# ---- block 1 ----
### Sequential cells colored by netlist name, block 1

Scale: 4 px per um. Other sequential cells in the stronger gray, the rest of the logic in the fainter gray.
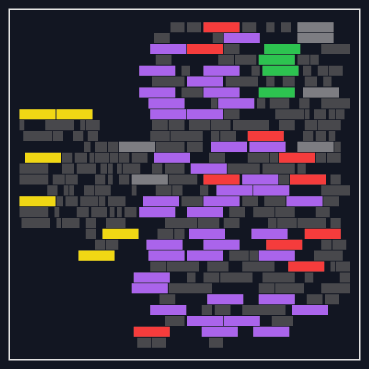

File: src/rtl/cute_key_sequencer.sv
// Key-delivery sequencer for time-windowed locked FSMs. Mirrors the locked block's window
// counter on negedge and presents the current window's key on posedge. Optional macro: KEYSEQ_SCRUB_EN.
module cute_key_sequencer #(
   parameter int KEY_W    = 10,
   parameter int NUM_KEYS = 3,
   parameter int WIN_LEN  = 7
) (
   input  logic             clk,
   input  logic             rst,
   input  logic             cfg_we,
   input  logic [1:0]       cfg_idx,
   input  logic [KEY_W-1:0] cfg_key,
   input  logic             arm,
   output logic [KEY_W-1:0] key_out,
   output logic [1:0]       win_idx,
   output logic [5:0]       cnt,
   output logic             armed,
   output logic             cfg_err
);

   localparam int         PERIOD     = NUM_KEYS * WIN_LEN;
   localparam logic [5:0] CNT_LAST   = 6'(PERIOD - 1);
   localparam logic [5:0] WIN_LEN_C  = 6'(WIN_LEN);
   localparam logic [2:0] NUM_KEYS_C = 3'(NUM_KEYS);
   localparam logic [3:0] MASK_FULL  = 4'((1 << NUM_KEYS) - 1);

   typedef enum logic [1:0] {UNPROG, READY, RUN} state_t;

   state_t           state_q, state_d;
   logic [5:0]       cnt_q, cnt_d;
   logic [1:0]       win_q, win_d;
   logic             armed_q, armed_d;
   logic             err_q, err_d;
   logic [3:0]       mask_q, mask_d;
   logic [KEY_W-1:0] key_q [4];
   logic [KEY_W-1:0] key_d [4];
   logic [KEY_W-1:0] key_out_q, key_out_d;
   logic             idx_ok, wr_ok;

   always_comb begin
      cnt_d  = (cnt_q >= CNT_LAST) ? 6'd0 : cnt_q + 6'd1;
      win_d  = 2'(cnt_d / WIN_LEN_C);
      idx_ok = ({1'b0, cfg_idx} < NUM_KEYS_C);
      wr_ok  = cfg_we && idx_ok && (state_q != RUN);
      err_d  = cfg_we && !wr_ok;

      key_d  = key_q;
      mask_d = mask_q;
      if (wr_ok) begin
         key_d[cfg_idx]  = cfg_key;
         mask_d[cfg_idx] = 1'b1;
      end

      // The mask is compared exactly so a stray bit can never unlock READY.
      state_d = state_q;
      case (state_q)
         UNPROG: if (mask_q == MASK_FULL) state_d = READY;
         READY:  if (arm) state_d = RUN;
         RUN: begin
            if (!arm) begin
`ifdef KEYSEQ_SCRUB_EN
               state_d = UNPROG;
               mask_d  = '0;
               for (int i = 0; i < 4; i++) key_d[i] = '0;
`else
               state_d = READY;
`endif
            end
         end
         default: state_d = UNPROG;
      endcase
      armed_d = (state_d == RUN);

      key_out_d = (state_q == RUN) ? key_q[win_q] : '0;
   end

   always_ff @(negedge clk or posedge rst) begin
      if (rst) begin
         state_q <= UNPROG;
         cnt_q   <= '0;
         win_q   <= '0;
         armed_q <= 1'b0;
         err_q   <= 1'b0;
         mask_q  <= '0;
         for (int i = 0; i < 4; i++) key_q[i] <= '0;
      end else begin
         state_q <= state_d;
         cnt_q   <= cnt_d;
         win_q   <= win_d;
         armed_q <= armed_d;
         err_q   <= err_d;
         mask_q  <= mask_d;
         for (int i = 0; i < 4; i++) key_q[i] <= key_d[i];
      end
   end

   // Posedge launch keeps key_out stable around the locked block's negedge sample.
   always_ff @(posedge clk or posedge rst) begin
      if (rst) key_out_q <= '0;
      else     key_out_q <= key_out_d;
   end

   assign key_out = key_out_q;
   assign win_idx = win_q;
   assign cnt     = cnt_q;
   assign armed   = armed_q;
   assign cfg_err = err_q;

endmodule

File: config.mk
export PLATFORM = sky130hd
export DESIGN_NAME = cute_key_sequencer
export DESIGN_NICKNAME = d
export VERILOG_FILES = /design/src/rtl/cute_key_sequencer.sv
export SDC_FILE = /design/constraint.sdc
export NUM_CORES = 1
export LEC_CHECK = 0
export CAP_MARGIN = 0
export CORE_MARGIN = 2
export CORE_UTILIZATION = 40
export CTS_CLUSTER_DIAMETER = 60
export CTS_CLUSTER_SIZE = 14
export DETAILED_ROUTE_END_ITERATION = 8
export HOLD_SLACK_MARGIN = 0.03
export PLACE_DENSITY = 0.72
export REMOVE_ABC_BUFFERS = 1
export SYNTH_ARGS = -nofsm -noshare
export SYNTH_HDL_FRONTEND = slang
export SYNTH_SLANG_ARGS = --single-unit
File: constraint.sdc
create_clock -name clk -period 2.8 [get_ports clk]
set_input_delay 0.56 -clock clk [delete_from_list [all_inputs] [get_ports clk]]
set_output_delay 0.56 -clock clk [all_outputs]
set_load 0.1 [all_outputs]
# ---- block 2 ----
### src/rtl/bandwidth_check.sv
// rtl/bandwidth_check.sv - receive-side checker for the 512-bit descending-count bandwidth stream
//
// Accepts one burst on an AXI4-Stream slave port and checks every beat against
// the generator pattern: [31:0] = count, [287:256] = count-1. The count starts
// at BURST_LEN and falls by one per beat. The block reports the burst duration,
// the beat count, the error count, the first failing beat and pass/fail.
//
// Ports:
//   clock, resetn      clock; asynchronous active-low reset
//   ARM                level, sampled in IDLE/DONE to start a new check
//   AXIS_RX_*          stream slave (TDATA 512b, TVALID, registered TREADY)
//   busy / done        ARMED or RECV / DONE state flags
//   pass               done & no errors & full beat count & no timeout
//   timed_out          burst aborted after TIMEOUT idle cycles in RECV
//   rx_time            cycles from first to last accepted beat (64b)
//   beats_rcvd         beats accepted this burst
//   error_count        failing beats, saturating
//   first_err_beat     0-based index of first failing beat, all-ones if none
module bandwidth_check #(
  parameter int unsigned BURST_LEN = 500,
  parameter logic [31:0] TIMEOUT   = 32'd1_000_000
) (
  input  logic         clock,
  input  logic         resetn,
  input  logic         ARM,
  input  logic [511:0] AXIS_RX_TDATA,
  input  logic         AXIS_RX_TVALID,
  output logic         AXIS_RX_TREADY,
  output logic         busy,
  output logic         done,
  output logic         pass,
  output logic         timed_out,
  output logic [63:0]  rx_time,
  output logic [31:0]  beats_rcvd,
  output logic [31:0]  error_count,
  output logic [31:0]  first_err_beat
);

  localparam logic [31:0] BURST_W  = 32'(BURST_LEN);
  localparam logic [31:0] ALL_ONES = 32'hFFFF_FFFF;

  typedef enum logic [1:0] {
    S_IDLE  = 2'd0,
    S_ARMED = 2'd1,
    S_RECV  = 2'd2,
    S_DONE  = 2'd3
  } state_t;

  state_t      state_q, state_d;
  logic        tready_q, tready_d;
  logic        timed_out_q, timed_out_d;
  logic [63:0] rx_time_q, rx_time_d;
  logic [31:0] beats_q, beats_d;
  logic [31:0] err_q, err_d;
  logic [31:0] first_err_q, first_err_d;
  logic [31:0] expected_q, expected_d;
  logic [31:0] idle_q, idle_d;
  logic [63:0] cycle_q;
  logic [63:0] start_q, start_d;

  logic hs;
  logic beat_ok;
  logic do_beat;
  logic last_beat;

  // Only the two count fields are checked; the rest of the beat is don't-care.
  logic unused_tdata;
  assign unused_tdata = ^{AXIS_RX_TDATA[511:288], AXIS_RX_TDATA[255:32]};

  assign hs        = AXIS_RX_TVALID & tready_q;
  assign beat_ok   = (AXIS_RX_TDATA[31:0] == expected_q) &&
                     (AXIS_RX_TDATA[287:256] == (expected_q - 32'd1));
  assign last_beat = ((beats_q + 32'd1) == BURST_W);

  always_comb begin
    state_d     = state_q;
    timed_out_d = timed_out_q;
    rx_time_d   = rx_time_q;
    beats_d     = beats_q;
    err_d       = err_q;
    first_err_d = first_err_q;
    expected_d  = expected_q;
    idle_d      = idle_q;
    start_d     = start_q;
    do_beat     = 1'b0;

    case (state_q)
      S_IDLE, S_DONE: begin
        if (ARM) begin
          state_d     = S_ARMED;
          beats_d     = '0;
          err_d       = '0;
          timed_out_d = 1'b0;
          first_err_d = ALL_ONES;
          expected_d  = BURST_W;
          idle_d      = '0;
        end
      end
      S_ARMED: begin
        // No timeout here: the source may take arbitrarily long to start.
        if (hs) begin
          do_beat = 1'b1;
          start_d = cycle_q;
          idle_d  = '0;
          if (last_beat) begin
            state_d   = S_DONE;
            rx_time_d = '0;
          end else begin
            state_d = S_RECV;
          end
        end
      end
      S_RECV: begin
        if (hs) begin
          do_beat = 1'b1;
          idle_d  = '0;
          if (last_beat) begin
            state_d   = S_DONE;
            rx_time_d = cycle_q - start_q;
          end
        end else if (idle_q == (TIMEOUT - 32'd1)) begin
          // This edge completes the TIMEOUT-th consecutive idle cycle.
          state_d     = S_DONE;
          timed_out_d = 1'b1;
          rx_time_d   = cycle_q - start_q;
        end else begin
          idle_d = idle_q + 32'd1;
        end
      end
      default: state_d = S_IDLE;
    endcase

    if (do_beat) begin
      beats_d    = beats_q + 32'd1;
      expected_d = expected_q - 32'd1;
      if (!beat_ok) begin
        if (err_q != ALL_ONES) begin
          err_d = err_q + 32'd1;
        end
        // error_count never returns to zero within a burst, so zero marks
        // "no failure seen yet" without a separate flag.
        if (err_q == '0) begin
          first_err_d = beats_q;
        end
      end
    end

    // Ready rises one cycle after ARMED is entered and falls on the edge that
    // leaves for DONE, so nothing is accepted past the final beat.
    tready_d = ((state_q == S_ARMED) || (state_q == S_RECV)) &&
               ((state_d == S_ARMED) || (state_d == S_RECV));
  end

  always_ff @(posedge clock or negedge resetn) begin
    if (!resetn) begin
      state_q     <= S_IDLE;
      tready_q    <= 1'b0;
      timed_out_q <= 1'b0;
      rx_time_q   <= '0;
      beats_q     <= '0;
      err_q       <= '0;
      first_err_q <= ALL_ONES;
      expected_q  <= BURST_W;
      idle_q      <= '0;
      cycle_q     <= '0;
      start_q     <= '0;
    end else begin
      state_q     <= state_d;
      tready_q    <= tready_d;
      timed_out_q <= timed_out_d;
      rx_time_q   <= rx_time_d;
      beats_q     <= beats_d;
      err_q       <= err_d;
      first_err_q <= first_err_d;
      expected_q  <= expected_d;
      idle_q      <= idle_d;
      cycle_q     <= cycle_q + 64'd1;
      start_q     <= start_d;
    end
  end

  assign AXIS_RX_TREADY = tready_q;
  assign busy           = (state_q == S_ARMED) || (state_q == S_RECV);
  assign done           = (state_q == S_DONE);
  assign pass           = done && (err_q == '0) && (beats_q == BURST_W) && !timed_out_q;
  assign timed_out      = timed_out_q;
  assign rx_time        = rx_time_q;
  assign beats_rcvd     = beats_q;
  assign error_count    = err_q;
  assign first_err_beat = first_err_q;

endmodule

### config.mk
export PLATFORM = sky130hd
export DESIGN_NAME = bandwidth_check
export DESIGN_NICKNAME = d
export VERILOG_FILES = /design/src/rtl/bandwidth_check.sv
export SDC_FILE = /design/constraint.sdc
export NUM_CORES = 1
export LEC_CHECK = 0
export ABC_CLOCK_PERIOD_IN_PS = 9050
export CAP_MARGIN = 40
export CELL_PAD_IN_SITES_DETAIL_PLACEMENT = 1
export CELL_PAD_IN_SITES_GLOBAL_PLACEMENT = 2
export CORE_MARGIN = 4
export CORE_UTILIZATION = 30
export CTS_BUF_LIST = sky130_fd_sc_hd__clkbuf_8
export CTS_CLUSTER_DIAMETER = 40
export DETAILED_ROUTE_END_ITERATION = 10
export PLACE_DENSITY_LB_ADDON = 0.1
export SLEW_MARGIN = 20
export SYNTH_ARGS = -nofsm -noshare
export SYNTH_HDL_FRONTEND = slang
export SYNTH_SLANG_ARGS = --single-unit
### constraint.sdc
create_clock -name clock -period 9.05 [get_ports clock]
set_clock_uncertainty 0.05 [all_clocks]
set_input_delay 1.81 -clock clock [delete_from_list [all_inputs] [get_ports clock]]
set_output_delay 1.81 -clock clock [all_outputs]
set_load 0.1 [all_outputs]
# ---- block 3 ----
<file path="src/rtl/input_block_scheduler_pkg.sv">
// Shared types and width helpers for the input block scheduler.
package input_block_scheduler_pkg;

    typedef enum logic [1:0] {
        StIdle,
        StIssue,
        StDrain,
        StDone
    } state_e;

    // Block-index width; at least one bit so a single-block layer still has a port.
    function automatic int calc_bw(input int unsigned n);
        return (n > 1) ? $clog2(n) : 1;
    endfunction

    // Counter width: one extra bit so blocks_1 + 1 == IM_BLOCKS_MAX does not wrap.
    function automatic int calc_cw(input int unsigned n);
        return calc_bw(n) + 1;
    endfunction

endpackage

</file>
<file path="src/rtl/input_block_scheduler_slot.sv">
// sched_cmd_slot: holds one command valid until its ready, then remembers it was sent.
module sched_cmd_slot #(
    parameter int unsigned BW = 6
) (
    input  logic          clk_i,
    input  logic          rst_i,
    input  logic          en_i,
    input  logic          clr_i,
    input  logic [BW-1:0] block_i,
    input  logic          ready_i,
    output logic          valid_o,
    output logic [BW-1:0] block_o,
    output logic          sent_o
);

    logic sent_q, sent_d;
    logic fire;

    // Present the command only while enabled and not yet accepted for this block.
    always_comb begin
        valid_o = en_i & ~sent_q;
        block_o = valid_o ? block_i : '0;
        fire    = valid_o & ready_i;
        sent_o  = sent_q | fire;
        sent_d  = clr_i ? 1'b0 : (sent_q | fire);
    end

    // Sent flag register.
    always_ff @(posedge clk_i) begin
        if (rst_i) begin
            sent_q <= 1'b0;
        end else begin
            sent_q <= sent_d;
        end
    end

endmodule

</file>
<file path="src/rtl/input_block_scheduler.sv">
// Input block scheduler: issues per-block weight/pixel fetch commands with a bounded
// number of blocks in flight, counts completions on the conv stream tap and pulses done.
// Optional watchdog enabled by defining INPUT_SCHED_TIMEOUT_EN.
module input_block_scheduler
    import input_block_scheduler_pkg::*;
#(
    parameter int unsigned IM_BLOCKS_MAX   = 64,
    parameter int unsigned MAX_OUTSTANDING = 2,
    parameter int unsigned TIMEOUT_CYCLES  = 4096,
    localparam int         BW              = calc_bw(IM_BLOCKS_MAX),
    localparam int         CW              = calc_cw(IM_BLOCKS_MAX)
) (
    input  logic          aclk,
    input  logic          areset,
    input  logic          s_cfg_valid,
    output logic          s_cfg_ready,
    input  logic [BW-1:0] s_cfg_blocks_1,
    output logic          m_wcmd_valid,
    input  logic          m_wcmd_ready,
    output logic [BW-1:0] m_wcmd_block,
    output logic          m_pcmd_valid,
    input  logic          m_pcmd_ready,
    output logic [BW-1:0] m_pcmd_block,
    input  logic          mon_valid,
    input  logic          mon_ready,
    input  logic          mon_last,
    output logic          busy,
    output logic          done,
    output logic          err
);

    state_e        state_q, state_d;
    logic [BW-1:0] blocks_1_q, blocks_1_d;
    logic [CW-1:0] issue_idx_q, issue_idx_d;
    logic [CW-1:0] done_cnt_q, done_cnt_d;
    logic [CW-1:0] outstanding;
    logic [CW-1:0] total;
    logic          active;
    logic          issue_en;
    logic          issue_fire;
    logic          complete;
    logic          w_sent, p_sent;

    // Window and completion decode.
    always_comb begin
        outstanding = issue_idx_q - done_cnt_q;
        total       = CW'(blocks_1_q) + CW'(1);
        active      = (state_q == StIssue) || (state_q == StDrain);
        issue_en    = ~areset && (state_q == StIssue) && (32'(outstanding) < MAX_OUTSTANDING);
        issue_fire  = issue_en & w_sent & p_sent;
        complete    = mon_valid & mon_ready & mon_last & active;
    end

    sched_cmd_slot #(
        .BW (BW)
    ) u_wcmd_slot (
        .clk_i   (aclk),
        .rst_i   (areset),
        .en_i    (issue_en),
        .clr_i   (issue_fire),
        .block_i (issue_idx_q[BW-1:0]),
        .ready_i (m_wcmd_ready),
        .valid_o (m_wcmd_valid),
        .block_o (m_wcmd_block),
        .sent_o  (w_sent)
    );

    sched_cmd_slot #(
        .BW (BW)
    ) u_pcmd_slot (
        .clk_i   (aclk),
        .rst_i   (areset),
        .en_i    (issue_en),
        .clr_i   (issue_fire),
        .block_i (issue_idx_q[BW-1:0]),
        .ready_i (m_pcmd_ready),
        .valid_o (m_pcmd_valid),
        .block_o (m_pcmd_block),
        .sent_o  (p_sent)
    );

    // Next-state and counter updates; issue and completion in one cycle both count.
    always_comb begin
        state_d     = state_q;
        blocks_1_d  = blocks_1_q;
        issue_idx_d = issue_idx_q + CW'(issue_fire);
        done_cnt_d  = done_cnt_q + CW'(complete);
        unique case (state_q)
            StIdle: begin
                if (s_cfg_valid) begin
                    blocks_1_d  = s_cfg_blocks_1;
                    issue_idx_d = '0;
                    done_cnt_d  = '0;
                    state_d     = StIssue;
                end
            end
            StIssue: begin
                if (issue_fire && (issue_idx_q == CW'(blocks_1_q))) begin
                    state_d = StDrain;
                end
            end
            StDrain: begin
                if (done_cnt_d == total) begin
                    state_d = StDone;
                end
            end
            StDone: begin
                state_d = StIdle;
            end
            default: begin
                state_d = StIdle;
            end
        endcase
    end

    // State and counter registers.
    always_ff @(posedge aclk) begin
        if (areset) begin
            state_q     <= StIdle;
            blocks_1_q  <= '0;
            issue_idx_q <= '0;
            done_cnt_q  <= '0;
        end else begin
            state_q     <= state_d;
            blocks_1_q  <= blocks_1_d;
            issue_idx_q <= issue_idx_d;
            done_cnt_q  <= done_cnt_d;
        end
    end

    // Status outputs are forced low while reset is held.
    always_comb begin
        s_cfg_ready = ~areset && (state_q == StIdle);
        busy        = ~areset && (state_q != StIdle);
        done        = ~areset && (state_q == StDone);
    end

`ifdef INPUT_SCHED_TIMEOUT_EN
    localparam int WW = $clog2(TIMEOUT_CYCLES) + 1;

    logic [WW-1:0] wd_q, wd_d;
    logic          err_q, err_d;
    logic          activity;

    // Watchdog: counts idle cycles while a layer is running; error is sticky.
    always_comb begin
        activity = (m_wcmd_valid & m_wcmd_ready) | (m_pcmd_valid & m_pcmd_ready) |
                   (mon_valid & mon_ready);
        wd_d     = '0;
        err_d    = err_q;
        if (active) begin
            if (activity) begin
                wd_d = '0;
            end else if (wd_q != WW'(TIMEOUT_CYCLES - 1)) begin
                wd_d = wd_q + WW'(1);
            end else begin
                wd_d = wd_q;
            end
            if (wd_q == WW'(TIMEOUT_CYCLES - 1)) begin
                err_d = 1'b1;
            end
        end
    end

    // Watchdog registers.
    always_ff @(posedge aclk) begin
        if (areset) begin
            wd_q  <= '0;
            err_q <= 1'b0;
        end else begin
            wd_q  <= wd_d;
            err_q <= err_d;
        end
    end

    assign err = err_q & ~areset;
`else
    assign err = 1'b0;
`endif

endmodule

</file>
<file path="config.mk">
export PLATFORM = sky130hd
export DESIGN_NAME = input_block_scheduler
export DESIGN_NICKNAME = d
export VERILOG_FILES = /design/src/rtl/input_block_scheduler_pkg.sv /design/src/rtl/input_block_scheduler_slot.sv /design/src/rtl/input_block_scheduler.sv
export SDC_FILE = /design/constraint.sdc
export NUM_CORES = 1
export LEC_CHECK = 0
export ABC_AREA = 1
export CAP_MARGIN = 10
export CORE_AREA = 2 2 75 77
export DETAILED_ROUTE_END_ITERATION = 16
export DIE_AREA = 0 0 77 79
export GPL_ROUTABILITY_DRIVEN = 0
export GPL_TIMING_DRIVEN = 0
export PLACE_DENSITY_LB_ADDON = 0.3
export SYNTH_ARGS = -nofsm -noshare
export SYNTH_HDL_FRONTEND = slang
export SYNTH_SLANG_ARGS = --single-unit
</file>
<file path="constraint.sdc">
create_clock -name aclk -period 3.75 [get_ports aclk]
set_input_delay 1.125 -clock aclk [delete_from_list [all_inputs] [get_ports aclk]]
set_output_delay 1.125 -clock aclk [all_outputs]
set_load 0.005 [all_outputs]
</file>
# ---- block 4 ----
[config.mk]
export PLATFORM = sky130hd
export DESIGN_NAME = scenario_state_monitor
export DESIGN_NICKNAME = d
export VERILOG_FILES = /design/src/rtl/scenario_state_monitor.sv
export SDC_FILE = /design/constraint.sdc
export NUM_CORES = 1
export LEC_CHECK = 0
export CORE_MARGIN = 10
export CORE_UTILIZATION = 50
export CTS_CLUSTER_DIAMETER = 40
export DETAILED_ROUTE_END_ITERATION = 10
export PLACE_DENSITY = 0.79
export SYNTH_ARGS = -nofsm -noshare
export SYNTH_HDL_FRONTEND = slang
export SYNTH_SLANG_ARGS = --single-unit
[constraint.sdc]
create_clock -name clock -period 9.2 [get_ports clock]
set_clock_uncertainty 0.05 [all_clocks]
set_input_delay 1.84 -clock clock [delete_from_list [all_inputs] [get_ports clock]]
set_output_delay 1.84 -clock clock [all_outputs]
set_load 0.02 [all_outputs]
[src/rtl/scenario_state_monitor.sv]
// Watches a scenario FSM state code, classifies each transition as legal or illegal,
// queues transition events with dwell times in a FWFT FIFO and keeps saturating counters.
module scenario_state_monitor #(
    parameter int unsigned FIFO_DEPTH = 8,
    parameter int unsigned DWELL_W    = 16
) (
    input  logic               clock,
    input  logic               reset_n,
    input  logic [7:0]         scenario_state,
    input  logic               clear,
    output logic               evt_valid,
    input  logic               evt_ready,
    output logic [DWELL_W+8:0] evt_data,
    output logic [15:0]        trans_count,
    output logic [7:0]         illegal_count,
    output logic               overflow,
    output logic               seq_done
);

    localparam int unsigned PTR_W   = $clog2(FIFO_DEPTH);
    localparam int unsigned CNT_W   = PTR_W + 1;
    localparam logic [3:0]  ST_IDLE = 4'd0;
    localparam logic [3:0]  ST_LAST = 4'd8;

    typedef struct packed {
        logic               illegal;
        logic [3:0]         prev;
        logic [3:0]         nxt;
        logic [DWELL_W-1:0] dwell;
    } evt_t;

    typedef enum logic {
        TRK_OFF,
        TRK_ARMED
    } trk_e;

    logic [3:0]         state_q, state_d;
    logic [DWELL_W-1:0] dwell_q, dwell_d;
    logic [PTR_W-1:0]   rd_q, rd_d, wr_q, wr_d;
    logic [CNT_W-1:0]   cnt_q, cnt_d;
    logic               valid_q, valid_d;
    evt_t               data_q, data_d;
    logic [15:0]        trans_q, trans_d;
    logic [7:0]         illegal_q, illegal_d;
    logic               ovf_q, ovf_d;
    logic               done_q, done_d;
    trk_e               trk_q, trk_d;
    logic [3:0]         step_q, step_d;

    evt_t               mem [FIFO_DEPTH];

    logic [3:0]         code_c;
    logic               trans_c;
    logic               legal_c;
    logic               full_c;
    logic               pop_c;
    logic               push_c;
    logic               push_ok_c;
    logic [DWELL_W-1:0] dwell_inc_c;
    evt_t               evt_c;
    logic               unused_c;

    assign code_c      = scenario_state[3:0];
    assign unused_c    = ^scenario_state[7:4];
    assign full_c      = (cnt_q == CNT_W'(FIFO_DEPTH));
    assign pop_c       = valid_q && evt_ready;
    assign trans_c     = (code_c != state_q);
    assign dwell_inc_c = (dwell_q == '1) ? dwell_q : dwell_q + DWELL_W'(1);
    // Forward step n -> n+1, or any valid code back to IDLE (covers 8 -> 0 and aborts)
    assign legal_c     = (state_q <= ST_LAST) && (code_c <= ST_LAST) &&
                         ((code_c == ST_IDLE) || (code_c == state_q + 4'd1));

    always_comb begin
        evt_c.illegal = !legal_c;
        evt_c.prev    = state_q;
        evt_c.nxt     = code_c;
        evt_c.dwell   = dwell_inc_c;
    end

    // Next-state logic for monitor state, counters, tracker and FIFO pointers
    always_comb begin
        state_d   = state_q;
        dwell_d   = dwell_q;
        rd_d      = rd_q;
        wr_d      = wr_q;
        cnt_d     = cnt_q;
        trans_d   = trans_q;
        illegal_d = illegal_q;
        ovf_d     = ovf_q;
        done_d    = 1'b0;
        trk_d     = trk_q;
        step_d    = step_q;
        push_c    = 1'b0;
        push_ok_c = 1'b0;

        if (clear) begin
            state_d   = code_c;
            dwell_d   = '0;
            rd_d      = '0;
            wr_d      = '0;
            cnt_d     = '0;
            trans_d   = '0;
            illegal_d = '0;
            ovf_d     = 1'b0;
            trk_d     = (code_c == ST_IDLE) ? TRK_ARMED : TRK_OFF;
            step_d    = '0;
        end else begin
            if (trans_c) begin
                state_d = code_c;
                dwell_d = '0;
                push_c  = 1'b1;
                if (trans_q != '1) begin
                    trans_d = trans_q + 16'd1;
                end
                if (!legal_c && (illegal_q != '1)) begin
                    illegal_d = illegal_q + 8'd1;
                end
                // Sequence tracker: arms on every legal entry to IDLE, counts in-order steps
                if (!legal_c) begin
                    trk_d  = TRK_OFF;
                    step_d = '0;
                end else if (code_c == ST_IDLE) begin
                    done_d = (trk_q == TRK_ARMED) && (state_q == ST_LAST) && (step_q == ST_LAST);
                    trk_d  = TRK_ARMED;
                    step_d = '0;
                end else if ((trk_q == TRK_ARMED) && (step_q == state_q)) begin
                    step_d = step_q + 4'd1;
                end else begin
                    trk_d  = TRK_OFF;
                    step_d = '0;
                end
            end else begin
                dwell_d = dwell_inc_c;
            end

            push_ok_c = push_c && (!full_c || pop_c);
            if (push_c && !push_ok_c) begin
                ovf_d = 1'b1;
            end
            if (pop_c) begin
                rd_d = rd_q + PTR_W'(1);
            end
            if (push_ok_c) begin
                wr_d = wr_q + PTR_W'(1);
            end
            cnt_d = cnt_q + CNT_W'(push_ok_c) - CNT_W'(pop_c);
        end
    end

    // Head register: bypass the incoming event when it lands at the new read slot
    always_comb begin
        valid_d = (cnt_d != '0);
        data_d  = (push_ok_c && (wr_q == rd_d)) ? evt_c : mem[rd_d];
    end

    always_ff @(posedge clock or negedge reset_n) begin
        if (!reset_n) begin
            state_q   <= ST_IDLE;
            dwell_q   <= '0;
            rd_q      <= '0;
            wr_q      <= '0;
            cnt_q     <= '0;
            valid_q   <= 1'b0;
            data_q    <= '0;
            trans_q   <= '0;
            illegal_q <= '0;
            ovf_q     <= 1'b0;
            done_q    <= 1'b0;
            trk_q     <= TRK_ARMED;
            step_q    <= '0;
        end else begin
            state_q   <= state_d;
            dwell_q   <= dwell_d;
            rd_q      <= rd_d;
            wr_q      <= wr_d;
            cnt_q     <= cnt_d;
            valid_q   <= valid_d;
            data_q    <= data_d;
            trans_q   <= trans_d;
            illegal_q <= illegal_d;
            ovf_q     <= ovf_d;
            done_q    <= done_d;
            trk_q     <= trk_d;
            step_q    <= step_d;
        end
    end

    // Event storage needs no reset; occupancy is tracked by the pointers
    always_ff @(posedge clock) begin
        if (push_ok_c) begin
            mem[wr_q] <= evt_c;
        end
    end

    assign evt_valid     = valid_q;
    assign evt_data      = data_q;
    assign trans_count   = trans_q;
    assign illegal_count = illegal_q;
    assign overflow      = ovf_q;
    assign seq_done      = done_q;

endmodule

### Floorplan with the power grid, block 3

Scale: 4 px per um. Pins as bars on the die edge.
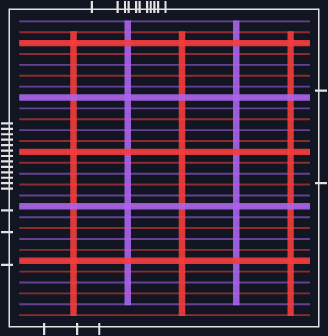
- VSS: red
- VDD: purple
- signal pins: 32
- met4 straps: 5
- met1 rails: 28
- met5 straps: 5
- rows: 27

### Cell density map, block 3

Scale: 4 px per um. 8 x 8 tiles, from black (low) to pale yellow (high), 0 to 100% covered.
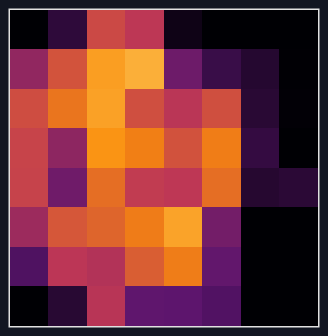
- fullest tile: 83%
- densest ninth of the die: middle
- mean over tiles: 36%
- emptiest ninth of the die: bottom right
- tiles over 75% full: 7.8%
- nearly empty tiles: 22%

==> impl_metrics.csv, block 3 <==
group,metric,value,unit
pwr,p_seq_frac,0.372,
final_layout,comb-cell-share,0.499,
critical_path,crit_arrival,2480,ps
synth,ys_ff,24,
synth,post_synth.cell_area_avg,6.32,um2
pwr,swShare,0.375,
global_route,overflow,0,
critical_path,critical_path_class,"primary input to primary output",
run_status,status,"completed",
global_route,met2_usage,0.260,
critical_path,critPathLaunchType,"primary input",
synth,fa_ha_area_frac,0.110,
final_layout,clkbuf_count,4,
final_layout,area_dominant_class,"logic gates",
critical_path,crit_required,2620,ps
synth,netlist_area,1780,um2
synth,postSynthCellCount,281,
final_layout,buf_share,0.151,
final_layout,clk_share,0.0242,
detailed_routing,drt_pass1_iterations,4,
final_layout,design_area,2270,um2
pwr,clock_power,0.176,mW
sta,fin_skew,5.74,ps
synth,fp_nets,310,
synth,top_area_frac,0.270,
detailed_routing,drtAntennaViolNets,0,
final_layout,seq_cells,24,
global_route,met3_usage,0.0102,
global_route,grt_max_degree,14,
final_layout,inverters,44,
placement,place_ws,-592,ps
pwr,combPwrFrac,0.424,
synth,ys_sh_xor,0.0394,
sta,hold_viol_final,0,
pwr,powerSeq,0.320,mW
final_layout,comb_cells,208,
die,n_tap_cell,72,
pwr,p_int,0.538,mW
min_path,min_path_cells,2,
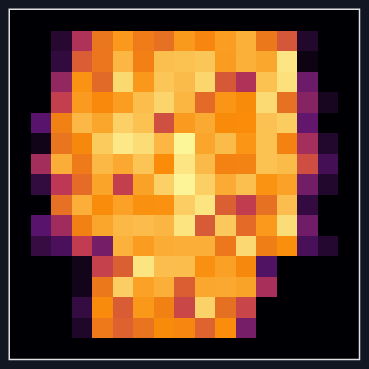
*Cell density map, block 4*
Scale: 2 px per um. 17 x 17 tiles, from black (low) to pale yellow (high), 0 to 100% covered.
- nearly empty tiles: 34%
- emptiest ninth of the die: bottom right
- tiles over 75% full: 34%

==> impl_metrics.csv, block 4 <==
group,metric,value,unit
global_route,grt_pass1_vias,7943,
synth,synthTopCellsByCount,"200 x edfxtp_1, 133 x nand2_1, 86 x dfrtp_1",
final_layout,area_dominant_class,"flip-flops and latches",
detailed_routing,drc_errors,0,
global_route,grt_max_degree,57,
pwr,swShare,0.276,
detailed_routing,dr_wl_met2,14000,um
synth,mux_share,0.0278,
critical_path,r2r_cells,11,
job,tool_warnings,32,
pwr,p_comb,0.677,mW
synth,ys_sh_xor,0.0331,
synth,fa_ha_area_frac,0.0153,
sta,fin_ws,4010,ps
sta,slew_headroom,0.357,
run_status,status,"completed",
sta,setup_viol,0,
global_route,met2_usage,0.311,
clock_tree,cts_tree,"done",
synth,top_area_frac,0.504,
global_route,met3_usage,0.0243,
sta,finalCritPeriodShare,0.564,
critical_path,path_common_cell,"buf_4",
critical_path,path_max_fanout,52,
clock_tree,htreeDepth,1,
synth,synth-edff-count,200,
sta,slew_violations,0,
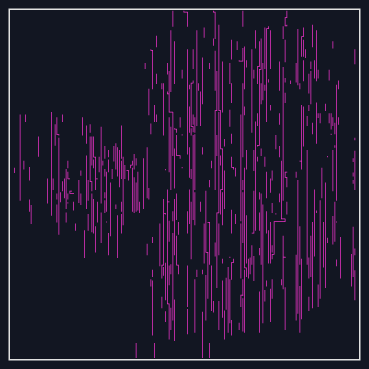
*Met2 routing, block 1*
Scale: 4 px per um.
- nets with wire on the layer: 234
- main direction: vertical
- longest straight run: 33.3 um
- share of all routed wire: 48%

### Cell density map, block 1

Scale: 4 px per um. 9 x 9 tiles, from black (low) to pale yellow (high), 0 to 100% covered.
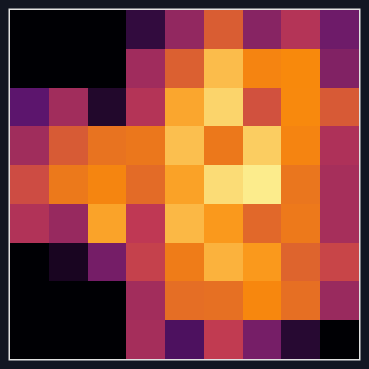
- mean over tiles: 48%
- fullest tile: 96%
- tiles over 75% full: 16%

About 'Sequential cells colored by netlist name' of block 1:
- `key_out`: red (sequential cells 10)
- `key_q`: purple (sequential cells 40)
- `mask_q`: green (sequential cells 4; where top right)
- `cnt`: yellow (sequential cells 6; where left middle)
- not colored: 6

==> impl_metrics.csv, block 1 <==
group,metric,value,unit
sta,setup_viol,19,
clock_tree,cts_root_buffer,"clkbuf_8",
sta,whs,319,ps
final_layout,clk_share,0.0612,
min_path,hold_end,"key_q[1]$_DFFE_NP0P_",
run_status,status,"finished with violations",
detailed_routing,drt_pass1_iterations,4,
final_layout,regArea,1650,um2
final_layout,seq-cell-share,0.444,
pwr,powerSeq,1.30,mW
sta,slew_violations,0,
pwr,swShare,0.324,
critical_path,critical_path_class,"flip-flop to primary output",
synth,aoi_share,0.0343,
run_status,violations,"setup timing",
die,die-width,87.3,um
die,n_tap_cell,80,
sta,fin_ws,-202,ps
pwr,power,3.20,mW
### Floorplan with the power grid, block 2

Scale: 1.5 px per um. Pins as bars on the die edge.
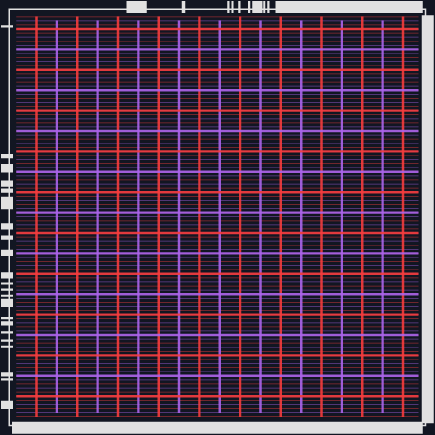
- VSS: red
- VDD: purple
- met1 rails: 99
- met5 straps: 19
- signal pins: 681
- rows: 98
- met4 straps: 19

==> impl_metrics.csv, block 2 <==
group,metric,value,unit
final_layout,final_common_cell,"dfrtp_1",
synth,fp_nets,3041,
pwr,cellLeakagePower,13.3,nW
synth,ys_sh_simple,0.217,
final_layout,clkbuf_count,104,
synth,synthTopCellsByCount,"318 x dfrtp_1, 282 x nand2_1, 226 x nor2_1",
clock_tree,cts_root_buffer,"clkbuf_8",
final_layout,area_delta_synth_final,39.2,%
pwr,clkPwrFrac,0.368,
detailed_routing,drt_iter0_drc,963,
clock_tree,cts.sinks,356,
pwr,maxPowerGroup,"the clock network",
pwr,powerSeq,1.91,mW
critical_path,endpoint,"first_err_beat[10]$_DFF_PN1_",
die,n_tap_cell,950,
pwr,swShare,0.364,
die,core_area,71500,um2
final_layout,clk_share,0.0655,
clock_tree,post_cts_buffers,0,
min_path,hold_class,"flip-flop to flip-flop",
min_path,hold_end,"rx_time[8]$_DFFE_PN0P_",
sta,whs,416,ps
final_layout,regArea,8960,um2
detailed_routing,drt-total-wl,83600,um
final_layout,fillCellCount,8042,
sta,tightestPinTransition,872,ps
clock_tree,clk_pin_slew,60,ps
placement,place_congestion,0.811,
global_route,grt_pass1_vias,21600,
min_path,min_from,"rx_time[8]$_DFFE_PN0P_",
detailed_routing,dr_wl_met2,40700,um
critical_path,path_max_fanout,64,
pwr,combPwrFrac,0.310,
run_status,status,"completed",
global_route,grt_max_degree,130,
clock_tree,htreeDepth,3,
critical_path,rr_startpoint,"expected_q[0]$_DFFE_PN0P_",
placement,hpwl,62300,um
critical_path,rrSetupSlack,3610,ps

# ---- block 5 ----
`config.mk`:
```
export PLATFORM = sky130hd
export DESIGN_NAME = instr_fetch_ctrl
export DESIGN_NICKNAME = d
export VERILOG_FILES = /design/src/rtl/instr_fetch_ctrl_pkg.sv /design/src/rtl/instr_fetch_ctrl_queue.sv /design/src/rtl/instr_fetch_ctrl.sv
export SDC_FILE = /design/constraint.sdc
export NUM_CORES = 1
export LEC_CHECK = 0
export CAP_MARGIN = 10
export CORE_ASPECT_RATIO = 0.6
export CORE_UTILIZATION = 49
export CTS_CLUSTER_SIZE = 24
export DETAILED_ROUTE_END_ITERATION = 7
export PLACE_DENSITY = 0.87
export REMOVE_ABC_BUFFERS = 1
export SLEW_MARGIN = 40
export SYNTH_ARGS = -nofsm -noshare
export SYNTH_HDL_FRONTEND = slang
export SYNTH_SLANG_ARGS = --single-unit
```
`constraint.sdc`:
```
create_clock -name clk -period 9.5 [get_ports clk]
set_input_delay 1.9 -clock clk [delete_from_list [all_inputs] [get_ports clk]]
set_output_delay 1.9 -clock clk [all_outputs]
set_load 0.01 [all_outputs]
```
`src/rtl/instr_fetch_ctrl_pkg.sv`:
```
// Shared definitions for the SOIN-RV instruction fetch path.
// The reset PC and memory size defaults are shared with the instruction memory model.
package instr_fetch_ctrl_pkg;

  localparam int XLEN        = 32;
  localparam int INSTR_BYTES = 4;

  localparam logic [XLEN-1:0] RESET_PC_DEFAULT  = 32'h0000_0000;
  localparam int              MEM_BYTES_DEFAULT = 256;

  typedef enum logic [1:0] {
    IDLE  = 2'd0,
    FETCH = 2'd1,
    FAULT = 2'd2
  } fetch_state_e;

  // The last byte of the word must lie inside memory; computed one bit wider so
  // a pc near 2^32 cannot wrap back into the legal range.
  function automatic logic pc_legal(input logic [XLEN-1:0] pc, input int mem_bytes);
    logic [XLEN:0] last_byte;
    last_byte = {1'b0, pc} + (XLEN+1)'(INSTR_BYTES - 1);
    return last_byte < (XLEN+1)'(mem_bytes);
  endfunction

endpackage

```
`src/rtl/instr_fetch_ctrl_queue.sv`:
```
// Small synchronous FIFO holding fetched {pc, instr} pairs.
// The head reads as zero while the queue is empty. A flush overrides push and pop.
module fetch_queue #(
  parameter int WIDTH = 64,
  parameter int DEPTH = 2
) (
  input  logic                       clk,
  input  logic                       rst,
  input  logic                       push,
  input  logic                       pop,
  input  logic                       flush,
  input  logic [WIDTH-1:0]           din,
  output logic                       full,
  output logic                       empty,
  output logic [$clog2(DEPTH):0]     count,
  output logic [WIDTH-1:0]           head
);

  localparam int AW = $clog2(DEPTH);

  logic [WIDTH-1:0] entry_reg [DEPTH];
  logic [AW-1:0]    rd_ptr_reg;
  logic [AW-1:0]    wr_ptr_reg;
  logic [AW:0]      count_reg;
  logic             push_eff;
  logic             pop_eff;

  assign full     = (count_reg == (AW+1)'(DEPTH));
  assign empty    = (count_reg == '0);
  assign count    = count_reg;
  assign head     = empty ? '0 : entry_reg[rd_ptr_reg];
  assign pop_eff  = pop & ~empty & ~flush;
  assign push_eff = push & ~flush & (~full | pop_eff);

  // Data storage needs no reset: the head is masked by empty.
  always_ff @(posedge clk) begin
    if (push_eff) begin
      entry_reg[wr_ptr_reg] <= din;
    end
  end

  always_ff @(posedge clk or posedge rst) begin
    if (rst) begin
      rd_ptr_reg <= '0;
      wr_ptr_reg <= '0;
      count_reg  <= '0;
    end else if (flush) begin
      rd_ptr_reg <= '0;
      wr_ptr_reg <= '0;
      count_reg  <= '0;
    end else begin
      if (push_eff) begin
        wr_ptr_reg <= wr_ptr_reg + 1'b1;
      end
      if (pop_eff) begin
        rd_ptr_reg <= rd_ptr_reg + 1'b1;
      end
      if (push_eff && !pop_eff) begin
        count_reg <= count_reg + 1'b1;
      end else if (pop_eff && !push_eff) begin
        count_reg <= count_reg - 1'b1;
      end
    end
  end

endmodule

```
`src/rtl/instr_fetch_ctrl.sv`:
```
// Fetch controller: owns the pc, drives the instruction memory address, fills
// the fetch queue, handles redirects and records the first faulting pc.
module instr_fetch_ctrl
  import instr_fetch_ctrl_pkg::*;
#(
  parameter logic [31:0] RESET_PC  = RESET_PC_DEFAULT,
  parameter int          MEM_BYTES = MEM_BYTES_DEFAULT,
  parameter int          QDEPTH    = 2
) (
  input  logic        clk,
  input  logic        rst,
  output logic [31:0] imem_addr,
  input  logic [31:0] imem_rdata,
  input  logic        redirect_valid,
  input  logic [31:0] redirect_pc,
  input  logic        fetch_en,
  output logic        out_valid,
  input  logic        out_ready,
  output logic [31:0] out_instr,
  output logic [31:0] out_pc,
  output logic        fault,
  output logic [31:0] fault_pc
);

  fetch_state_e state_reg, state_next;
  logic [31:0]  pc_reg, pc_next;
  logic         fault_reg, fault_next;
  logic [31:0]  fault_pc_reg, fault_pc_next;

  logic                      push;
  logic                      pop;
  logic                      flush;
  logic                      q_full;
  logic                      q_empty;
  logic [$clog2(QDEPTH):0]   q_count;
  logic [63:0]               q_head;
  logic                      can_push;

  assign imem_addr = pc_reg;
  assign out_valid = (q_count != '0);
  assign out_pc    = q_head[63:32];
  assign out_instr = q_head[31:0];
  assign fault     = fault_reg;
  assign fault_pc  = fault_pc_reg;
  assign pop       = ~q_empty & out_ready;
  assign can_push  = ~q_full | pop;

  fetch_queue #(
    .WIDTH (64),
    .DEPTH (QDEPTH)
  ) u_queue (
    .clk   (clk),
    .rst   (rst),
    .push  (push),
    .pop   (pop),
    .flush (flush),
    .din   ({pc_reg, imem_rdata}),
    .full  (q_full),
    .empty (q_empty),
    .count (q_count),
    .head  (q_head)
  );

  always_ff @(posedge clk or posedge rst) begin
    if (rst) begin
      state_reg    <= IDLE;
      pc_reg       <= RESET_PC;
      fault_reg    <= 1'b0;
      fault_pc_reg <= '0;
    end else begin
      state_reg    <= state_next;
      pc_reg       <= pc_next;
      fault_reg    <= fault_next;
      fault_pc_reg <= fault_pc_next;
    end
  end

  always_comb begin
    state_next    = state_reg;
    pc_next       = pc_reg;
    fault_next    = fault_reg;
    fault_pc_next = fault_pc_reg;
    push          = 1'b0;
    flush         = 1'b0;
    // A redirect wins over every other action, including a concurrent pop.
    if (redirect_valid) begin
      flush      = 1'b1;
      pc_next    = redirect_pc;
      fault_next = 1'b0;
      state_next = FETCH;
    end else begin
      case (state_reg)
        IDLE:  state_next = FETCH;
        FETCH: begin
          if (fetch_en) begin
            if (!pc_legal(pc_reg, MEM_BYTES) || (pc_reg[1:0] != 2'b00)) begin
              fault_next    = 1'b1;
              fault_pc_next = pc_reg;
              state_next    = FAULT;
            end else if (can_push) begin
              push    = 1'b1;
              pc_next = pc_reg + 32'(INSTR_BYTES);
            end
          end
        end
        FAULT:   state_next = FAULT;
        default: state_next = IDLE;
      endcase
    end
  end

endmodule
```
# ---- block 6 ----
$ cat src/rtl/ws2812_tx_pkg.sv
// Shared definitions for the WS2812 serialiser: FSM state encoding and
// default pulse timing for a 50 MHz clock.
package ws2812_tx_pkg;

    typedef enum logic [1:0] {
        ST_IDLE  = 2'd0,
        ST_SHIFT = 2'd1,
        ST_LATCH = 2'd2
    } state_t;

    localparam int unsigned DEF_PIXEL_WIDTH  = 24;
    localparam int unsigned DEF_NUM_LEDS     = 64;
    localparam int unsigned DEF_BIT_CYCLES   = 62;     // 1.25 us
    localparam int unsigned DEF_T0H_CYCLES   = 20;
    localparam int unsigned DEF_T1H_CYCLES   = 40;
    localparam int unsigned DEF_RESET_CYCLES = 15000;  // 300 us latch

endpackage

$ cat src/rtl/ws2812_tx.sv
// WS2812 serialiser: pops GRB pixel words from a show-ahead FIFO and drives
// them MSB-first onto one data line with cycle-counted pulse widths, then
// holds the line low for the latch period after each frame.
// Ports:
//   i_clk, i_reset     clock, asynchronous active-high reset
//   i_empty, i_data    FIFO empty flag and head word
//   o_rd               FIFO pop strobe (combinational, same cycle as sample)
//   o_dout             serial data line (registered)
//   o_busy             high whenever not idle
//   o_frame_done       pulse on the last latch cycle of a complete frame
//   o_underrun         pulse when the FIFO ran dry mid-frame
module ws2812_tx
    import ws2812_tx_pkg::*;
#(
    parameter int unsigned PIXEL_WIDTH  = DEF_PIXEL_WIDTH,
    parameter int unsigned NUM_LEDS     = DEF_NUM_LEDS,
    parameter int unsigned BIT_CYCLES   = DEF_BIT_CYCLES,
    parameter int unsigned T0H_CYCLES   = DEF_T0H_CYCLES,
    parameter int unsigned T1H_CYCLES   = DEF_T1H_CYCLES,
    parameter int unsigned RESET_CYCLES = DEF_RESET_CYCLES
) (
    input  logic                   i_clk,
    input  logic                   i_reset,
    input  logic                   i_empty,
    input  logic [PIXEL_WIDTH-1:0] i_data,
    output logic                   o_rd,
    output logic                   o_dout,
    output logic                   o_busy,
    output logic                   o_frame_done,
    output logic                   o_underrun
);

    localparam int unsigned PH_W  = $clog2(BIT_CYCLES);
    localparam int unsigned BIT_W = $clog2(PIXEL_WIDTH);
    localparam int unsigned PIX_W = $clog2(NUM_LEDS + 1);
    localparam int unsigned LAT_W = $clog2(RESET_CYCLES + 1);

    state_t                 state_q, state_d;
    logic [PH_W-1:0]        phase_q, phase_d;
    logic [BIT_W-1:0]       bit_q, bit_d;
    logic [PIX_W-1:0]       pix_q, pix_d;
    logic [LAT_W-1:0]       lat_q, lat_d;
    logic [PIXEL_WIDTH-1:0] shreg_q, shreg_d;
    logic                   frame_ok_q, frame_ok_d;
    logic                   dout_d, busy_d, done_d, underrun_d;
    logic                   rd_c;

    // State and datapath registers; outputs are registered from next-state
    // values so they line up with the state they describe.
    always_ff @(posedge i_clk or posedge i_reset) begin
        if (i_reset) begin
            state_q      <= ST_IDLE;
            phase_q      <= '0;
            bit_q        <= '0;
            pix_q        <= '0;
            lat_q        <= '0;
            shreg_q      <= '0;
            frame_ok_q   <= 1'b0;
            o_dout       <= 1'b0;
            o_busy       <= 1'b0;
            o_frame_done <= 1'b0;
            o_underrun   <= 1'b0;
        end else begin
            state_q      <= state_d;
            phase_q      <= phase_d;
            bit_q        <= bit_d;
            pix_q        <= pix_d;
            lat_q        <= lat_d;
            shreg_q      <= shreg_d;
            frame_ok_q   <= frame_ok_d;
            o_dout       <= dout_d;
            o_busy       <= busy_d;
            o_frame_done <= done_d;
            o_underrun   <= underrun_d;
        end
    end

    // Next-state, counter and output decode.
    always_comb begin
        state_d    = state_q;
        phase_d    = phase_q;
        bit_d      = bit_q;
        pix_d      = pix_q;
        lat_d      = lat_q;
        shreg_d    = shreg_q;
        frame_ok_d = frame_ok_q;
        rd_c       = 1'b0;
        underrun_d = 1'b0;

        case (state_q)
            ST_IDLE: begin
                if (!i_empty) begin
                    rd_c       = 1'b1;
                    shreg_d    = i_data;
                    bit_d      = BIT_W'(PIXEL_WIDTH - 1);
                    phase_d    = '0;
                    pix_d      = '0;
                    frame_ok_d = 1'b1;
                    state_d    = ST_SHIFT;
                end
            end
            ST_SHIFT: begin
                if (phase_q == PH_W'(BIT_CYCLES - 1)) begin
                    phase_d = '0;
                    if (bit_q != '0) begin
                        shreg_d = shreg_q << 1;
                        bit_d   = bit_q - BIT_W'(1);
                    end else if (pix_q == PIX_W'(NUM_LEDS - 1)) begin
                        lat_d   = '0;
                        state_d = ST_LATCH;
                    end else if (!i_empty) begin
                        // Fetch in the last cycle of the pixel: no gap on the line.
                        rd_c    = 1'b1;
                        shreg_d = i_data;
                        bit_d   = BIT_W'(PIXEL_WIDTH - 1);
                        pix_d   = pix_q + PIX_W'(1);
                    end else begin
                        underrun_d = 1'b1;
                        frame_ok_d = 1'b0;
                        lat_d      = '0;
                        state_d    = ST_LATCH;
                    end
                end else begin
                    phase_d = phase_q + PH_W'(1);
                end
            end
            ST_LATCH: begin
                if (lat_q == LAT_W'(RESET_CYCLES - 1)) begin
                    lat_d   = '0;
                    state_d = ST_IDLE;
                end else begin
                    lat_d = lat_q + LAT_W'(1);
                end
            end
            default: begin
                state_d = ST_IDLE;
            end
        endcase

        // High portion of a bit depends on the MSB being sent next cycle.
        dout_d = (state_d == ST_SHIFT) &&
                 (phase_d < (shreg_d[PIXEL_WIDTH-1] ? PH_W'(T1H_CYCLES) : PH_W'(T0H_CYCLES)));
        busy_d = (state_d != ST_IDLE);
        done_d = (state_d == ST_LATCH) && (lat_d == LAT_W'(RESET_CYCLES - 1)) && frame_ok_d;
    end

    // Never pop while reset is held.
    assign o_rd = rd_c & ~i_reset;

`ifdef FORMAL
    always_comb begin
        if (!i_reset) begin
            assert (!(o_rd && i_empty));
            assert ((state_q == ST_SHIFT) || !o_dout);
            assert (pix_q < PIX_W'(NUM_LEDS));
            cover (o_frame_done);
        end
    end
`endif

endmodule

$ cat config.mk
export PLATFORM = sky130hd
export DESIGN_NAME = ws2812_tx
export DESIGN_NICKNAME = d
export VERILOG_FILES = /design/src/rtl/ws2812_tx_pkg.sv /design/src/rtl/ws2812_tx.sv
export SDC_FILE = /design/constraint.sdc
export NUM_CORES = 1
export LEC_CHECK = 0
export CAP_MARGIN = 20
export CORE_MARGIN = 2
export CORE_UTILIZATION = 55
export CTS_CLUSTER_SIZE = 10
export DETAILED_ROUTE_END_ITERATION = 8
export PLACE_DENSITY = 0.82
export SKIP_CTS_REPAIR_TIMING = 1
export SYNTH_ARGS = -nofsm -noshare
export SYNTH_HDL_FRONTEND = slang
export SYNTH_SLANG_ARGS = --single-unit
$ cat constraint.sdc
create_clock -name i_clk -period 3 [get_ports i_clk]
set_input_delay 0.45 -clock i_clk [delete_from_list [all_inputs] [get_ports i_clk]]
set_output_delay 0.45 -clock i_clk [all_outputs]
set_load 0.01 [all_outputs]
### Met2 routing, block 6

Scale: 4 px per um.
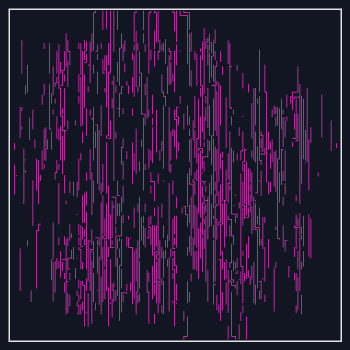
- longest straight run: 29.9 um
- nets with wire on the layer: 378

==> impl_metrics.csv, block 6 <==
group,metric,value,unit
critical_path,path_cells,"nand4bb_1 -> o41ai_2 -> buf_4 -> nor2b_1 -> o21ai_0 -> o31ai_1 -> or4b_4 -> nor4_2",
clock_tree,cts_made_buffers,9,
synth,top_area_cell,"dfrtp_1",
final_layout,final_nets,455,
synth,flop_cell,"dfrtp_1",
synth,top_cell,"dfrtp_1",
die,io_pins,32,
critical_path,crit_required,3260,ps
pwr,p_int,1.48,mW
final_layout,signal_buffers,46,
critical_path,critPathMaxStageDelay,550,ps
die,fp_util,0.571,
synth,ys_sh_xor,0.00773,
pwr,powerSeq,0.874,mW
critical_path,reg2reg_to,"o_frame_done$_DFF_PP0_",
job,maxCapViolCount,0,
final_layout,buf_share,0.106,
final_layout,drive_gt1_frac,0.100,
critical_path,path_max_fanout,7,
final_layout,area_dominant_class,"logic gates",
pwr,switching_power,0.392,mW
clock_tree,cts.path.max_buffers,2,
detailed_routing,drt-total-wl,7960,um
final_layout,inverters,14,
final_layout,seq-cell-share,0.383,
synth,postSynth.asyncResetShare,1.00,
synth,synthTopCellsByCount,"63 x dfrtp_1, 54 x nand2_1, 42 x o21ai_0",
placement,place_congestion,0.908,
job,tool_warnings,31,
clock_tree,htreeDepth,3,
sta,fin_skew,8.65,ps
final_layout,lay_top_cells,"63 x dfrtp_1, 54 x nand2_1, 41 x o21ai_0",
critical_path,rr_startpoint,"lat_q[3]$_DFF_PP0_",
final_layout,clk_share,0.0596,
final_layout,fillCellCount,462,
detailed_routing,wl_met3,398,um
die,die-width,82.6,um
final_layout,design_area,4120,um2
run_status,status,"completed",
synth,fa_ha_area_frac,0.0478,
### Met2 routing, block 5

Scale: 3 px per um.
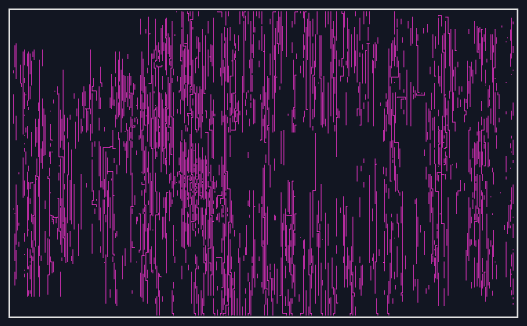
- main direction: vertical
- wire length on this layer: 9,160 um
- longest straight run: 65.3 um
- nets with wire on the layer: 736
- share of all routed wire: 47%

==> impl_metrics.csv, block 5 <==
group,metric,value,unit
sta,slew_violations,0,
die,fp_util,0.504,
final_layout,signal_buffers,208,
job,tool_warnings,26,
critical_path,critPathTopFamily,"buffers and inverters",
critical_path,crit_start,"u_queue.count[0]$_DFFE_PP0P_",
critical_path,path_max_fanout,44,
critical_path,critical_path.slowest_cell,"clkdlybuf4s50_1",
synth,postSynth.asyncResetShare,0.357,
clock_tree,postCtsResizedCells,0,
critical_path,endpoint,"out_instr[0]",
sta,slew_headroom,0.559,
clock_tree,cts.sinks,199,
pwr,combPwrFrac,0.184,
pwr,power,2.22,mW
critical_path,cp_num_buf_inv,2,
final_layout,regArea,5620,um2
global_route,met3_usage,0.0678,
detailed_routing,dr_wl_met2,9160,um
detailed_routing,drtAntennaViolNets,0,
pwr,clock_power,0.722,mW
run_status,status,"completed",
min_path,hold_end,"fault_pc[0]$_DFFE_PP0P_",
detailed_routing,num_vias,5383,
synth,synthTopCellsByCount,"128 x edfxtp_1, 75 x nor2_1, 71 x dfrtp_1",
sta,fin_skew,12.2,ps
final_layout,drive_gt1_frac,0.145,
critical_path,endpoint_kind,"primary output",
placement,place_congestion,0.819,
synth,top_cell,"edfxtp_1",
critical_path,critical_path_class,"flip-flop to primary output",
synth,ys_sh_xor,0.00963,
synth,yosys.stat.seqShare,0.686,
synth,ys_cells,549,
final_layout,largest_reg_flops,128,

# ---- block 7 ----
### Floorplan with the power grid, block 7

Scale: 2 px per um. Pins as bars on the die edge.
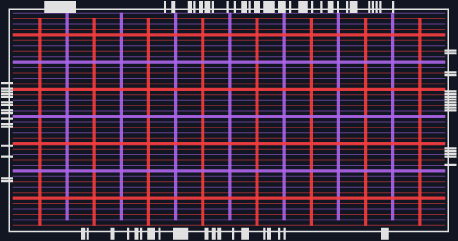

--- src/rtl/mul_drv_pkg.sv ---
// Shared types and width helpers for the multiplier operand driver.
// The MUL_DRV_ERRSUM_EN build option is handled in the modules that import this package.
package mul_drv_pkg;

   typedef enum logic [1:0] {IDLE, DRIVE, SAMPLE, HOLD} drv_state_t;

   function automatic int prod_w(input int width);
      return 2 * width;
   endfunction

   function automatic int err_w(input int width);
      return 2 * width + 1;
   endfunction

endpackage

--- src/rtl/mul_err_stats.sv ---
// Saturating error statistics: result count, mismatch count, max |err|.
// MUL_DRV_ERRSUM_EN adds a saturating sum of |err| and a stat_clr input.
module mul_err_stats
   import mul_drv_pkg::*;
#(
   parameter int WIDTH = 6,
   parameter int CNT_W = 32
) (
   input  logic                     clk,
   input  logic                     rst,
   input  logic                     sample,
   input  logic [2*WIDTH:0]         err,
`ifdef MUL_DRV_ERRSUM_EN
   input  logic                     stat_clr,
   output logic [CNT_W+2*WIDTH-1:0] stat_err_sum,
`endif
   output logic [CNT_W-1:0]         stat_count,
   output logic [CNT_W-1:0]         stat_mismatch,
   output logic [2*WIDTH-1:0]       stat_max_abs
);

   localparam int PW = prod_w(WIDTH);
   localparam int EW = err_w(WIDTH);

   logic [PW-1:0] abs_err;
   logic          clr;

   // err never reaches -2^PW, so its magnitude always fits in PW bits
   always_comb begin
      abs_err = err[PW-1:0];
      if (err[EW-1])
         abs_err = ~err[PW-1:0] + 1'b1;
   end

`ifdef MUL_DRV_ERRSUM_EN
   localparam int SW = CNT_W + PW;
   logic [SW:0] sum_ext;

   assign sum_ext = {1'b0, stat_err_sum} + {{(CNT_W+1){1'b0}}, abs_err};
   assign clr     = rst | stat_clr;

   always_ff @(posedge clk) begin
      if (clr)
         stat_err_sum <= '0;
      else if (sample)
         stat_err_sum <= sum_ext[SW] ? '1 : sum_ext[SW-1:0];
   end
`else
   assign clr = rst;
`endif

   always_ff @(posedge clk) begin
      if (clr) begin
         stat_count    <= '0;
         stat_mismatch <= '0;
         stat_max_abs  <= '0;
      end else if (sample) begin
         if (stat_count != '1)
            stat_count <= stat_count + 1'b1;
         if (err != '0 && stat_mismatch != '1)
            stat_mismatch <= stat_mismatch + 1'b1;
         if (abs_err > stat_max_abs)
            stat_max_abs <= abs_err;
      end
   end

endmodule

--- src/rtl/mul_operand_driver.sv ---
// Drives operand pairs into a combinational approximate multiplier, samples after SETTLE cycles,
// and returns product plus signed error (exact - approx). MUL_DRV_ERRSUM_EN adds stat_err_sum/stat_clr.
module mul_operand_driver
   import mul_drv_pkg::*;
#(
   parameter int WIDTH  = 6,
   parameter int SETTLE = 2,
   parameter int CNT_W  = 32
) (
   input  logic                     clk,
   input  logic                     rst,
   input  logic                     op_valid,
   output logic                     op_ready,
   input  logic [WIDTH-1:0]         op_a,
   input  logic [WIDTH-1:0]         op_b,
   output logic [WIDTH-1:0]         mul_in1,
   output logic [WIDTH-1:0]         mul_in2,
   input  logic [2*WIDTH-1:0]       mul_out,
   input  logic                     mul_overflow,
   output logic                     res_valid,
   input  logic                     res_ready,
   output logic [2*WIDTH-1:0]       res_prod,
   output logic [2*WIDTH:0]         res_err,
   output logic                     res_ovf,
`ifdef MUL_DRV_ERRSUM_EN
   input  logic                     stat_clr,
   output logic [CNT_W+2*WIDTH-1:0] stat_err_sum,
`endif
   output logic [CNT_W-1:0]         stat_count,
   output logic [CNT_W-1:0]         stat_mismatch,
   output logic [2*WIDTH-1:0]       stat_max_abs
);

   localparam int         PW         = prod_w(WIDTH);
   localparam int         EW         = err_w(WIDTH);
   localparam logic [3:0] SETTLE_CNT = 4'(SETTLE);
   // SETTLE of 0 or 1 samples in the cycle right after the operands are registered
   localparam bit         DIRECT     = (SETTLE <= 1);

   drv_state_t    state;
   logic [3:0]    settle_cnt;
   logic [PW-1:0] exact;
   logic [EW-1:0] err_now;
   logic          sample;

   assign exact   = {{WIDTH{1'b0}}, mul_in1} * {{WIDTH{1'b0}}, mul_in2};
   assign err_now = {1'b0, exact} - {1'b0, mul_out};
   assign sample  = (state == SAMPLE);

   always_ff @(posedge clk) begin
      if (rst) begin
         state      <= IDLE;
         settle_cnt <= '0;
         op_ready   <= 1'b1;
         res_valid  <= 1'b0;
         mul_in1    <= '0;
         mul_in2    <= '0;
         res_prod   <= '0;
         res_err    <= '0;
         res_ovf    <= 1'b0;
      end else begin
         case (state)
            IDLE: begin
               if (op_valid && op_ready) begin
                  mul_in1    <= op_a;
                  mul_in2    <= op_b;
                  settle_cnt <= SETTLE_CNT;
                  op_ready   <= 1'b0;
                  state      <= DIRECT ? SAMPLE : DRIVE;
               end
            end
            DRIVE: begin
               settle_cnt <= settle_cnt - 1'b1;
               if (settle_cnt == 4'd2)
                  state <= SAMPLE;
            end
            SAMPLE: begin
               res_prod  <= mul_out;
               res_ovf   <= mul_overflow;
               res_err   <= err_now;
               res_valid <= 1'b1;
               state     <= HOLD;
            end
            HOLD: begin
               if (res_ready) begin
                  res_valid <= 1'b0;
                  op_ready  <= 1'b1;
                  state     <= IDLE;
               end
            end
            default: state <= IDLE;
         endcase
      end
   end

   mul_err_stats #(
      .WIDTH(WIDTH),
      .CNT_W(CNT_W)
   ) u_stats (
      .clk          (clk),
      .rst          (rst),
      .sample       (sample),
      .err          (err_now),
`ifdef MUL_DRV_ERRSUM_EN
      .stat_clr     (stat_clr),
      .stat_err_sum (stat_err_sum),
`endif
      .stat_count   (stat_count),
      .stat_mismatch(stat_mismatch),
      .stat_max_abs (stat_max_abs)
   );

endmodule

--- config.mk ---
export PLATFORM = sky130hd
export DESIGN_NAME = mul_operand_driver
export DESIGN_NICKNAME = d
export VERILOG_FILES = /design/src/rtl/mul_drv_pkg.sv /design/src/rtl/mul_err_stats.sv /design/src/rtl/mul_operand_driver.sv
export SDC_FILE = /design/constraint.sdc
export NUM_CORES = 1
export LEC_CHECK = 0
export CAP_MARGIN = 20
export CELL_PAD_IN_SITES_DETAIL_PLACEMENT = 1
export CELL_PAD_IN_SITES_GLOBAL_PLACEMENT = 2
export CORE_ASPECT_RATIO = 0.5
export CORE_UTILIZATION = 32
export CTS_BUF_LIST = sky130_fd_sc_hd__clkbuf_8
export CTS_CLUSTER_SIZE = 25
export DETAILED_ROUTE_END_ITERATION = 12
export HOLD_SLACK_MARGIN = 0.03
export PLACE_DENSITY = 0.78
export SLEW_MARGIN = 40
export SYNTH_ARGS = -nofsm -noshare
export SYNTH_HDL_FRONTEND = slang
export SYNTH_SLANG_ARGS = --single-unit
--- constraint.sdc ---
create_clock -name clk -period 7.97 [get_ports clk]
set_input_delay 1.1955 -clock clk [delete_from_list [all_inputs] [get_ports clk]]
set_output_delay 1.1955 -clock clk [all_outputs]
set_load 0.02 [all_outputs]
# ---- block 8 ----
===== src/rtl/window_gen_3x3_pkg.sv =====
// Shared constants for the 3x3 window generator: default pixel width, window
// tap indices (row-major, TL=0 .. BR=8), streaming phase type, counter widths.
package window_gen_3x3_pkg;

    localparam int DEFAULT_DATA_WIDTH = 32;

    localparam int WIN_TL   = 0;
    localparam int WIN_TC   = 1;
    localparam int WIN_TR   = 2;
    localparam int WIN_ML   = 3;
    localparam int WIN_MC   = 4;
    localparam int WIN_MR   = 5;
    localparam int WIN_BL   = 6;
    localparam int WIN_BC   = 7;
    localparam int WIN_BR   = 8;
    localparam int WIN_SIZE = 9;

    typedef enum logic {
        PH_FILL   = 1'b0,
        PH_STREAM = 1'b1
    } phase_e;

    // Width of a counter that spans 0..n-1, never narrower than one bit.
    function automatic int cnt_width(input int n);
        return (n <= 2) ? 1 : $clog2(n);
    endfunction

endpackage


===== src/rtl/window_gen_3x3_line_delay.sv =====
// Shift-enabled delay line: o_data is the value presented DEPTH enabled beats
// earlier. Contents are not reset; the consumer gates start-up garbage.
module line_delay
    import window_gen_3x3_pkg::*;
#(
    parameter int DATA_WIDTH = DEFAULT_DATA_WIDTH,
    parameter int DEPTH      = 28
) (
    input  logic                  clk,
    input  logic                  i_en,
    input  logic [DATA_WIDTH-1:0] i_data,
    output logic [DATA_WIDTH-1:0] o_data
);

    logic [DATA_WIDTH-1:0] r_mem [DEPTH];

    always_ff @(posedge clk) begin
        if (i_en) begin
            r_mem[0] <= i_data;
            for (int i = 1; i < DEPTH; i++) begin
                r_mem[i] <= r_mem[i-1];
            end
        end
    end

    assign o_data = r_mem[DEPTH-1];

endmodule


===== src/rtl/window_gen_3x3.sv =====
// Streaming 3x3 window generator emitting only fully-populated windows.
// Optional frame_done pulse is enabled by defining WINDOW_GEN_FRAME_DONE_EN.
module window_gen_3x3
    import window_gen_3x3_pkg::*;
#(
    parameter int DATA_WIDTH = DEFAULT_DATA_WIDTH,
    parameter int IMG_WIDTH  = 28,
    parameter int IMG_HEIGHT = 28
) (
    input  logic                  clk,
    input  logic                  rst,
    input  logic [DATA_WIDTH-1:0] data_in,
    input  logic                  valid_in,
    output logic [DATA_WIDTH-1:0] data_out0,
    output logic [DATA_WIDTH-1:0] data_out1,
    output logic [DATA_WIDTH-1:0] data_out2,
    output logic [DATA_WIDTH-1:0] data_out3,
    output logic [DATA_WIDTH-1:0] data_out4,
    output logic [DATA_WIDTH-1:0] data_out5,
    output logic [DATA_WIDTH-1:0] data_out6,
    output logic [DATA_WIDTH-1:0] data_out7,
    output logic [DATA_WIDTH-1:0] data_out8,
`ifdef WINDOW_GEN_FRAME_DONE_EN
    output logic                  frame_done,
`endif
    output logic                  valid_out
);

    localparam int COL_W = cnt_width(IMG_WIDTH);
    localparam int ROW_W = cnt_width(IMG_HEIGHT);
    localparam logic [COL_W-1:0] COL_LAST = COL_W'(IMG_WIDTH - 1);
    localparam logic [ROW_W-1:0] ROW_LAST = ROW_W'(IMG_HEIGHT - 1);

    logic [COL_W-1:0]      r_col;
    logic [ROW_W-1:0]      r_row;
    logic [DATA_WIDTH-1:0] w_line1;
    logic [DATA_WIDTH-1:0] w_line2;
    logic [DATA_WIDTH-1:0] r_win      [WIN_SIZE];
    logic [DATA_WIDTH-1:0] w_win_next [WIN_SIZE];
    logic [DATA_WIDTH-1:0] r_out      [WIN_SIZE];
    logic                  r_valid;
    phase_e                w_phase;
    logic                  w_col_last;
    logic                  w_row_last;
    logic                  w_qual;

    assign w_col_last = (r_col == COL_LAST);
    assign w_row_last = (r_row == ROW_LAST);
    assign w_phase    = (r_row >= ROW_W'(2)) ? PH_STREAM : PH_FILL;
    assign w_qual     = valid_in && (w_phase == PH_STREAM) && (r_col >= COL_W'(2));

    always_ff @(posedge clk) begin
        if (rst) begin
            r_col <= '0;
            r_row <= '0;
        end else if (valid_in) begin
            if (w_col_last) begin
                r_col <= '0;
                r_row <= w_row_last ? '0 : r_row + ROW_W'(1);
            end else begin
                r_col <= r_col + COL_W'(1);
            end
        end
    end

    line_delay #(.DATA_WIDTH(DATA_WIDTH), .DEPTH(IMG_WIDTH)) u_line1 (
        .clk    (clk),
        .i_en   (valid_in && !rst),
        .i_data (data_in),
        .o_data (w_line1)
    );

    line_delay #(.DATA_WIDTH(DATA_WIDTH), .DEPTH(IMG_WIDTH)) u_line2 (
        .clk    (clk),
        .i_en   (valid_in && !rst),
        .i_data (w_line1),
        .o_data (w_line2)
    );

    // Each window row shifts left; the new right column comes from the two
    // line delays (rows r-2, r-1) and the incoming pixel (row r).
    always_comb begin
        w_win_next[WIN_TL] = r_win[WIN_TC];
        w_win_next[WIN_TC] = r_win[WIN_TR];
        w_win_next[WIN_TR] = w_line2;
        w_win_next[WIN_ML] = r_win[WIN_MC];
        w_win_next[WIN_MC] = r_win[WIN_MR];
        w_win_next[WIN_MR] = w_line1;
        w_win_next[WIN_BL] = r_win[WIN_BC];
        w_win_next[WIN_BC] = r_win[WIN_BR];
        w_win_next[WIN_BR] = data_in;
    end

    always_ff @(posedge clk) begin
        if (valid_in && !rst) begin
            r_win <= w_win_next;
        end
    end

    // Outputs are a separate copy so they hold between windows even though
    // the shifting window keeps moving through columns 0-1.
    always_ff @(posedge clk) begin
        if (rst) begin
            r_valid <= 1'b0;
            for (int i = 0; i < WIN_SIZE; i++) begin
                r_out[i] <= '0;
            end
        end else begin
            r_valid <= w_qual;
            if (w_qual) begin
                r_out <= w_win_next;
            end
        end
    end

`ifdef WINDOW_GEN_FRAME_DONE_EN
    logic r_frame_done;

    always_ff @(posedge clk) begin
        if (rst) begin
            r_frame_done <= 1'b0;
        end else begin
            r_frame_done <= w_qual && w_col_last && w_row_last;
        end
    end

    assign frame_done = r_frame_done;
`endif

    assign valid_out = r_valid;
    assign data_out0 = r_out[WIN_TL];
    assign data_out1 = r_out[WIN_TC];
    assign data_out2 = r_out[WIN_TR];
    assign data_out3 = r_out[WIN_ML];
    assign data_out4 = r_out[WIN_MC];
    assign data_out5 = r_out[WIN_MR];
    assign data_out6 = r_out[WIN_BL];
    assign data_out7 = r_out[WIN_BC];
    assign data_out8 = r_out[WIN_BR];

endmodule


===== config.mk =====
export PLATFORM = sky130hd
export DESIGN_NAME = window_gen_3x3
export DESIGN_NICKNAME = d
export VERILOG_FILES = /design/src/rtl/window_gen_3x3_pkg.sv /design/src/rtl/window_gen_3x3_line_delay.sv /design/src/rtl/window_gen_3x3.sv
export SDC_FILE = /design/constraint.sdc
export NUM_CORES = 2
export LEC_CHECK = 0
export ABC_AREA = 1
export CAP_MARGIN = 10
export CORE_UTILIZATION = 35
export DETAILED_ROUTE_END_ITERATION = 7
export GPL_ROUTABILITY_DRIVEN = 0
export SETUP_SLACK_MARGIN = 0.5
export SLEW_MARGIN = 25
export SYNTH_ARGS = -nofsm -noshare
export SYNTH_HDL_FRONTEND = slang
export SYNTH_SLANG_ARGS = --single-unit

===== constraint.sdc =====
create_clock -name clk -period 115 [get_ports clk]
set_input_delay 11.5 -clock clk [delete_from_list [all_inputs] [get_ports clk]]
set_output_delay 11.5 -clock clk [all_outputs]
set_load 0.05 [all_outputs]

# ---- block 9 ----
**src/rtl/bitonic_topk_stream_if.sv**
```systemverilog
// Streaming handshake bundle for bitonic_topk_stream: one vector in, the
// top-K ranked values and their original lane indices out.
interface bitonic_topk_stream_if #(
    parameter int DATAWIDTH  = 8,
    parameter int DATALENGTH = 16,
    parameter int TOPK       = 4
);
    localparam int L  = $clog2(DATALENGTH);
    localparam int IW = (L > 1) ? L : 1;
    localparam int S  = L * (L + 1) / 2;
    localparam int CW = $clog2(S + 1);

    logic                 flush_i;
    logic                 in_valid_i;
    logic                 in_ready_o;
    logic                 desc_i;
    logic [DATAWIDTH-1:0] x_i [DATALENGTH];
    logic                 out_valid_o;
    logic                 out_ready_i;
    logic [DATAWIDTH-1:0] y_o [TOPK];
    logic [IW-1:0]        idx_o [TOPK];
    logic [CW-1:0]        inflight_o;

    modport master (output flush_i, in_valid_i, desc_i, x_i, out_ready_i,
                    input  in_ready_o, out_valid_o, y_o, idx_o, inflight_o);
    modport slave  (input  flush_i, in_valid_i, desc_i, x_i, out_ready_i,
                    output in_ready_o, out_valid_o, y_o, idx_o, inflight_o);
endinterface

```
**src/rtl/bitonic_topk_stream.sv**
```systemverilog
// Pipelined bitonic sorter over (value, lane index) keys with per-vector
// direction; emits the TOPK best lanes under a global stall-on-backpressure.
module bitonic_topk_stream #(
    parameter int DATAWIDTH  = 8,
    parameter int DATALENGTH = 16,
    parameter int TOPK       = 4
) (
    input  logic                 clk_i,
    input  logic                 rst_i,
    bitonic_topk_stream_if.slave bus
);
    localparam int DW = DATAWIDTH;
    localparam int DL = DATALENGTH;
    localparam int L  = $clog2(DL);
    localparam int IW = (L > 1) ? L : 1;
    localparam int S  = L * (L + 1) / 2;
    localparam int CW = $clog2(S + 1);

    // Block size K and partner distance J of compare column t, in network order.
    function automatic int col_k(input int t);
        int n;
        int r;
        n = 0;
        r = 2;
        for (int p = 1; p <= L; p++)
            for (int q = p - 1; q >= 0; q--) begin
                if (n == t) r = 1 << p;
                n++;
            end
        return r;
    endfunction

    function automatic int col_j(input int t);
        int n;
        int r;
        n = 0;
        r = 1;
        for (int p = 1; p <= L; p++)
            for (int q = p - 1; q >= 0; q--) begin
                if (n == t) r = 1 << q;
                n++;
            end
        return r;
    endfunction

    // Strict total order: value by direction, then lower lane index first.
    function automatic logic better(input logic [DW-1:0] av, input logic [IW-1:0] ai,
                                    input logic [DW-1:0] bv, input logic [IW-1:0] bi,
                                    input logic d);
        if (av == bv) return ai < bi;
        return d ? (av > bv) : (av < bv);
    endfunction

    logic [S:0]                    vld, vld_nxt;
    logic [S-1:0]                  dsc;
    logic [S-1:0][DL-1:0][DW-1:0]  val;
    logic [S-1:0][DL-1:0][IW-1:0]  idx;
    logic [S:1][DL-1:0][DW-1:0]    nval;
    logic [S:1][DL-1:0][IW-1:0]    nidx;
    logic [TOPK-1:0][DW-1:0]       yq;
    logic [TOPK-1:0][IW-1:0]       iq;
    logic [CW-1:0]                 cnt, cnt_nxt;
    logic                          adv;

    assign adv             = bus.out_ready_i | ~vld[S];
    assign bus.in_ready_o  = adv;
    assign bus.out_valid_o = vld[S];
    assign bus.inflight_o  = cnt;

    for (genvar k = 0; k < TOPK; k++) begin : g_out
        assign bus.y_o[k]   = yq[k];
        assign bus.idx_o[k] = iq[k];
    end

    // Column c sorts stage c-1; a lane keeps its own key when the pair is
    // already in the block's order, else takes its partner's.
    for (genvar c = 1; c <= S; c++) begin : g_col
        localparam int K = col_k(c - 1);
        localparam int J = col_j(c - 1);
        for (genvar i = 0; i < DL; i++) begin : g_lane
            localparam int P  = i ^ J;
            localparam int LO = (i < P) ? i : P;
            localparam int HI = (i < P) ? P : i;
            localparam bit UP = ((LO & K) == 0);
            logic keep;
            assign keep = (UP == better(val[c-1][LO], idx[c-1][LO],
                                        val[c-1][HI], idx[c-1][HI], dsc[c-1]));
            assign nval[c][i] = keep ? val[c-1][i] : val[c-1][P];
            assign nidx[c][i] = keep ? idx[c-1][i] : idx[c-1][P];
        end
    end

    if (TOPK < DL) begin : g_drop
        logic unused_lanes;
        assign unused_lanes = ^{nval[S][DL-1:TOPK], nidx[S][DL-1:TOPK]};
    end

    // Occupancy counts the S compare-column registers, not the capture stage.
    always_comb begin
        vld_nxt = vld;
        if (bus.flush_i)
            vld_nxt = '0;
        else if (adv)
            vld_nxt = {vld[S-1:0], bus.in_valid_i};
        cnt_nxt = '0;
        for (int c = 1; c <= S; c++)
            cnt_nxt = cnt_nxt + CW'(vld_nxt[c]);
    end

    always_ff @(posedge clk_i or posedge rst_i) begin
        if (rst_i) begin
            vld <= '0;
            cnt <= '0;
            dsc <= '0;
            val <= '0;
            idx <= '0;
            yq  <= '0;
            iq  <= '0;
        end else begin
            vld <= vld_nxt;
            cnt <= cnt_nxt;
            if (adv) begin
                for (int i = 0; i < DL; i++) begin
                    val[0][i] <= bus.x_i[i];
                    idx[0][i] <= IW'(i);
                end
                dsc[0] <= bus.desc_i;
                for (int c = 1; c < S; c++) begin
                    val[c] <= nval[c];
                    idx[c] <= nidx[c];
                    dsc[c] <= dsc[c-1];
                end
                for (int k = 0; k < TOPK; k++) begin
                    yq[k] <= nval[S][k];
                    iq[k] <= nidx[S][k];
                end
            end
        end
    end
endmodule

```
**src/flat_wrapper.sv**
```systemverilog
// flat-port wrapper written by rule: the top's interface ports become plain ports
module bitonic_topk_stream_flat 
#(
    parameter int DATAWIDTH  = 8,
    parameter int DATALENGTH = 16,
    parameter int TOPK       = 4
)
  (clk_i, rst_i, bus_flush_i, bus_in_valid_i, bus_desc_i, bus_x_i, bus_out_ready_i, bus_in_ready_o, bus_out_valid_o, bus_y_o, bus_idx_o, bus_inflight_o);
  bitonic_topk_stream_if #(.DATAWIDTH(DATAWIDTH), .DATALENGTH(DATALENGTH), .TOPK(TOPK)) bus_i ();
  input  logic clk_i;
  input  logic rst_i;
  input wire logic [$bits(bus_i.flush_i)-1:0] bus_flush_i;
  input wire logic [$bits(bus_i.in_valid_i)-1:0] bus_in_valid_i;
  input wire logic [$bits(bus_i.desc_i)-1:0] bus_desc_i;
  input wire logic [$bits(bus_i.x_i)-1:0] bus_x_i;
  input wire logic [$bits(bus_i.out_ready_i)-1:0] bus_out_ready_i;
  output wire logic [$bits(bus_i.in_ready_o)-1:0] bus_in_ready_o;
  output wire logic [$bits(bus_i.out_valid_o)-1:0] bus_out_valid_o;
  output wire logic [$bits(bus_i.y_o)-1:0] bus_y_o;
  output wire logic [$bits(bus_i.idx_o)-1:0] bus_idx_o;
  output wire logic [$bits(bus_i.inflight_o)-1:0] bus_inflight_o;
  assign bus_i.flush_i = bus_flush_i;
  assign bus_i.in_valid_i = bus_in_valid_i;
  assign bus_i.desc_i = bus_desc_i;
  assign bus_i.x_i = {>>{bus_x_i}};
  assign bus_i.out_ready_i = bus_out_ready_i;
  assign bus_in_ready_o = bus_i.in_ready_o;
  assign bus_out_valid_o = bus_i.out_valid_o;
  assign bus_y_o = {>>{bus_i.y_o}};
  assign bus_idx_o = {>>{bus_i.idx_o}};
  assign bus_inflight_o = bus_i.inflight_o;
  bitonic_topk_stream #(.DATAWIDTH(DATAWIDTH), .DATALENGTH(DATALENGTH), .TOPK(TOPK)) u_core (.clk_i(clk_i), .rst_i(rst_i), .bus(bus_i));
endmodule
```
**config.mk**
```make
export PLATFORM = sky130hd
export DESIGN_NAME = bitonic_topk_stream_flat
export DESIGN_NICKNAME = d
export VERILOG_FILES = /design/src/rtl/bitonic_topk_stream_if.sv /design/src/rtl/bitonic_topk_stream.sv /design/src/flat_wrapper.sv
export SDC_FILE = /design/constraint.sdc
export NUM_CORES = 2
export LEC_CHECK = 0
export ABC_CLOCK_PERIOD_IN_PS = 59100
export CAP_MARGIN = 25
export CORE_MARGIN = 2
export CORE_UTILIZATION = 30
export DETAILED_ROUTE_END_ITERATION = 7
export SLEW_MARGIN = 5
export SYNTH_ARGS = -nofsm -noshare
export SYNTH_HDL_FRONTEND = slang
export SYNTH_SLANG_ARGS = --single-unit
export TNS_END_PERCENT = 10
```
**constraint.sdc**
```tcl
create_clock -name clk_i -period 59.1 [get_ports clk_i]
set_clock_uncertainty 0.1 [all_clocks]
set_input_delay 8.865 -clock clk_i [delete_from_list [all_inputs] [get_ports clk_i]]
set_output_delay 8.865 -clock clk_i [all_outputs]
set_load 0.01 [all_outputs]
```
# ---- block 10 ----
**config.mk**
```make
export PLATFORM = sky130hd
export DESIGN_NAME = serial_add_ctrl
export DESIGN_NICKNAME = d
export VERILOG_FILES = /design/src/rtl/serial_add_ctrl.sv
export SDC_FILE = /design/constraint.sdc
export NUM_CORES = 1
export LEC_CHECK = 0
export CAP_MARGIN = 20
export CORE_MARGIN = 2
export CORE_UTILIZATION = 60
export DETAILED_ROUTE_END_ITERATION = 6
export DONT_BUFFER_PORTS = 1
export PLACE_DENSITY = 0.86
export SLEW_MARGIN = 10
export SYNTH_ARGS = -nofsm -noshare
export SYNTH_HDL_FRONTEND = slang
export SYNTH_SLANG_ARGS = --single-unit
```
**constraint.sdc**
```tcl
create_clock -name clk -period 1.4 [get_ports clk]
set_input_delay 0.42 -clock clk [delete_from_list [all_inputs] [get_ports clk]]
set_output_delay 0.42 -clock clk [all_outputs]
set_load 0.01 [all_outputs]
```
**src/rtl/serial_add_ctrl.sv**
```systemverilog
// Bit-serial adder controller: one full-adder cell shared across all bit positions,
// operands accepted and results returned over valid/ready handshakes.

module serial_add_fa (
    input  logic a_i,
    input  logic b_i,
    input  logic c_i,
    output logic s_o,
    output logic co_o
);
    assign s_o  = a_i ^ b_i ^ c_i;
    assign co_o = (a_i & b_i) | (c_i & (a_i ^ b_i));
endmodule

module serial_add_ctrl #(
    parameter int unsigned WIDTH = 8
) (
    input  logic             clk,
    input  logic             rst,
    input  logic             in_valid,
    output logic             in_ready,
    input  logic [WIDTH-1:0] a,
    input  logic [WIDTH-1:0] b,
    input  logic             cin,
    output logic             out_valid,
    input  logic             out_ready,
    output logic [WIDTH-1:0] sum,
    output logic             cout,
    output logic             busy
);
    localparam int unsigned     CNT_W    = (WIDTH > 1) ? $clog2(WIDTH) : 1;
    localparam logic [CNT_W-1:0] CNT_LAST = CNT_W'(WIDTH - 1);

    typedef enum logic [1:0] {
        IDLE = 2'd0,
        RUN  = 2'd1,
        DONE = 2'd2
    } state_e;

    state_e           state_q;
    logic [WIDTH-1:0] a_sh_q;
    logic [WIDTH-1:0] b_sh_q;
    logic [WIDTH-1:0] s_sh_q;
    logic [WIDTH-1:0] s_sh_d;
    logic [WIDTH-1:0] sum_q;
    logic             cout_q;
    logic             carry_q;
    logic [CNT_W-1:0] cnt_q;
    logic             fa_sum;
    logic             fa_cout;

    serial_add_fa u_fa (
        .a_i  (a_sh_q[0]),
        .b_i  (b_sh_q[0]),
        .c_i  (carry_q),
        .s_o  (fa_sum),
        .co_o (fa_cout)
    );

    // New sum bit enters at the MSB; the widened shift also covers WIDTH=1.
    assign s_sh_d = WIDTH'({fa_sum, s_sh_q} >> 1);

    always_ff @(posedge clk) begin
        if (rst) begin
            state_q <= IDLE;
            a_sh_q  <= '0;
            b_sh_q  <= '0;
            s_sh_q  <= '0;
            sum_q   <= '0;
            cout_q  <= 1'b0;
            carry_q <= 1'b0;
            cnt_q   <= '0;
        end else begin
            case (state_q)
                IDLE: begin
                    if (in_valid) begin
                        a_sh_q  <= a;
                        b_sh_q  <= b;
                        carry_q <= cin;
                        cnt_q   <= '0;
                        state_q <= RUN;
                    end
                end
                RUN: begin
                    s_sh_q  <= s_sh_d;
                    a_sh_q  <= a_sh_q >> 1;
                    b_sh_q  <= b_sh_q >> 1;
                    carry_q <= fa_cout;
                    cnt_q   <= cnt_q + CNT_W'(1);
                    if (cnt_q == CNT_LAST) begin
                        sum_q   <= s_sh_d;
                        cout_q  <= fa_cout;
                        state_q <= DONE;
                    end
                end
                DONE: begin
                    if (out_ready) begin
                        state_q <= IDLE;
                    end
                end
                default: state_q <= IDLE;
            endcase
        end
    end

    assign in_ready  = (state_q == IDLE) & ~rst;
    assign out_valid = (state_q == DONE);
    assign busy      = (state_q != IDLE);
    assign sum       = sum_q;
    assign cout      = cout_q;

endmodule
```
### The clock network, block 7

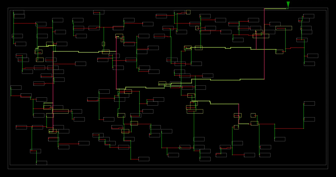
worst skew pair latency: 460 ps
CTS buffer count: 17
CTS Sinks: 122
clk_skew: 8.63 ps
clkbuf count: 21

### Met2 routing, block 7

Scale: 2 px per um.
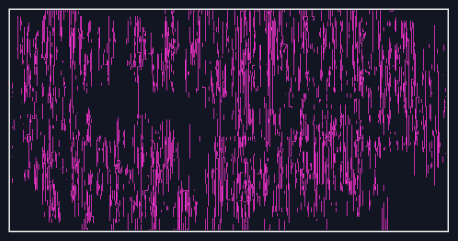
- share of all routed wire: 47%
- main direction: vertical

About 'Floorplan with the power grid' of block 7:
- VDD: purple
- VSS: red
- met4 straps: 15
- met5 straps: 7
- rows: 39

==> impl_metrics.csv, block 7 <==
group,metric,value,unit
detailed_routing,drc_errors,0,
synth,postSynth.asyncResetShare,0,
critical_path,rrSetupSlack,1080,ps
pwr,p_comb,0.758,mW
clock_tree,cts_root_buffer,"clkbuf_8",
pwr,p_int,1.38,mW
clock_tree,post_cts_buffers,0,
detailed_routing,drtAntennaViolNets,0,
synth,ys_sh_simple,0.227,
global_route,overflow,0,
final_layout,inverters,66,
final_layout,design_area,9750,um2
clock_tree,cts.path.max_buffers,2,
die,chipArea,24100,um2
detailed_routing,wl_met3,674,um
synth,post_synth.cell_area_avg,8.61,um2
placement,place_congestion,0.819,
synth,top_area_frac,0.325,
min_path,min_path_cells,2,
pwr,power.density,220,nW/um2
synth,ys_ff,122,
min_path,min_from,"res_err[2]$_SDFFE_PP0P_",
final_layout,final_cells,1336,
sta,tightestPinTransition,778,ps
detailed_routing,drt_pass1_iterations,4,
run_status,status,"completed",
synth,ys_types,65,
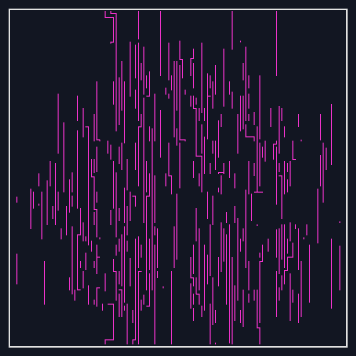
*Met2 routing, block 10*
Scale: 6 px per um.
- nets with wire on the layer: 164
- share of all routed wire: 48%
- wire length on this layer: 1,460 um
- longest straight run: 26.9 um

==> impl_metrics.csv, block 10 <==
group,metric,value,unit
pwr,clkPwrFrac,0.297,
critical_path,crit_start,"state_q[0]$_SDFFE_PP0P_",
placement,dp.cells,197,
synth,postSynth.asyncResetShare,0,
synth,mux_share,0.0123,
pwr,p_comb,0.213,mW
synth,synth-edff-count,0,
synth,ys_cells,174,
die,io_pins,33,
global_route,overflow,0,
sta,final.min_clock_period,1430,ps
synth,ys_sh_simple,0.140,
die,core_area,2520,um2
detailed_routing,drt_pass1_iterations,4,
critical_path,critPathLaunchType,"flip-flop",
final_layout,clkbuf_count,7,
sta,setup_viol,2,
synth,yosys.stat.seqShare,0.469,
final_layout,final_nets,202,
clock_tree,hold_buffers,0,
run_status,violations,"setup timing",
detailed_routing,drtAntennaViolNets,0,
synth,synth_warnings,0,
clock_tree,clk_latency,340,ps
synth,ys_sh_xor,0,
critical_path,r2r_cells,6,
global_route,grt_max_degree,40,
critical_path,endpoint_kind,"primary output",
sta,fin_ws,-33.0,ps
clock_tree,postCtsResizedCells,10,
run_status,status,"finished with violations",
final_layout,lay_top_cells,"36 x dfxtp_1, 24 x nand2_1, 21 x a21oi_1",
synth,ys_ff,38,
pwr,maxPowerGroup,"sequential cells",
clock_tree,cts_tree,"done",
final_layout,seq_cells,38,
final_layout,combGateArea,719,um2
synth,fp_nets,198,
### The clock network, block 9

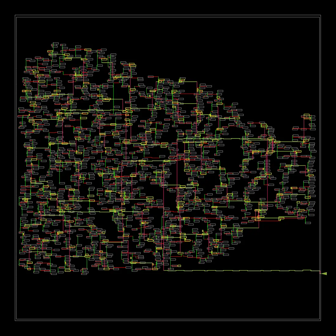
clkbuf count: 221
Seq Cell Count: 1,429

### Met2 routing, block 9

Scale: 1 px per um.
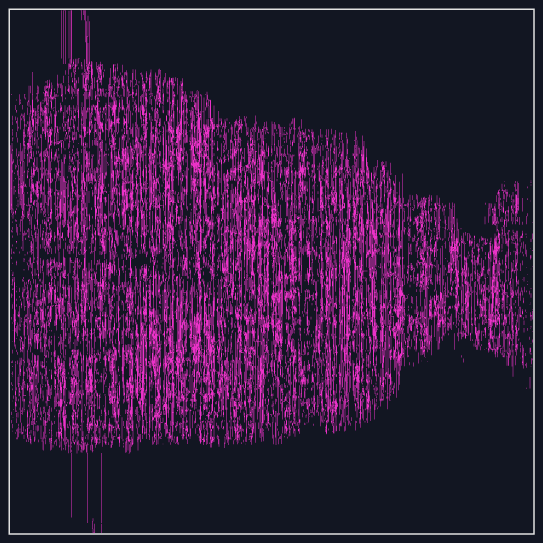
- longest straight run: 115 um
- nets with wire on the layer: 7,381
- wire length on this layer: 94.7 mm
- share of all routed wire: 43%
- main direction: vertical

==> impl_metrics.csv, block 9 <==
group,metric,value,unit
run_status,status,"completed",
sta,finalCritPeriodShare,0.340,
critical_path,critPathTopFamily,"buffers and inverters",
synth,netlist_area,80900,um2
detailed_routing,highest_layer,"met5",
final_layout,diodes,0,
final_layout,seq-cell-share,0.391,
detailed_routing,num_vias,60700,
detailed_routing,drc_errors,0,
final_layout,comb_cells,5922,
clock_tree,cts_tree,"done",
critical_path,rrSetupSlack,53070,ps
clock_tree,htreeDepth,4,
critical_path,rr_startpoint,"u_core.vld[10]$_DFF_PP0_",
pwr,power,5.44,mW
synth,ys_sh_simple,0.111,
final_layout,buf_share,0.0314,
final_layout,clk_share,0.0602,
sta,final.min_clock_period,20090,ps
synth,postSynth.asyncResetShare,1.00,
pwr,maxPowerGroup,"combinational logic",
pwr,clock_power,1.04,mW
sta,rsz0062_at_grt,"no",
min_path,hold_end,"u_core.idx[451]$_DFFE_PP0N_",
synth,yosys.stat.seqShare,0.442,
final_layout,comb-cell-share,0.439,
pwr,p_comb,2.49,mW
placement,dp.cells,11900,
final_layout,lay_top_cells,"1,429 x dfrtp_1, 1,339 x a21oi_1, 1,277 x nor2_1",
critical_path,reg2reg_to,"u_core.val[78]$_DFFE_PP0N_",
synth,ys_types,66,
final_layout,largest_reg_flops,1024,
pwr,p_seq_frac,0.352,
pwr,ir_drop,0.0363,mV
synth,top_area_frac,0.442,
synth,yosys-stat-area,80900,um2
synth,post_synth.cell_area_avg,9.51,um2
min_path,hold_class,"flip-flop to flip-flop",
critical_path,path_cells,"clkdlybuf4s50_1 -> nor2b_4 -> buf_4 -> inv_8 -> clkdlybuf4s50_1",
final_layout,final_common_cell,"dfrtp_1",
sta,tightestPinTransition,1210,ps
detailed_routing,drtAntennaViolNets,0,
synth,top_logic_kind,"AND-OR/OR-AND gates",
sta,fin_ws,39010,ps
### Cell density map, block 8

23 x 23 tiles, from black (low) to pale yellow (high), 0 to 100% covered.
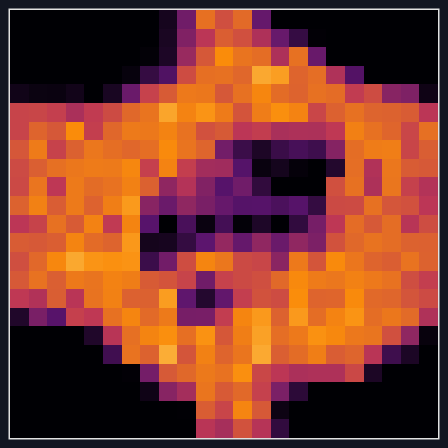
- mean over tiles: 40%
- emptiest ninth of the die: bottom left
- tiles over 75% full: 4.5%
- densest ninth of the die: left middle
- fullest tile: 82%

### The clock network, block 8

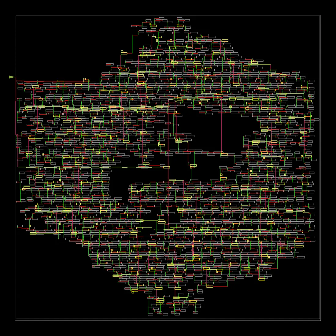
clk_skew: 51.9 ps
CTS Sinks: 2,155
Clock group: 0.673 mW
CTS buffer count: 211
clkbuf count: 274

==> impl_metrics.csv, block 8 <==
group,metric,value,unit
synth,postSynthCellCount,4399,
final_layout,clk_share,0.0821,
synth,postSynth.asyncResetShare,0,
sta,whs,381,ps
detailed_routing,wl_met3,6970,um
synth,post_synth.cell_area_avg,16.2,um2
critical_path,critPathMaxStageDelay,880,ps
placement,port_buffers,323,
detailed_routing,drc_errors,0,
synth,ys_ff,2155,
sta,fin_ws,97340,ps
synth,area_leaders,"edfxtp_1 78%, dfxtp_1 8.4%, inv_1 4.5%, nand2_1 3.1%, nand4_1 2.6%",
synth,synthTopCellsByCount,"1,856 x edfxtp_1, 857 x inv_1, 590 x nand2_1",
clock_tree,clk_pin_slew,60,ps
synth,ys_sh_simple,0.0735,
min_path,hold_end,"u_line1.r_mem[1][24]$_DFFE_PP_",
detailed_routing,num_vias,32200,
critical_path,critPathLaunchType,"primary input",
final_layout,seq-cell-share,0.732,
synth,mux_share,0,
critical_path,rr_startpoint,"r_row[0]$_SDFFE_PP0P_",
critical_path,worstSetupPathDepth,9,
final_layout,final_nets,4853,
run_status,status,"completed",
sta,max_freq,56.6,MHz
clock_tree,post_cts_buffers,0,
pwr,swShare,0.202,
detailed_routing,wire_per_inst,14.1,um
global_route,busiest_layer,"met2",
die,core_area,202000,um2
detailed_routing,highest_layer,"met4",
critical_path,cp_num_buf_inv,8,
critical_path,endpoint,"u_line1.r_mem[0][313]$_DFFE_PP_",
detailed_routing,drtAntennaViolNets,0,
die,die-width,453,um
synth,top_area_frac,0.784,
job,maxCapViolCount,0,
critical_path,crit_start,"rst",
critical_path,endpoint_kind,"flip-flop",

# ---- block 11 ----
### The clock network, block 11

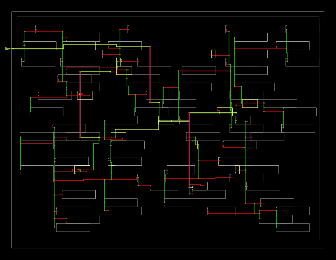

### src/rtl/bsg_parallel_in_serial_out_const_pkg.sv
`default_nettype none
//------------------------------------------------------------------------------
// Module  : bsg_parallel_in_serial_out_const_pkg
// Brief   : Shared helpers for the constant-ratio PISO (safe clog2 sizing).
// Revision: 1.0 - initial release
//------------------------------------------------------------------------------
package bsg_parallel_in_serial_out_const_pkg;

    // clog2 that never returns 0, so a 1-entry index still gets a 1-bit field
    function automatic int safe_clog2(input int n);
        return (n <= 1) ? 1 : $clog2(n);
    endfunction

endpackage
`default_nettype wire

### src/rtl/bsg_piso_const_buf.sv
`default_nettype none
//------------------------------------------------------------------------------
// Module  : bsg_piso_const_buf
// Brief   : Array FIFO of depth 1 or 2. valid/ready_and in, valid/yumi out.
//           Asynchronous active-low reset clears occupancy only; payload
//           storage is not reset.
// Revision: 1.0 - initial release
//------------------------------------------------------------------------------
module bsg_piso_const_buf #(
    parameter int els_p   = 2,
    parameter int width_p = 8
) (
    input  logic               clk_i,
    input  logic               reset_n_i,
    input  logic               v_i,
    output logic               ready_and_o,
    input  logic [width_p-1:0] data_i,
    output logic               v_o,
    output logic [width_p-1:0] data_o,
    input  logic               yumi_i
);

    if (els_p == 1) begin : g_single
        logic               r_full;
        logic [width_p-1:0] r_data;
        logic               w_push;

        // A single entry cannot be refilled in the cycle it drains, which
        // is the source of the one-cycle bubble in minimal mode.
        assign w_push = v_i & ~r_full;

        // Occupancy flag
        always_ff @(posedge clk_i or negedge reset_n_i) begin
            if (!reset_n_i)  r_full <= 1'b0;
            else if (w_push) r_full <= 1'b1;
            else if (yumi_i) r_full <= 1'b0;
        end

        // Payload capture
        always_ff @(posedge clk_i) begin
            if (w_push) r_data <= data_i;
        end

        assign ready_and_o = ~r_full;
        assign v_o         = r_full;
        assign data_o      = r_data;
    end else begin : g_double
        logic [1:0]         r_cnt;
        logic               r_wptr;
        logic               r_rptr;
        logic [width_p-1:0] r_mem [2];
        logic               w_push;

        assign w_push = v_i & (r_cnt != 2'd2);

        // Occupancy and ring pointers; push and pop may coincide
        always_ff @(posedge clk_i or negedge reset_n_i) begin
            if (!reset_n_i) begin
                r_cnt  <= 2'd0;
                r_wptr <= 1'b0;
                r_rptr <= 1'b0;
            end else begin
                r_cnt <= r_cnt + {1'b0, w_push} - {1'b0, yumi_i};
                if (w_push) r_wptr <= ~r_wptr;
                if (yumi_i) r_rptr <= ~r_rptr;
            end
        end

        // Payload capture into the tail entry
        always_ff @(posedge clk_i) begin
            if (w_push) r_mem[r_wptr] <= data_i;
        end

        assign ready_and_o = (r_cnt != 2'd2);
        assign v_o         = (r_cnt != 2'd0);
        assign data_o      = r_mem[r_rptr];
    end

endmodule
`default_nettype wire

### src/rtl/bsg_parallel_in_serial_out_const.sv
`default_nettype none
//------------------------------------------------------------------------------
// Module  : bsg_parallel_in_serial_out_const
// Brief   : Buffered parallel-in/serial-out converter with a constant ratio.
//           Accepts els_p words per input handshake and emits one word per
//           yumi, lowest index first unless hi_to_lo_p=1.
//           Optional macro BSG_PISO_CONST_PARTIAL_EN adds len_i (index of the
//           final word) stored with each array.
// Revision: 1.0 - initial release
//------------------------------------------------------------------------------
module bsg_parallel_in_serial_out_const
    import bsg_parallel_in_serial_out_const_pkg::*;
#(
    parameter int width_p                 = 8,
    parameter int els_p                   = 4,
    parameter int hi_to_lo_p              = 0,
    parameter int use_minimal_buffering_p = 0
) (
    input  logic                       clk_i,
    input  logic                       reset_n_i,
    input  logic                       v_i,
    output logic                       ready_and_o,
    input  logic [els_p*width_p-1:0]   data_i,
`ifdef BSG_PISO_CONST_PARTIAL_EN
    input  logic [safe_clog2(els_p)-1:0] len_i,
`endif
    output logic                       v_o,
    output logic [width_p-1:0]         data_o,
    output logic                       last_o,
    input  logic                       yumi_i
);

    localparam int c_CNT_W  = safe_clog2(els_p);
    localparam int c_DEPTH  = (use_minimal_buffering_p != 0) ? 1 : 2;
    localparam int c_DATA_W = els_p * width_p;
    localparam logic [c_CNT_W-1:0] c_LAST_IDX = c_CNT_W'(els_p - 1);

`ifdef BSG_PISO_CONST_PARTIAL_EN
    localparam int c_BUF_W = c_DATA_W + c_CNT_W;
`else
    localparam int c_BUF_W = c_DATA_W;
`endif

    logic                             w_buf_ready;
    logic                             w_buf_v;
    logic [c_BUF_W-1:0]               w_buf_in;
    logic [c_BUF_W-1:0]               w_buf_out;
    logic [els_p-1:0][width_p-1:0]    w_head;
    logic [c_CNT_W-1:0]               w_last_idx;
    logic                             w_last;
    logic [width_p-1:0]               w_word;
    logic [c_CNT_W-1:0]               r_cnt;

`ifdef BSG_PISO_CONST_PARTIAL_EN
    assign w_buf_in   = {len_i, data_i};
    assign w_head     = w_buf_out[c_DATA_W-1:0];
    assign w_last_idx = w_buf_out[c_BUF_W-1:c_DATA_W];
`else
    assign w_buf_in   = data_i;
    assign w_head     = w_buf_out;
    assign w_last_idx = c_LAST_IDX;
`endif

    bsg_piso_const_buf #(
        .els_p   (c_DEPTH),
        .width_p (c_BUF_W)
    ) u_buf (
        .clk_i       (clk_i),
        .reset_n_i   (reset_n_i),
        .v_i         (v_i),
        .ready_and_o (w_buf_ready),
        .data_i      (w_buf_in),
        .v_o         (w_buf_v),
        .data_o      (w_buf_out),
        .yumi_i      (yumi_i & w_last)
    );

    assign w_last = w_buf_v & (r_cnt == w_last_idx);

    // Word counter: explicit wrap at the final word of the head array
    always_ff @(posedge clk_i or negedge reset_n_i) begin
        if (!reset_n_i) begin
            r_cnt <= '0;
        end else if (yumi_i) begin
            if (w_last) r_cnt <= '0;
            else        r_cnt <= r_cnt + c_CNT_W'(1);
        end
    end

    // Output word select; reversed index order when hi_to_lo_p is set
    always_comb begin
        w_word = '0;
        for (int i = 0; i < els_p; i++) begin
            if (int'(r_cnt) == i) begin
                w_word = w_head[(hi_to_lo_p != 0) ? (els_p - 1 - i) : i];
            end
        end
    end

    // Ready is held low for the whole time reset is asserted
    assign ready_and_o = reset_n_i & w_buf_ready;
    assign v_o         = w_buf_v;
    assign data_o      = w_word;
    assign last_o      = w_last;

`ifndef SYNTHESIS
    // Consumer protocol: yumi only against a valid word
    always @(posedge clk_i) begin
        if (reset_n_i) begin
            assert (!(yumi_i && !v_o))
                else $error("yumi_i asserted while v_o is low");
        end
    end
`ifdef BSG_PISO_CONST_PARTIAL_EN
    // Producer protocol: len_i must index a word inside the array
    always @(posedge clk_i) begin
        if (reset_n_i && v_i) begin
            assert (int'(len_i) < els_p)
                else $error("len_i out of range: %0d", len_i);
        end
    end
`endif
`endif

endmodule
`default_nettype wire

### config.mk
export PLATFORM = sky130hd
export DESIGN_NAME = bsg_parallel_in_serial_out_const
export DESIGN_NICKNAME = d
export VERILOG_FILES = /design/src/rtl/bsg_parallel_in_serial_out_const_pkg.sv /design/src/rtl/bsg_piso_const_buf.sv /design/src/rtl/bsg_parallel_in_serial_out_const.sv
export SDC_FILE = /design/constraint.sdc
export NUM_CORES = 1
export LEC_CHECK = 0
export CAP_MARGIN = 20
export CELL_PAD_IN_SITES_DETAIL_PLACEMENT = 2
export CELL_PAD_IN_SITES_GLOBAL_PLACEMENT = 2
export CORE_ASPECT_RATIO = 0.75
export CORE_MARGIN = 1.5
export CORE_UTILIZATION = 39
export DETAILED_ROUTE_END_ITERATION = 10
export HOLD_SLACK_MARGIN = 0.15
export PLACE_DENSITY_LB_ADDON = 0.25
export SYNTH_ARGS = -nofsm -noshare
export SYNTH_HDL_FRONTEND = slang
export SYNTH_SLANG_ARGS = --single-unit
### constraint.sdc
create_clock -name clk_i -period 2.8 [get_ports clk_i]
set_input_delay 0.56 -clock clk_i [delete_from_list [all_inputs] [get_ports clk_i]]
set_output_delay 0.56 -clock clk_i [all_outputs]
set_load 0.1 [all_outputs]
# ---- block 12 ----
## src/rtl/hsi_rx_msg_ctrl_pkg.sv

```systemverilog
// ---------------------------------------------------------------------------
// hsi_rx_msg_ctrl_pkg
// Shared HSI configuration package: link-wide constants, receive-controller
// state encoding, message error codes and the default message-size and
// inter-byte gap limits.
// ---------------------------------------------------------------------------
package hsi_rx_msg_ctrl_pkg;

  // Link constants
  localparam int unsigned HSI_BYTE_W          = 8;
  localparam int unsigned HSI_LEN_W           = 6;
  localparam int unsigned HSI_GAP_W           = 16;

  // Receive controller defaults
  localparam int unsigned HSI_DEF_MAX_LEN     = 16;
  localparam int unsigned HSI_DEF_GAP_TIMEOUT = 255;

  typedef enum logic [1:0] {
    ST_IDLE  = 2'd0,
    ST_RECV  = 2'd1,
    ST_DRAIN = 2'd2,
    ST_FLUSH = 2'd3
  } hsi_rx_state_e;

  typedef enum logic [1:0] {
    ERR_NONE     = 2'd0,
    ERR_PARITY   = 2'd1,
    ERR_OVERFLOW = 2'd2,
    ERR_GAP      = 2'd3
  } hsi_err_e;

  // Address width for a buffer of the given depth (at least one bit).
  function automatic int unsigned hsi_addr_w(input int unsigned depth);
    return (depth > 32'd1) ? $clog2(depth) : 32'd1;
  endfunction

endpackage

```

## src/rtl/hsi_rx_msg_ctrl_if.sv

```systemverilog
// ---------------------------------------------------------------------------
// hsi_rx_msg_ctrl_if
// Host-side message stream of the HSI receive controller.
//   out_data/out_valid/out_ready/out_last : byte stream with ready/valid
//   msg_len                               : length of the message in flight
//   msg_err/err_code                      : discard pulse and its cause
// master = controller, slave = host.
// ---------------------------------------------------------------------------
interface hsi_rx_msg_ctrl_if;
  import hsi_rx_msg_ctrl_pkg::*;

  logic [HSI_BYTE_W-1:0] out_data;
  logic                  out_valid;
  logic                  out_ready;
  logic                  out_last;
  logic [HSI_LEN_W-1:0]  msg_len;
  logic                  msg_err;
  logic [1:0]            err_code;

  modport master (
    output out_data, out_valid, out_last, msg_len, msg_err, err_code,
    input  out_ready
  );

  modport slave (
    input  out_data, out_valid, out_last, msg_len, msg_err, err_code,
    output out_ready
  );

endinterface

```

## src/rtl/hsi_msg_buf.sv

```systemverilog
// ---------------------------------------------------------------------------
// hsi_msg_buf
// Message byte buffer: DEPTH x 8, one registered write port, one
// combinational read port. Contents are not reset; the controller tracks
// which entries are valid.
//   clk      : clock
//   we_i     : write enable
//   waddr_i  : write address
//   wdata_i  : write data
//   raddr_i  : read address
//   rdata_o  : read data (combinational)
// ---------------------------------------------------------------------------
module hsi_msg_buf
  import hsi_rx_msg_ctrl_pkg::*;
#(
  parameter int unsigned DEPTH = HSI_DEF_MAX_LEN,
  parameter int unsigned AW    = hsi_addr_w(DEPTH)
) (
  input  logic                  clk,
  input  logic                  we_i,
  input  logic [AW-1:0]         waddr_i,
  input  logic [HSI_BYTE_W-1:0] wdata_i,
  input  logic [AW-1:0]         raddr_i,
  output logic [HSI_BYTE_W-1:0] rdata_o
);

  logic [HSI_BYTE_W-1:0] mem_q [DEPTH];

  // Storage write port
  always_ff @(posedge clk) begin
    if (we_i) begin
      mem_q[waddr_i] <= wdata_i;
    end
  end

  assign rdata_o = mem_q[raddr_i];

endmodule

```

## src/rtl/hsi_rx_msg_ctrl.sv

```systemverilog
// ---------------------------------------------------------------------------
// hsi_rx_msg_ctrl
// Collects decoded bytes into a message buffer and, on end-of-message,
// drains them to the host over a ready/valid stream. Parity errors,
// buffer overflow and inter-byte gap timeouts discard the message, pulse
// msg_err with a cause code and hold the decoder in reset for two cycles.
//   clk, n_rst   : clock, synchronous active-low reset
//   clk_en       : bit-sample tick, advances the gap timer
//   rx_en        : host receive enable
//   dc_q ...     : decoder byte / parity-error / end-of-message pulses
//   dc_n_rst     : decoder reset (active-low)
//   host_if      : host-side message stream (master)
// ---------------------------------------------------------------------------
module hsi_rx_msg_ctrl
  import hsi_rx_msg_ctrl_pkg::*;
#(
  parameter int unsigned MAX_LEN     = HSI_DEF_MAX_LEN,
  parameter int unsigned GAP_TIMEOUT = HSI_DEF_GAP_TIMEOUT
) (
  input  logic                  clk,
  input  logic                  n_rst,
  input  logic                  clk_en,
  input  logic                  rx_en,
  input  logic [HSI_BYTE_W-1:0] dc_q,
  input  logic                  dc_q_rdy,
  input  logic                  dc_err,
  input  logic                  dc_msg_end,
  output logic                  dc_n_rst,
  hsi_rx_msg_ctrl_if.master     host_if
);

  localparam int unsigned          AW        = hsi_addr_w(MAX_LEN);
  localparam logic [HSI_LEN_W-1:0] MAX_LEN_C = HSI_LEN_W'(MAX_LEN);
  localparam logic [HSI_GAP_W-1:0] GAP_LIM_C = HSI_GAP_W'(GAP_TIMEOUT);

  hsi_rx_state_e         state_q, state_d;
  logic [HSI_LEN_W-1:0]  count_q, count_d;
  logic [HSI_GAP_W-1:0]  gap_q, gap_d;
  logic                  flush_q, flush_d;
  logic [AW-1:0]         rd_q, rd_d;
  logic                  dc_n_rst_q, dc_n_rst_d;
  logic                  out_valid_q, out_valid_d;
  logic                  out_last_q, out_last_d;
  logic [HSI_BYTE_W-1:0] out_data_q, out_data_d;
  logic [HSI_LEN_W-1:0]  msg_len_q, msg_len_d;
  logic                  msg_err_q, msg_err_d;
  hsi_err_e              err_code_q, err_code_d;

  logic                  we_s;
  logic [AW-1:0]         raddr_s;
  logic [AW-1:0]         rd_nxt_s;
  logic [HSI_BYTE_W-1:0] rdata_s;
  logic [HSI_GAP_W-1:0]  gap_inc_s;

  assign rd_nxt_s  = rd_q + AW'(1'b1);
  assign gap_inc_s = gap_q + {{(HSI_GAP_W-1){1'b0}}, 1'b1};
  // Output registers load the byte they will present next: entry to DRAIN
  // needs byte 0, each accepted transfer needs the following byte.
  assign raddr_s   = (state_q == ST_DRAIN) ? rd_nxt_s : {AW{1'b0}};

  hsi_msg_buf #(
    .DEPTH (MAX_LEN),
    .AW    (AW)
  ) u_buf (
    .clk     (clk),
    .we_i    (we_s),
    .waddr_i (count_q[AW-1:0]),
    .wdata_i (dc_q),
    .raddr_i (raddr_s),
    .rdata_o (rdata_s)
  );

  // Next-state and next-output logic for the receive/drain FSM
  always_comb begin
    state_d     = state_q;
    count_d     = count_q;
    gap_d       = gap_q;
    flush_d     = flush_q;
    rd_d        = rd_q;
    out_valid_d = out_valid_q;
    out_last_d  = out_last_q;
    out_data_d  = out_data_q;
    msg_len_d   = msg_len_q;
    msg_err_d   = 1'b0;
    err_code_d  = ERR_NONE;
    we_s        = 1'b0;

    case (state_q)
      ST_IDLE: begin
        count_d     = {HSI_LEN_W{1'b0}};
        gap_d       = {HSI_GAP_W{1'b0}};
        rd_d        = {AW{1'b0}};
        out_valid_d = 1'b0;
        out_last_d  = 1'b0;
        if (rx_en && dc_q_rdy) begin
          we_s    = 1'b1;
          count_d = {{(HSI_LEN_W-1){1'b0}}, 1'b1};
          state_d = ST_RECV;
        end else begin
          state_d = ST_IDLE;
        end
      end

      ST_RECV: begin
        if (!rx_en) begin
          // Host abort: silent discard
          count_d = {HSI_LEN_W{1'b0}};
          gap_d   = {HSI_GAP_W{1'b0}};
          state_d = ST_IDLE;
        end else if (dc_err) begin
          msg_err_d  = 1'b1;
          err_code_d = ERR_PARITY;
          flush_d    = 1'b0;
          state_d    = ST_FLUSH;
        end else if (dc_q_rdy && (count_q == MAX_LEN_C)) begin
          msg_err_d  = 1'b1;
          err_code_d = ERR_OVERFLOW;
          flush_d    = 1'b0;
          state_d    = ST_FLUSH;
        end else if (dc_msg_end && (count_q != {HSI_LEN_W{1'b0}})) begin
          msg_len_d   = count_q;
          rd_d        = {AW{1'b0}};
          out_valid_d = 1'b1;
          out_data_d  = rdata_s;
          out_last_d  = (count_q == {{(HSI_LEN_W-1){1'b0}}, 1'b1});
          state_d     = ST_DRAIN;
        end else if (dc_q_rdy) begin
          we_s    = 1'b1;
          count_d = count_q + {{(HSI_LEN_W-1){1'b0}}, 1'b1};
          gap_d   = {HSI_GAP_W{1'b0}};
        end else if (clk_en) begin
          gap_d = gap_inc_s;
          if (gap_inc_s >= GAP_LIM_C) begin
            msg_err_d  = 1'b1;
            err_code_d = ERR_GAP;
            flush_d    = 1'b0;
            state_d    = ST_FLUSH;
          end else begin
            state_d = ST_RECV;
          end
        end else begin
          gap_d = gap_q;
        end
      end

      ST_DRAIN: begin
        if (out_valid_q && host_if.out_ready) begin
          if (out_last_q) begin
            out_valid_d = 1'b0;
            out_last_d  = 1'b0;
            state_d     = ST_IDLE;
          end else begin
            rd_d       = rd_nxt_s;
            out_data_d = rdata_s;
            out_last_d = ({{(HSI_LEN_W-AW){1'b0}}, rd_nxt_s} ==
                          (msg_len_q - {{(HSI_LEN_W-1){1'b0}}, 1'b1}));
          end
        end else begin
          state_d = ST_DRAIN;
        end
      end

      ST_FLUSH: begin
        count_d = {HSI_LEN_W{1'b0}};
        gap_d   = {HSI_GAP_W{1'b0}};
        // Two FLUSH cycles hold the decoder in reset
        if (flush_q) begin
          flush_d = 1'b0;
          state_d = ST_IDLE;
        end else begin
          flush_d = 1'b1;
        end
      end

      default: begin
        state_d = ST_IDLE;
      end
    endcase

    // Decoder runs only while collecting, or idle with the host enabled
    dc_n_rst_d = (state_d == ST_RECV) || ((state_d == ST_IDLE) && rx_en);
  end

  // State and output registers with synchronous reset
  always_ff @(posedge clk) begin
    if (!n_rst) begin
      state_q     <= ST_IDLE;
      count_q     <= {HSI_LEN_W{1'b0}};
      gap_q       <= {HSI_GAP_W{1'b0}};
      flush_q     <= 1'b0;
      rd_q        <= {AW{1'b0}};
      dc_n_rst_q  <= 1'b0;
      out_valid_q <= 1'b0;
      out_last_q  <= 1'b0;
      out_data_q  <= {HSI_BYTE_W{1'b0}};
      msg_len_q   <= {HSI_LEN_W{1'b0}};
      msg_err_q   <= 1'b0;
      err_code_q  <= ERR_NONE;
    end else begin
      state_q     <= state_d;
      count_q     <= count_d;
      gap_q       <= gap_d;
      flush_q     <= flush_d;
      rd_q        <= rd_d;
      dc_n_rst_q  <= dc_n_rst_d;
      out_valid_q <= out_valid_d;
      out_last_q  <= out_last_d;
      out_data_q  <= out_data_d;
      msg_len_q   <= msg_len_d;
      msg_err_q   <= msg_err_d;
      err_code_q  <= err_code_d;
    end
  end

  assign dc_n_rst         = dc_n_rst_q;
  assign host_if.out_data  = out_data_q;
  assign host_if.out_valid = out_valid_q;
  assign host_if.out_last  = out_last_q;
  assign host_if.msg_len   = msg_len_q;
  assign host_if.msg_err   = msg_err_q;
  assign host_if.err_code  = err_code_q;

endmodule

```

## src/flat_wrapper.sv

```systemverilog
// flat-port wrapper written by rule: the top's interface ports become plain ports
module hsi_rx_msg_ctrl_flat import hsi_rx_msg_ctrl_pkg::*;
#(
  parameter int unsigned MAX_LEN     = HSI_DEF_MAX_LEN,
  parameter int unsigned GAP_TIMEOUT = HSI_DEF_GAP_TIMEOUT
)
  (clk, n_rst, clk_en, rx_en, dc_q, dc_q_rdy, dc_err, dc_msg_end, dc_n_rst, host_if_out_data, host_if_out_valid, host_if_out_last, host_if_msg_len, host_if_msg_err, host_if_err_code, host_if_out_ready);
  hsi_rx_msg_ctrl_if host_if_i ();
  input  logic clk;
  input  logic n_rst;
  input  logic clk_en;
  input  logic rx_en;
  input  logic [HSI_BYTE_W-1:0] dc_q;
  input  logic dc_q_rdy;
  input  logic dc_err;
  input  logic dc_msg_end;
  output logic dc_n_rst;
  output wire logic [$bits(host_if_i.out_data)-1:0] host_if_out_data;
  output wire logic [$bits(host_if_i.out_valid)-1:0] host_if_out_valid;
  output wire logic [$bits(host_if_i.out_last)-1:0] host_if_out_last;
  output wire logic [$bits(host_if_i.msg_len)-1:0] host_if_msg_len;
  output wire logic [$bits(host_if_i.msg_err)-1:0] host_if_msg_err;
  output wire logic [$bits(host_if_i.err_code)-1:0] host_if_err_code;
  input wire logic [$bits(host_if_i.out_ready)-1:0] host_if_out_ready;
  assign host_if_out_data = host_if_i.out_data;
  assign host_if_out_valid = host_if_i.out_valid;
  assign host_if_out_last = host_if_i.out_last;
  assign host_if_msg_len = host_if_i.msg_len;
  assign host_if_msg_err = host_if_i.msg_err;
  assign host_if_err_code = host_if_i.err_code;
  assign host_if_i.out_ready = host_if_out_ready;
  hsi_rx_msg_ctrl #(.MAX_LEN(MAX_LEN), .GAP_TIMEOUT(GAP_TIMEOUT)) u_core (.clk(clk), .n_rst(n_rst), .clk_en(clk_en), .rx_en(rx_en), .dc_q(dc_q), .dc_q_rdy(dc_q_rdy), .dc_err(dc_err), .dc_msg_end(dc_msg_end), .dc_n_rst(dc_n_rst), .host_if(host_if_i));
endmodule
```

## config.mk

```make
export PLATFORM = sky130hd
export DESIGN_NAME = hsi_rx_msg_ctrl_flat
export DESIGN_NICKNAME = d
export VERILOG_FILES = /design/src/rtl/hsi_rx_msg_ctrl_pkg.sv /design/src/rtl/hsi_rx_msg_ctrl_if.sv /design/src/rtl/hsi_msg_buf.sv /design/src/rtl/hsi_rx_msg_ctrl.sv /design/src/flat_wrapper.sv
export SDC_FILE = /design/constraint.sdc
export NUM_CORES = 1
export LEC_CHECK = 0
export CELL_PAD_IN_SITES_DETAIL_PLACEMENT = 0
export CELL_PAD_IN_SITES_GLOBAL_PLACEMENT = 1
export CORE_MARGIN = 4
export CORE_UTILIZATION = 34
export CTS_BUF_LIST = sky130_fd_sc_hd__clkbuf_4 sky130_fd_sc_hd__clkbuf_8
export DETAILED_ROUTE_END_ITERATION = 8
export HOLD_SLACK_MARGIN = 0.12
export MAX_ROUTING_LAYER = met4
export PLACE_DENSITY = 0.7
export SYNTH_ARGS = -nofsm -noshare
export SYNTH_HDL_FRONTEND = slang
export SYNTH_HIERARCHICAL = 1
export SYNTH_SLANG_ARGS = --single-unit
export TNS_END_PERCENT = 50
```

## constraint.sdc

```tcl
create_clock -name clk -period 6.5 [get_ports clk]
set_input_delay 1.3 -clock clk [delete_from_list [all_inputs] [get_ports clk]]
set_output_delay 1.3 -clock clk [all_outputs]
set_load 0.05 [all_outputs]
```


## Gallery

Sequential cells colored by netlist name.
image #1
Scale: 4 px per um. Other sequential cells in the stronger gray, the rest of the logic in the fainter gray.
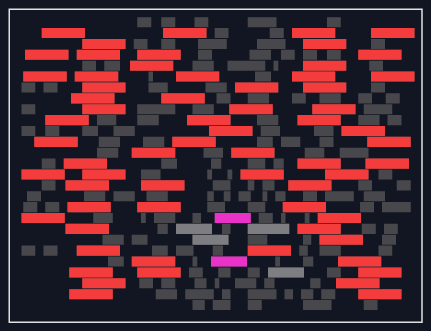
image #2
Scale: 2 px per um. Other sequential cells in the stronger gray, the rest of the logic in the fainter gray.
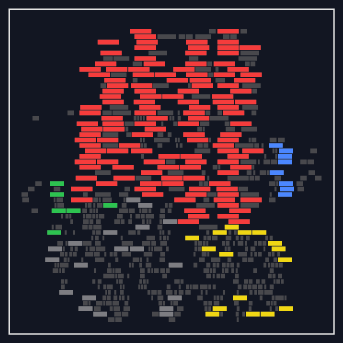
The one with the largest die is image #2.
The one with the most cells is image #2.
For block 11, see image #1.
For block 12, see image #2.

Key to image #2:
- `u_core/host_if.out_data`: blue (sequential cells 8; where right middle)
- `u_core/gap_q`: yellow (sequential cells 16; where bottom right)
- `u_core/u_buf/mem_q`: red (sequential cells 128)
- `u_core/host_if.msg_len`: green (sequential cells 6; where left middle)

### Met2 routing, block 11

Scale: 4 px per um.
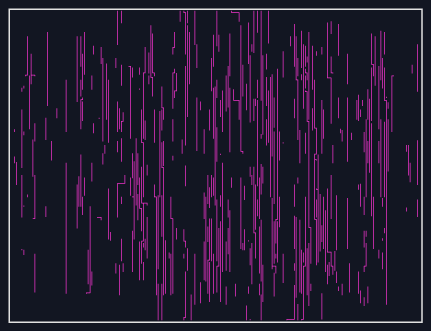
- share of all routed wire: 50%
- wire length on this layer: 3,160 um
- longest straight run: 51.0 um
- nets with wire on the layer: 238
- main direction: vertical

Notes on 'The clock network' of block 11 above:
CTS buffer count: 9
clkbuf count: 10
Seq Cell Count: 70

==> impl_metrics.csv, block 11 <==
group,metric,value,unit
synth,fa_ha_area_frac,0.0258,
global_route,track_usage,0.174,
synth,top_area_cell,"edfxtp_1",
final_layout,largestRegisters,"u_buf.g_double.r_mem: 64 flops, r_cnt: 2 flops, u_buf.g_double.r_cnt: 2 flops",
final_layout,fillCellCount,653,
synth,post_synth.cell_area_avg,18.6,um2
placement,hpwl,4580,um
placement,place_ws,73.1,ps
synth,flop_cell,"edfxtp_1",
synth,top_logic_kind,"multiplexers",
synth,postSynth.asyncResetShare,0.0857,
placement,dp.cells,301,
critical_path,rrSetupSlack,410,ps
sta,finalCritPeriodShare,0.957,
critical_path,rr_startpoint,"r_cnt[0]$_DFFE_PN0P_",
sta,fin_ws,121,ps
run_status,status,"completed",
synth,postSynthCellCount,157,
synth,ys_types,27,
synth,ys_cells,157,
final_layout,comb_cells,73,
synth,yosys.stat.seqShare,0.711,
final_layout,area_dominant_class,"flip-flops and latches",
detailed_routing,wl_met3,250,um
detailed_routing,avgViaCountPerCell,4.95,
synth,synth-edff-count,64,
synth,top_area_frac,0.660,
global_route,grt_pass1_wl,9930,um
sta,final.min_clock_period,2680,ps
### Cell density map, block 12

Scale: 2 px per um. 16 x 16 tiles, from black (low) to pale yellow (high), 0 to 100% covered.
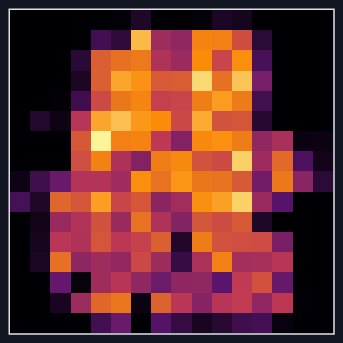
- tiles over 75% full: 7.8%
- densest ninth of the die: middle
- mean over tiles: 33%
- fullest tile: 98%

### Met2 routing, block 12

Scale: 2 px per um.
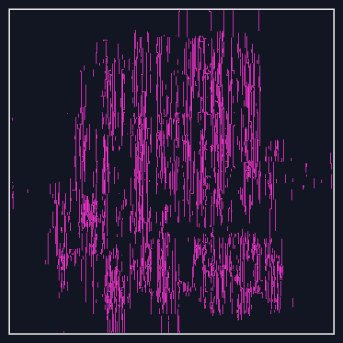
- wire length on this layer: 8,810 um
- longest straight run: 62.9 um
- main direction: vertical

==> impl_metrics.csv, block 12 <==
group,metric,value,unit
sta,slew_violations,0,
critical_path,critPathTopFamily,"simple AND/OR/NAND/NOR gates",
critical_path,critical_path_class,"primary input to flip-flop",
die,die-width,162,um
min_path,min_from,"u_core/rd_q[1]$_SDFFE_PN0P_",
synth,postSynthCellCount,619,
critical_path,r2r_cells,8,
critical_path,cp_num_buf_inv,2,
final_layout,seq_cells,177,
placement,place_congestion,0.860,
placement,place_area,8620,um2
global_route,grt_antenna_before_repair,0,
clock_tree,post_cts_buffers,0,
final_layout,clk_share,0.0423,
critical_path,endpoint_kind,"flip-flop",
clock_tree,cts_made_buffers,17,
global_route,grt_pass1_wl,28300,um
final_layout,inverters,16,
placement,hpwl,12200,um
final_layout,regMostFlops,"u_core/u_buf/mem_q",
synth,top_area_cell,"edfxtp_1",
final_layout,regArea,4820,um2
synth,postSynth.asyncResetShare,0,
final_layout,area_dominant_class,"flip-flops and latches",
synth,ys_cells,619,
detailed_routing,highest_layer,"met4",
critical_path,path_max_fanout,8,
global_route,grt_pass1_vias,5065,
sta,tightestPinTransition,1170,ps
run_status,status,"completed",
critical_path,rr_startpoint,"u_core/count_q[0]$_SDFFE_PN0P_",
detailed_routing,drt-total-wl,18200,um
sta,max_freq,261,MHz
min_path,hold_end,"u_core/rd_q[1]$_SDFFE_PN0P_",
critical_path,endpoint,"u_core/u_buf/mem_q[0][6]$_DFFE_PP_",
global_route,use_met1,0.196,
synth,ys_sh_simple,0.132,


==> gallery <==
Met2 routing.
(a)
Scale: 1.5 px per um.
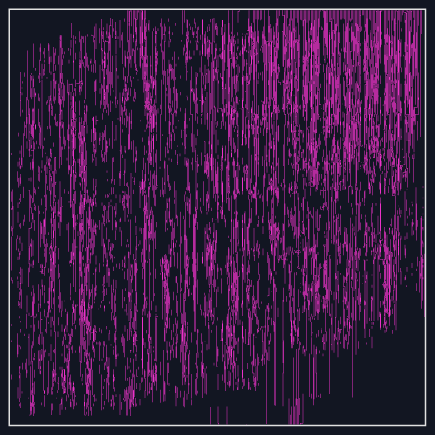
(b)
Scale: 2 px per um.
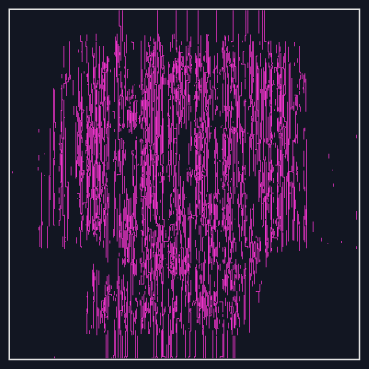
(c)
Scale: 1 px per um.
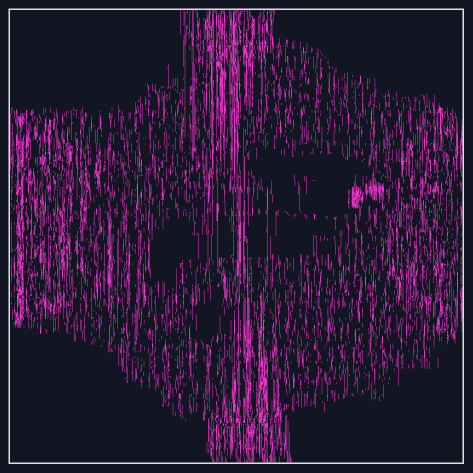
(d)
Scale: 4 px per um.
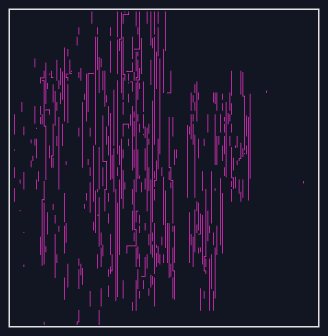
- smallest die: (d)
- largest die: (c)
block 8 -> (c)
block 2 -> (a)
block 4 -> (b)
block 3 -> (d)


==> layout pictures side by side <==
The clock network.
picture 1
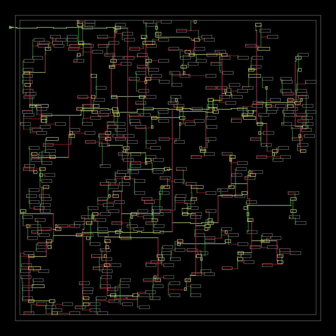
picture 2
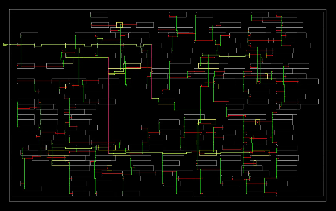
picture 3
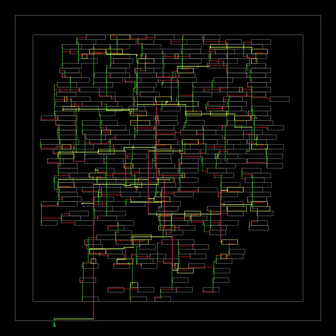
picture 4
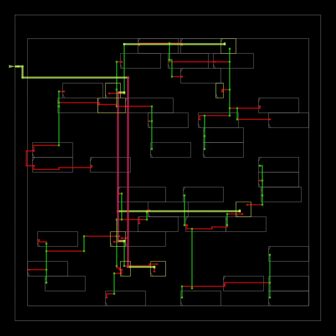
picture 5
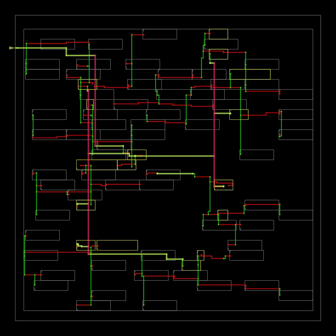
picture 6
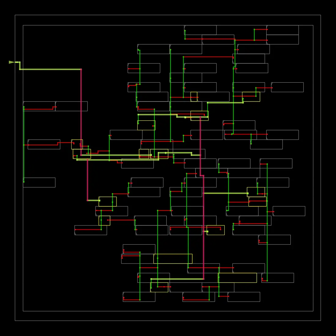
Picture 5 comes from block 6.
Picture 3 comes from block 4.
Picture 4 comes from block 10.
Picture 1 comes from block 2.
Picture 6 comes from block 1.
Picture 2 comes from block 5.
- most clock buffers: picture 1
- most sequential cells: picture 1

No activity file was given, so power comes from the tool's default toggle rates.
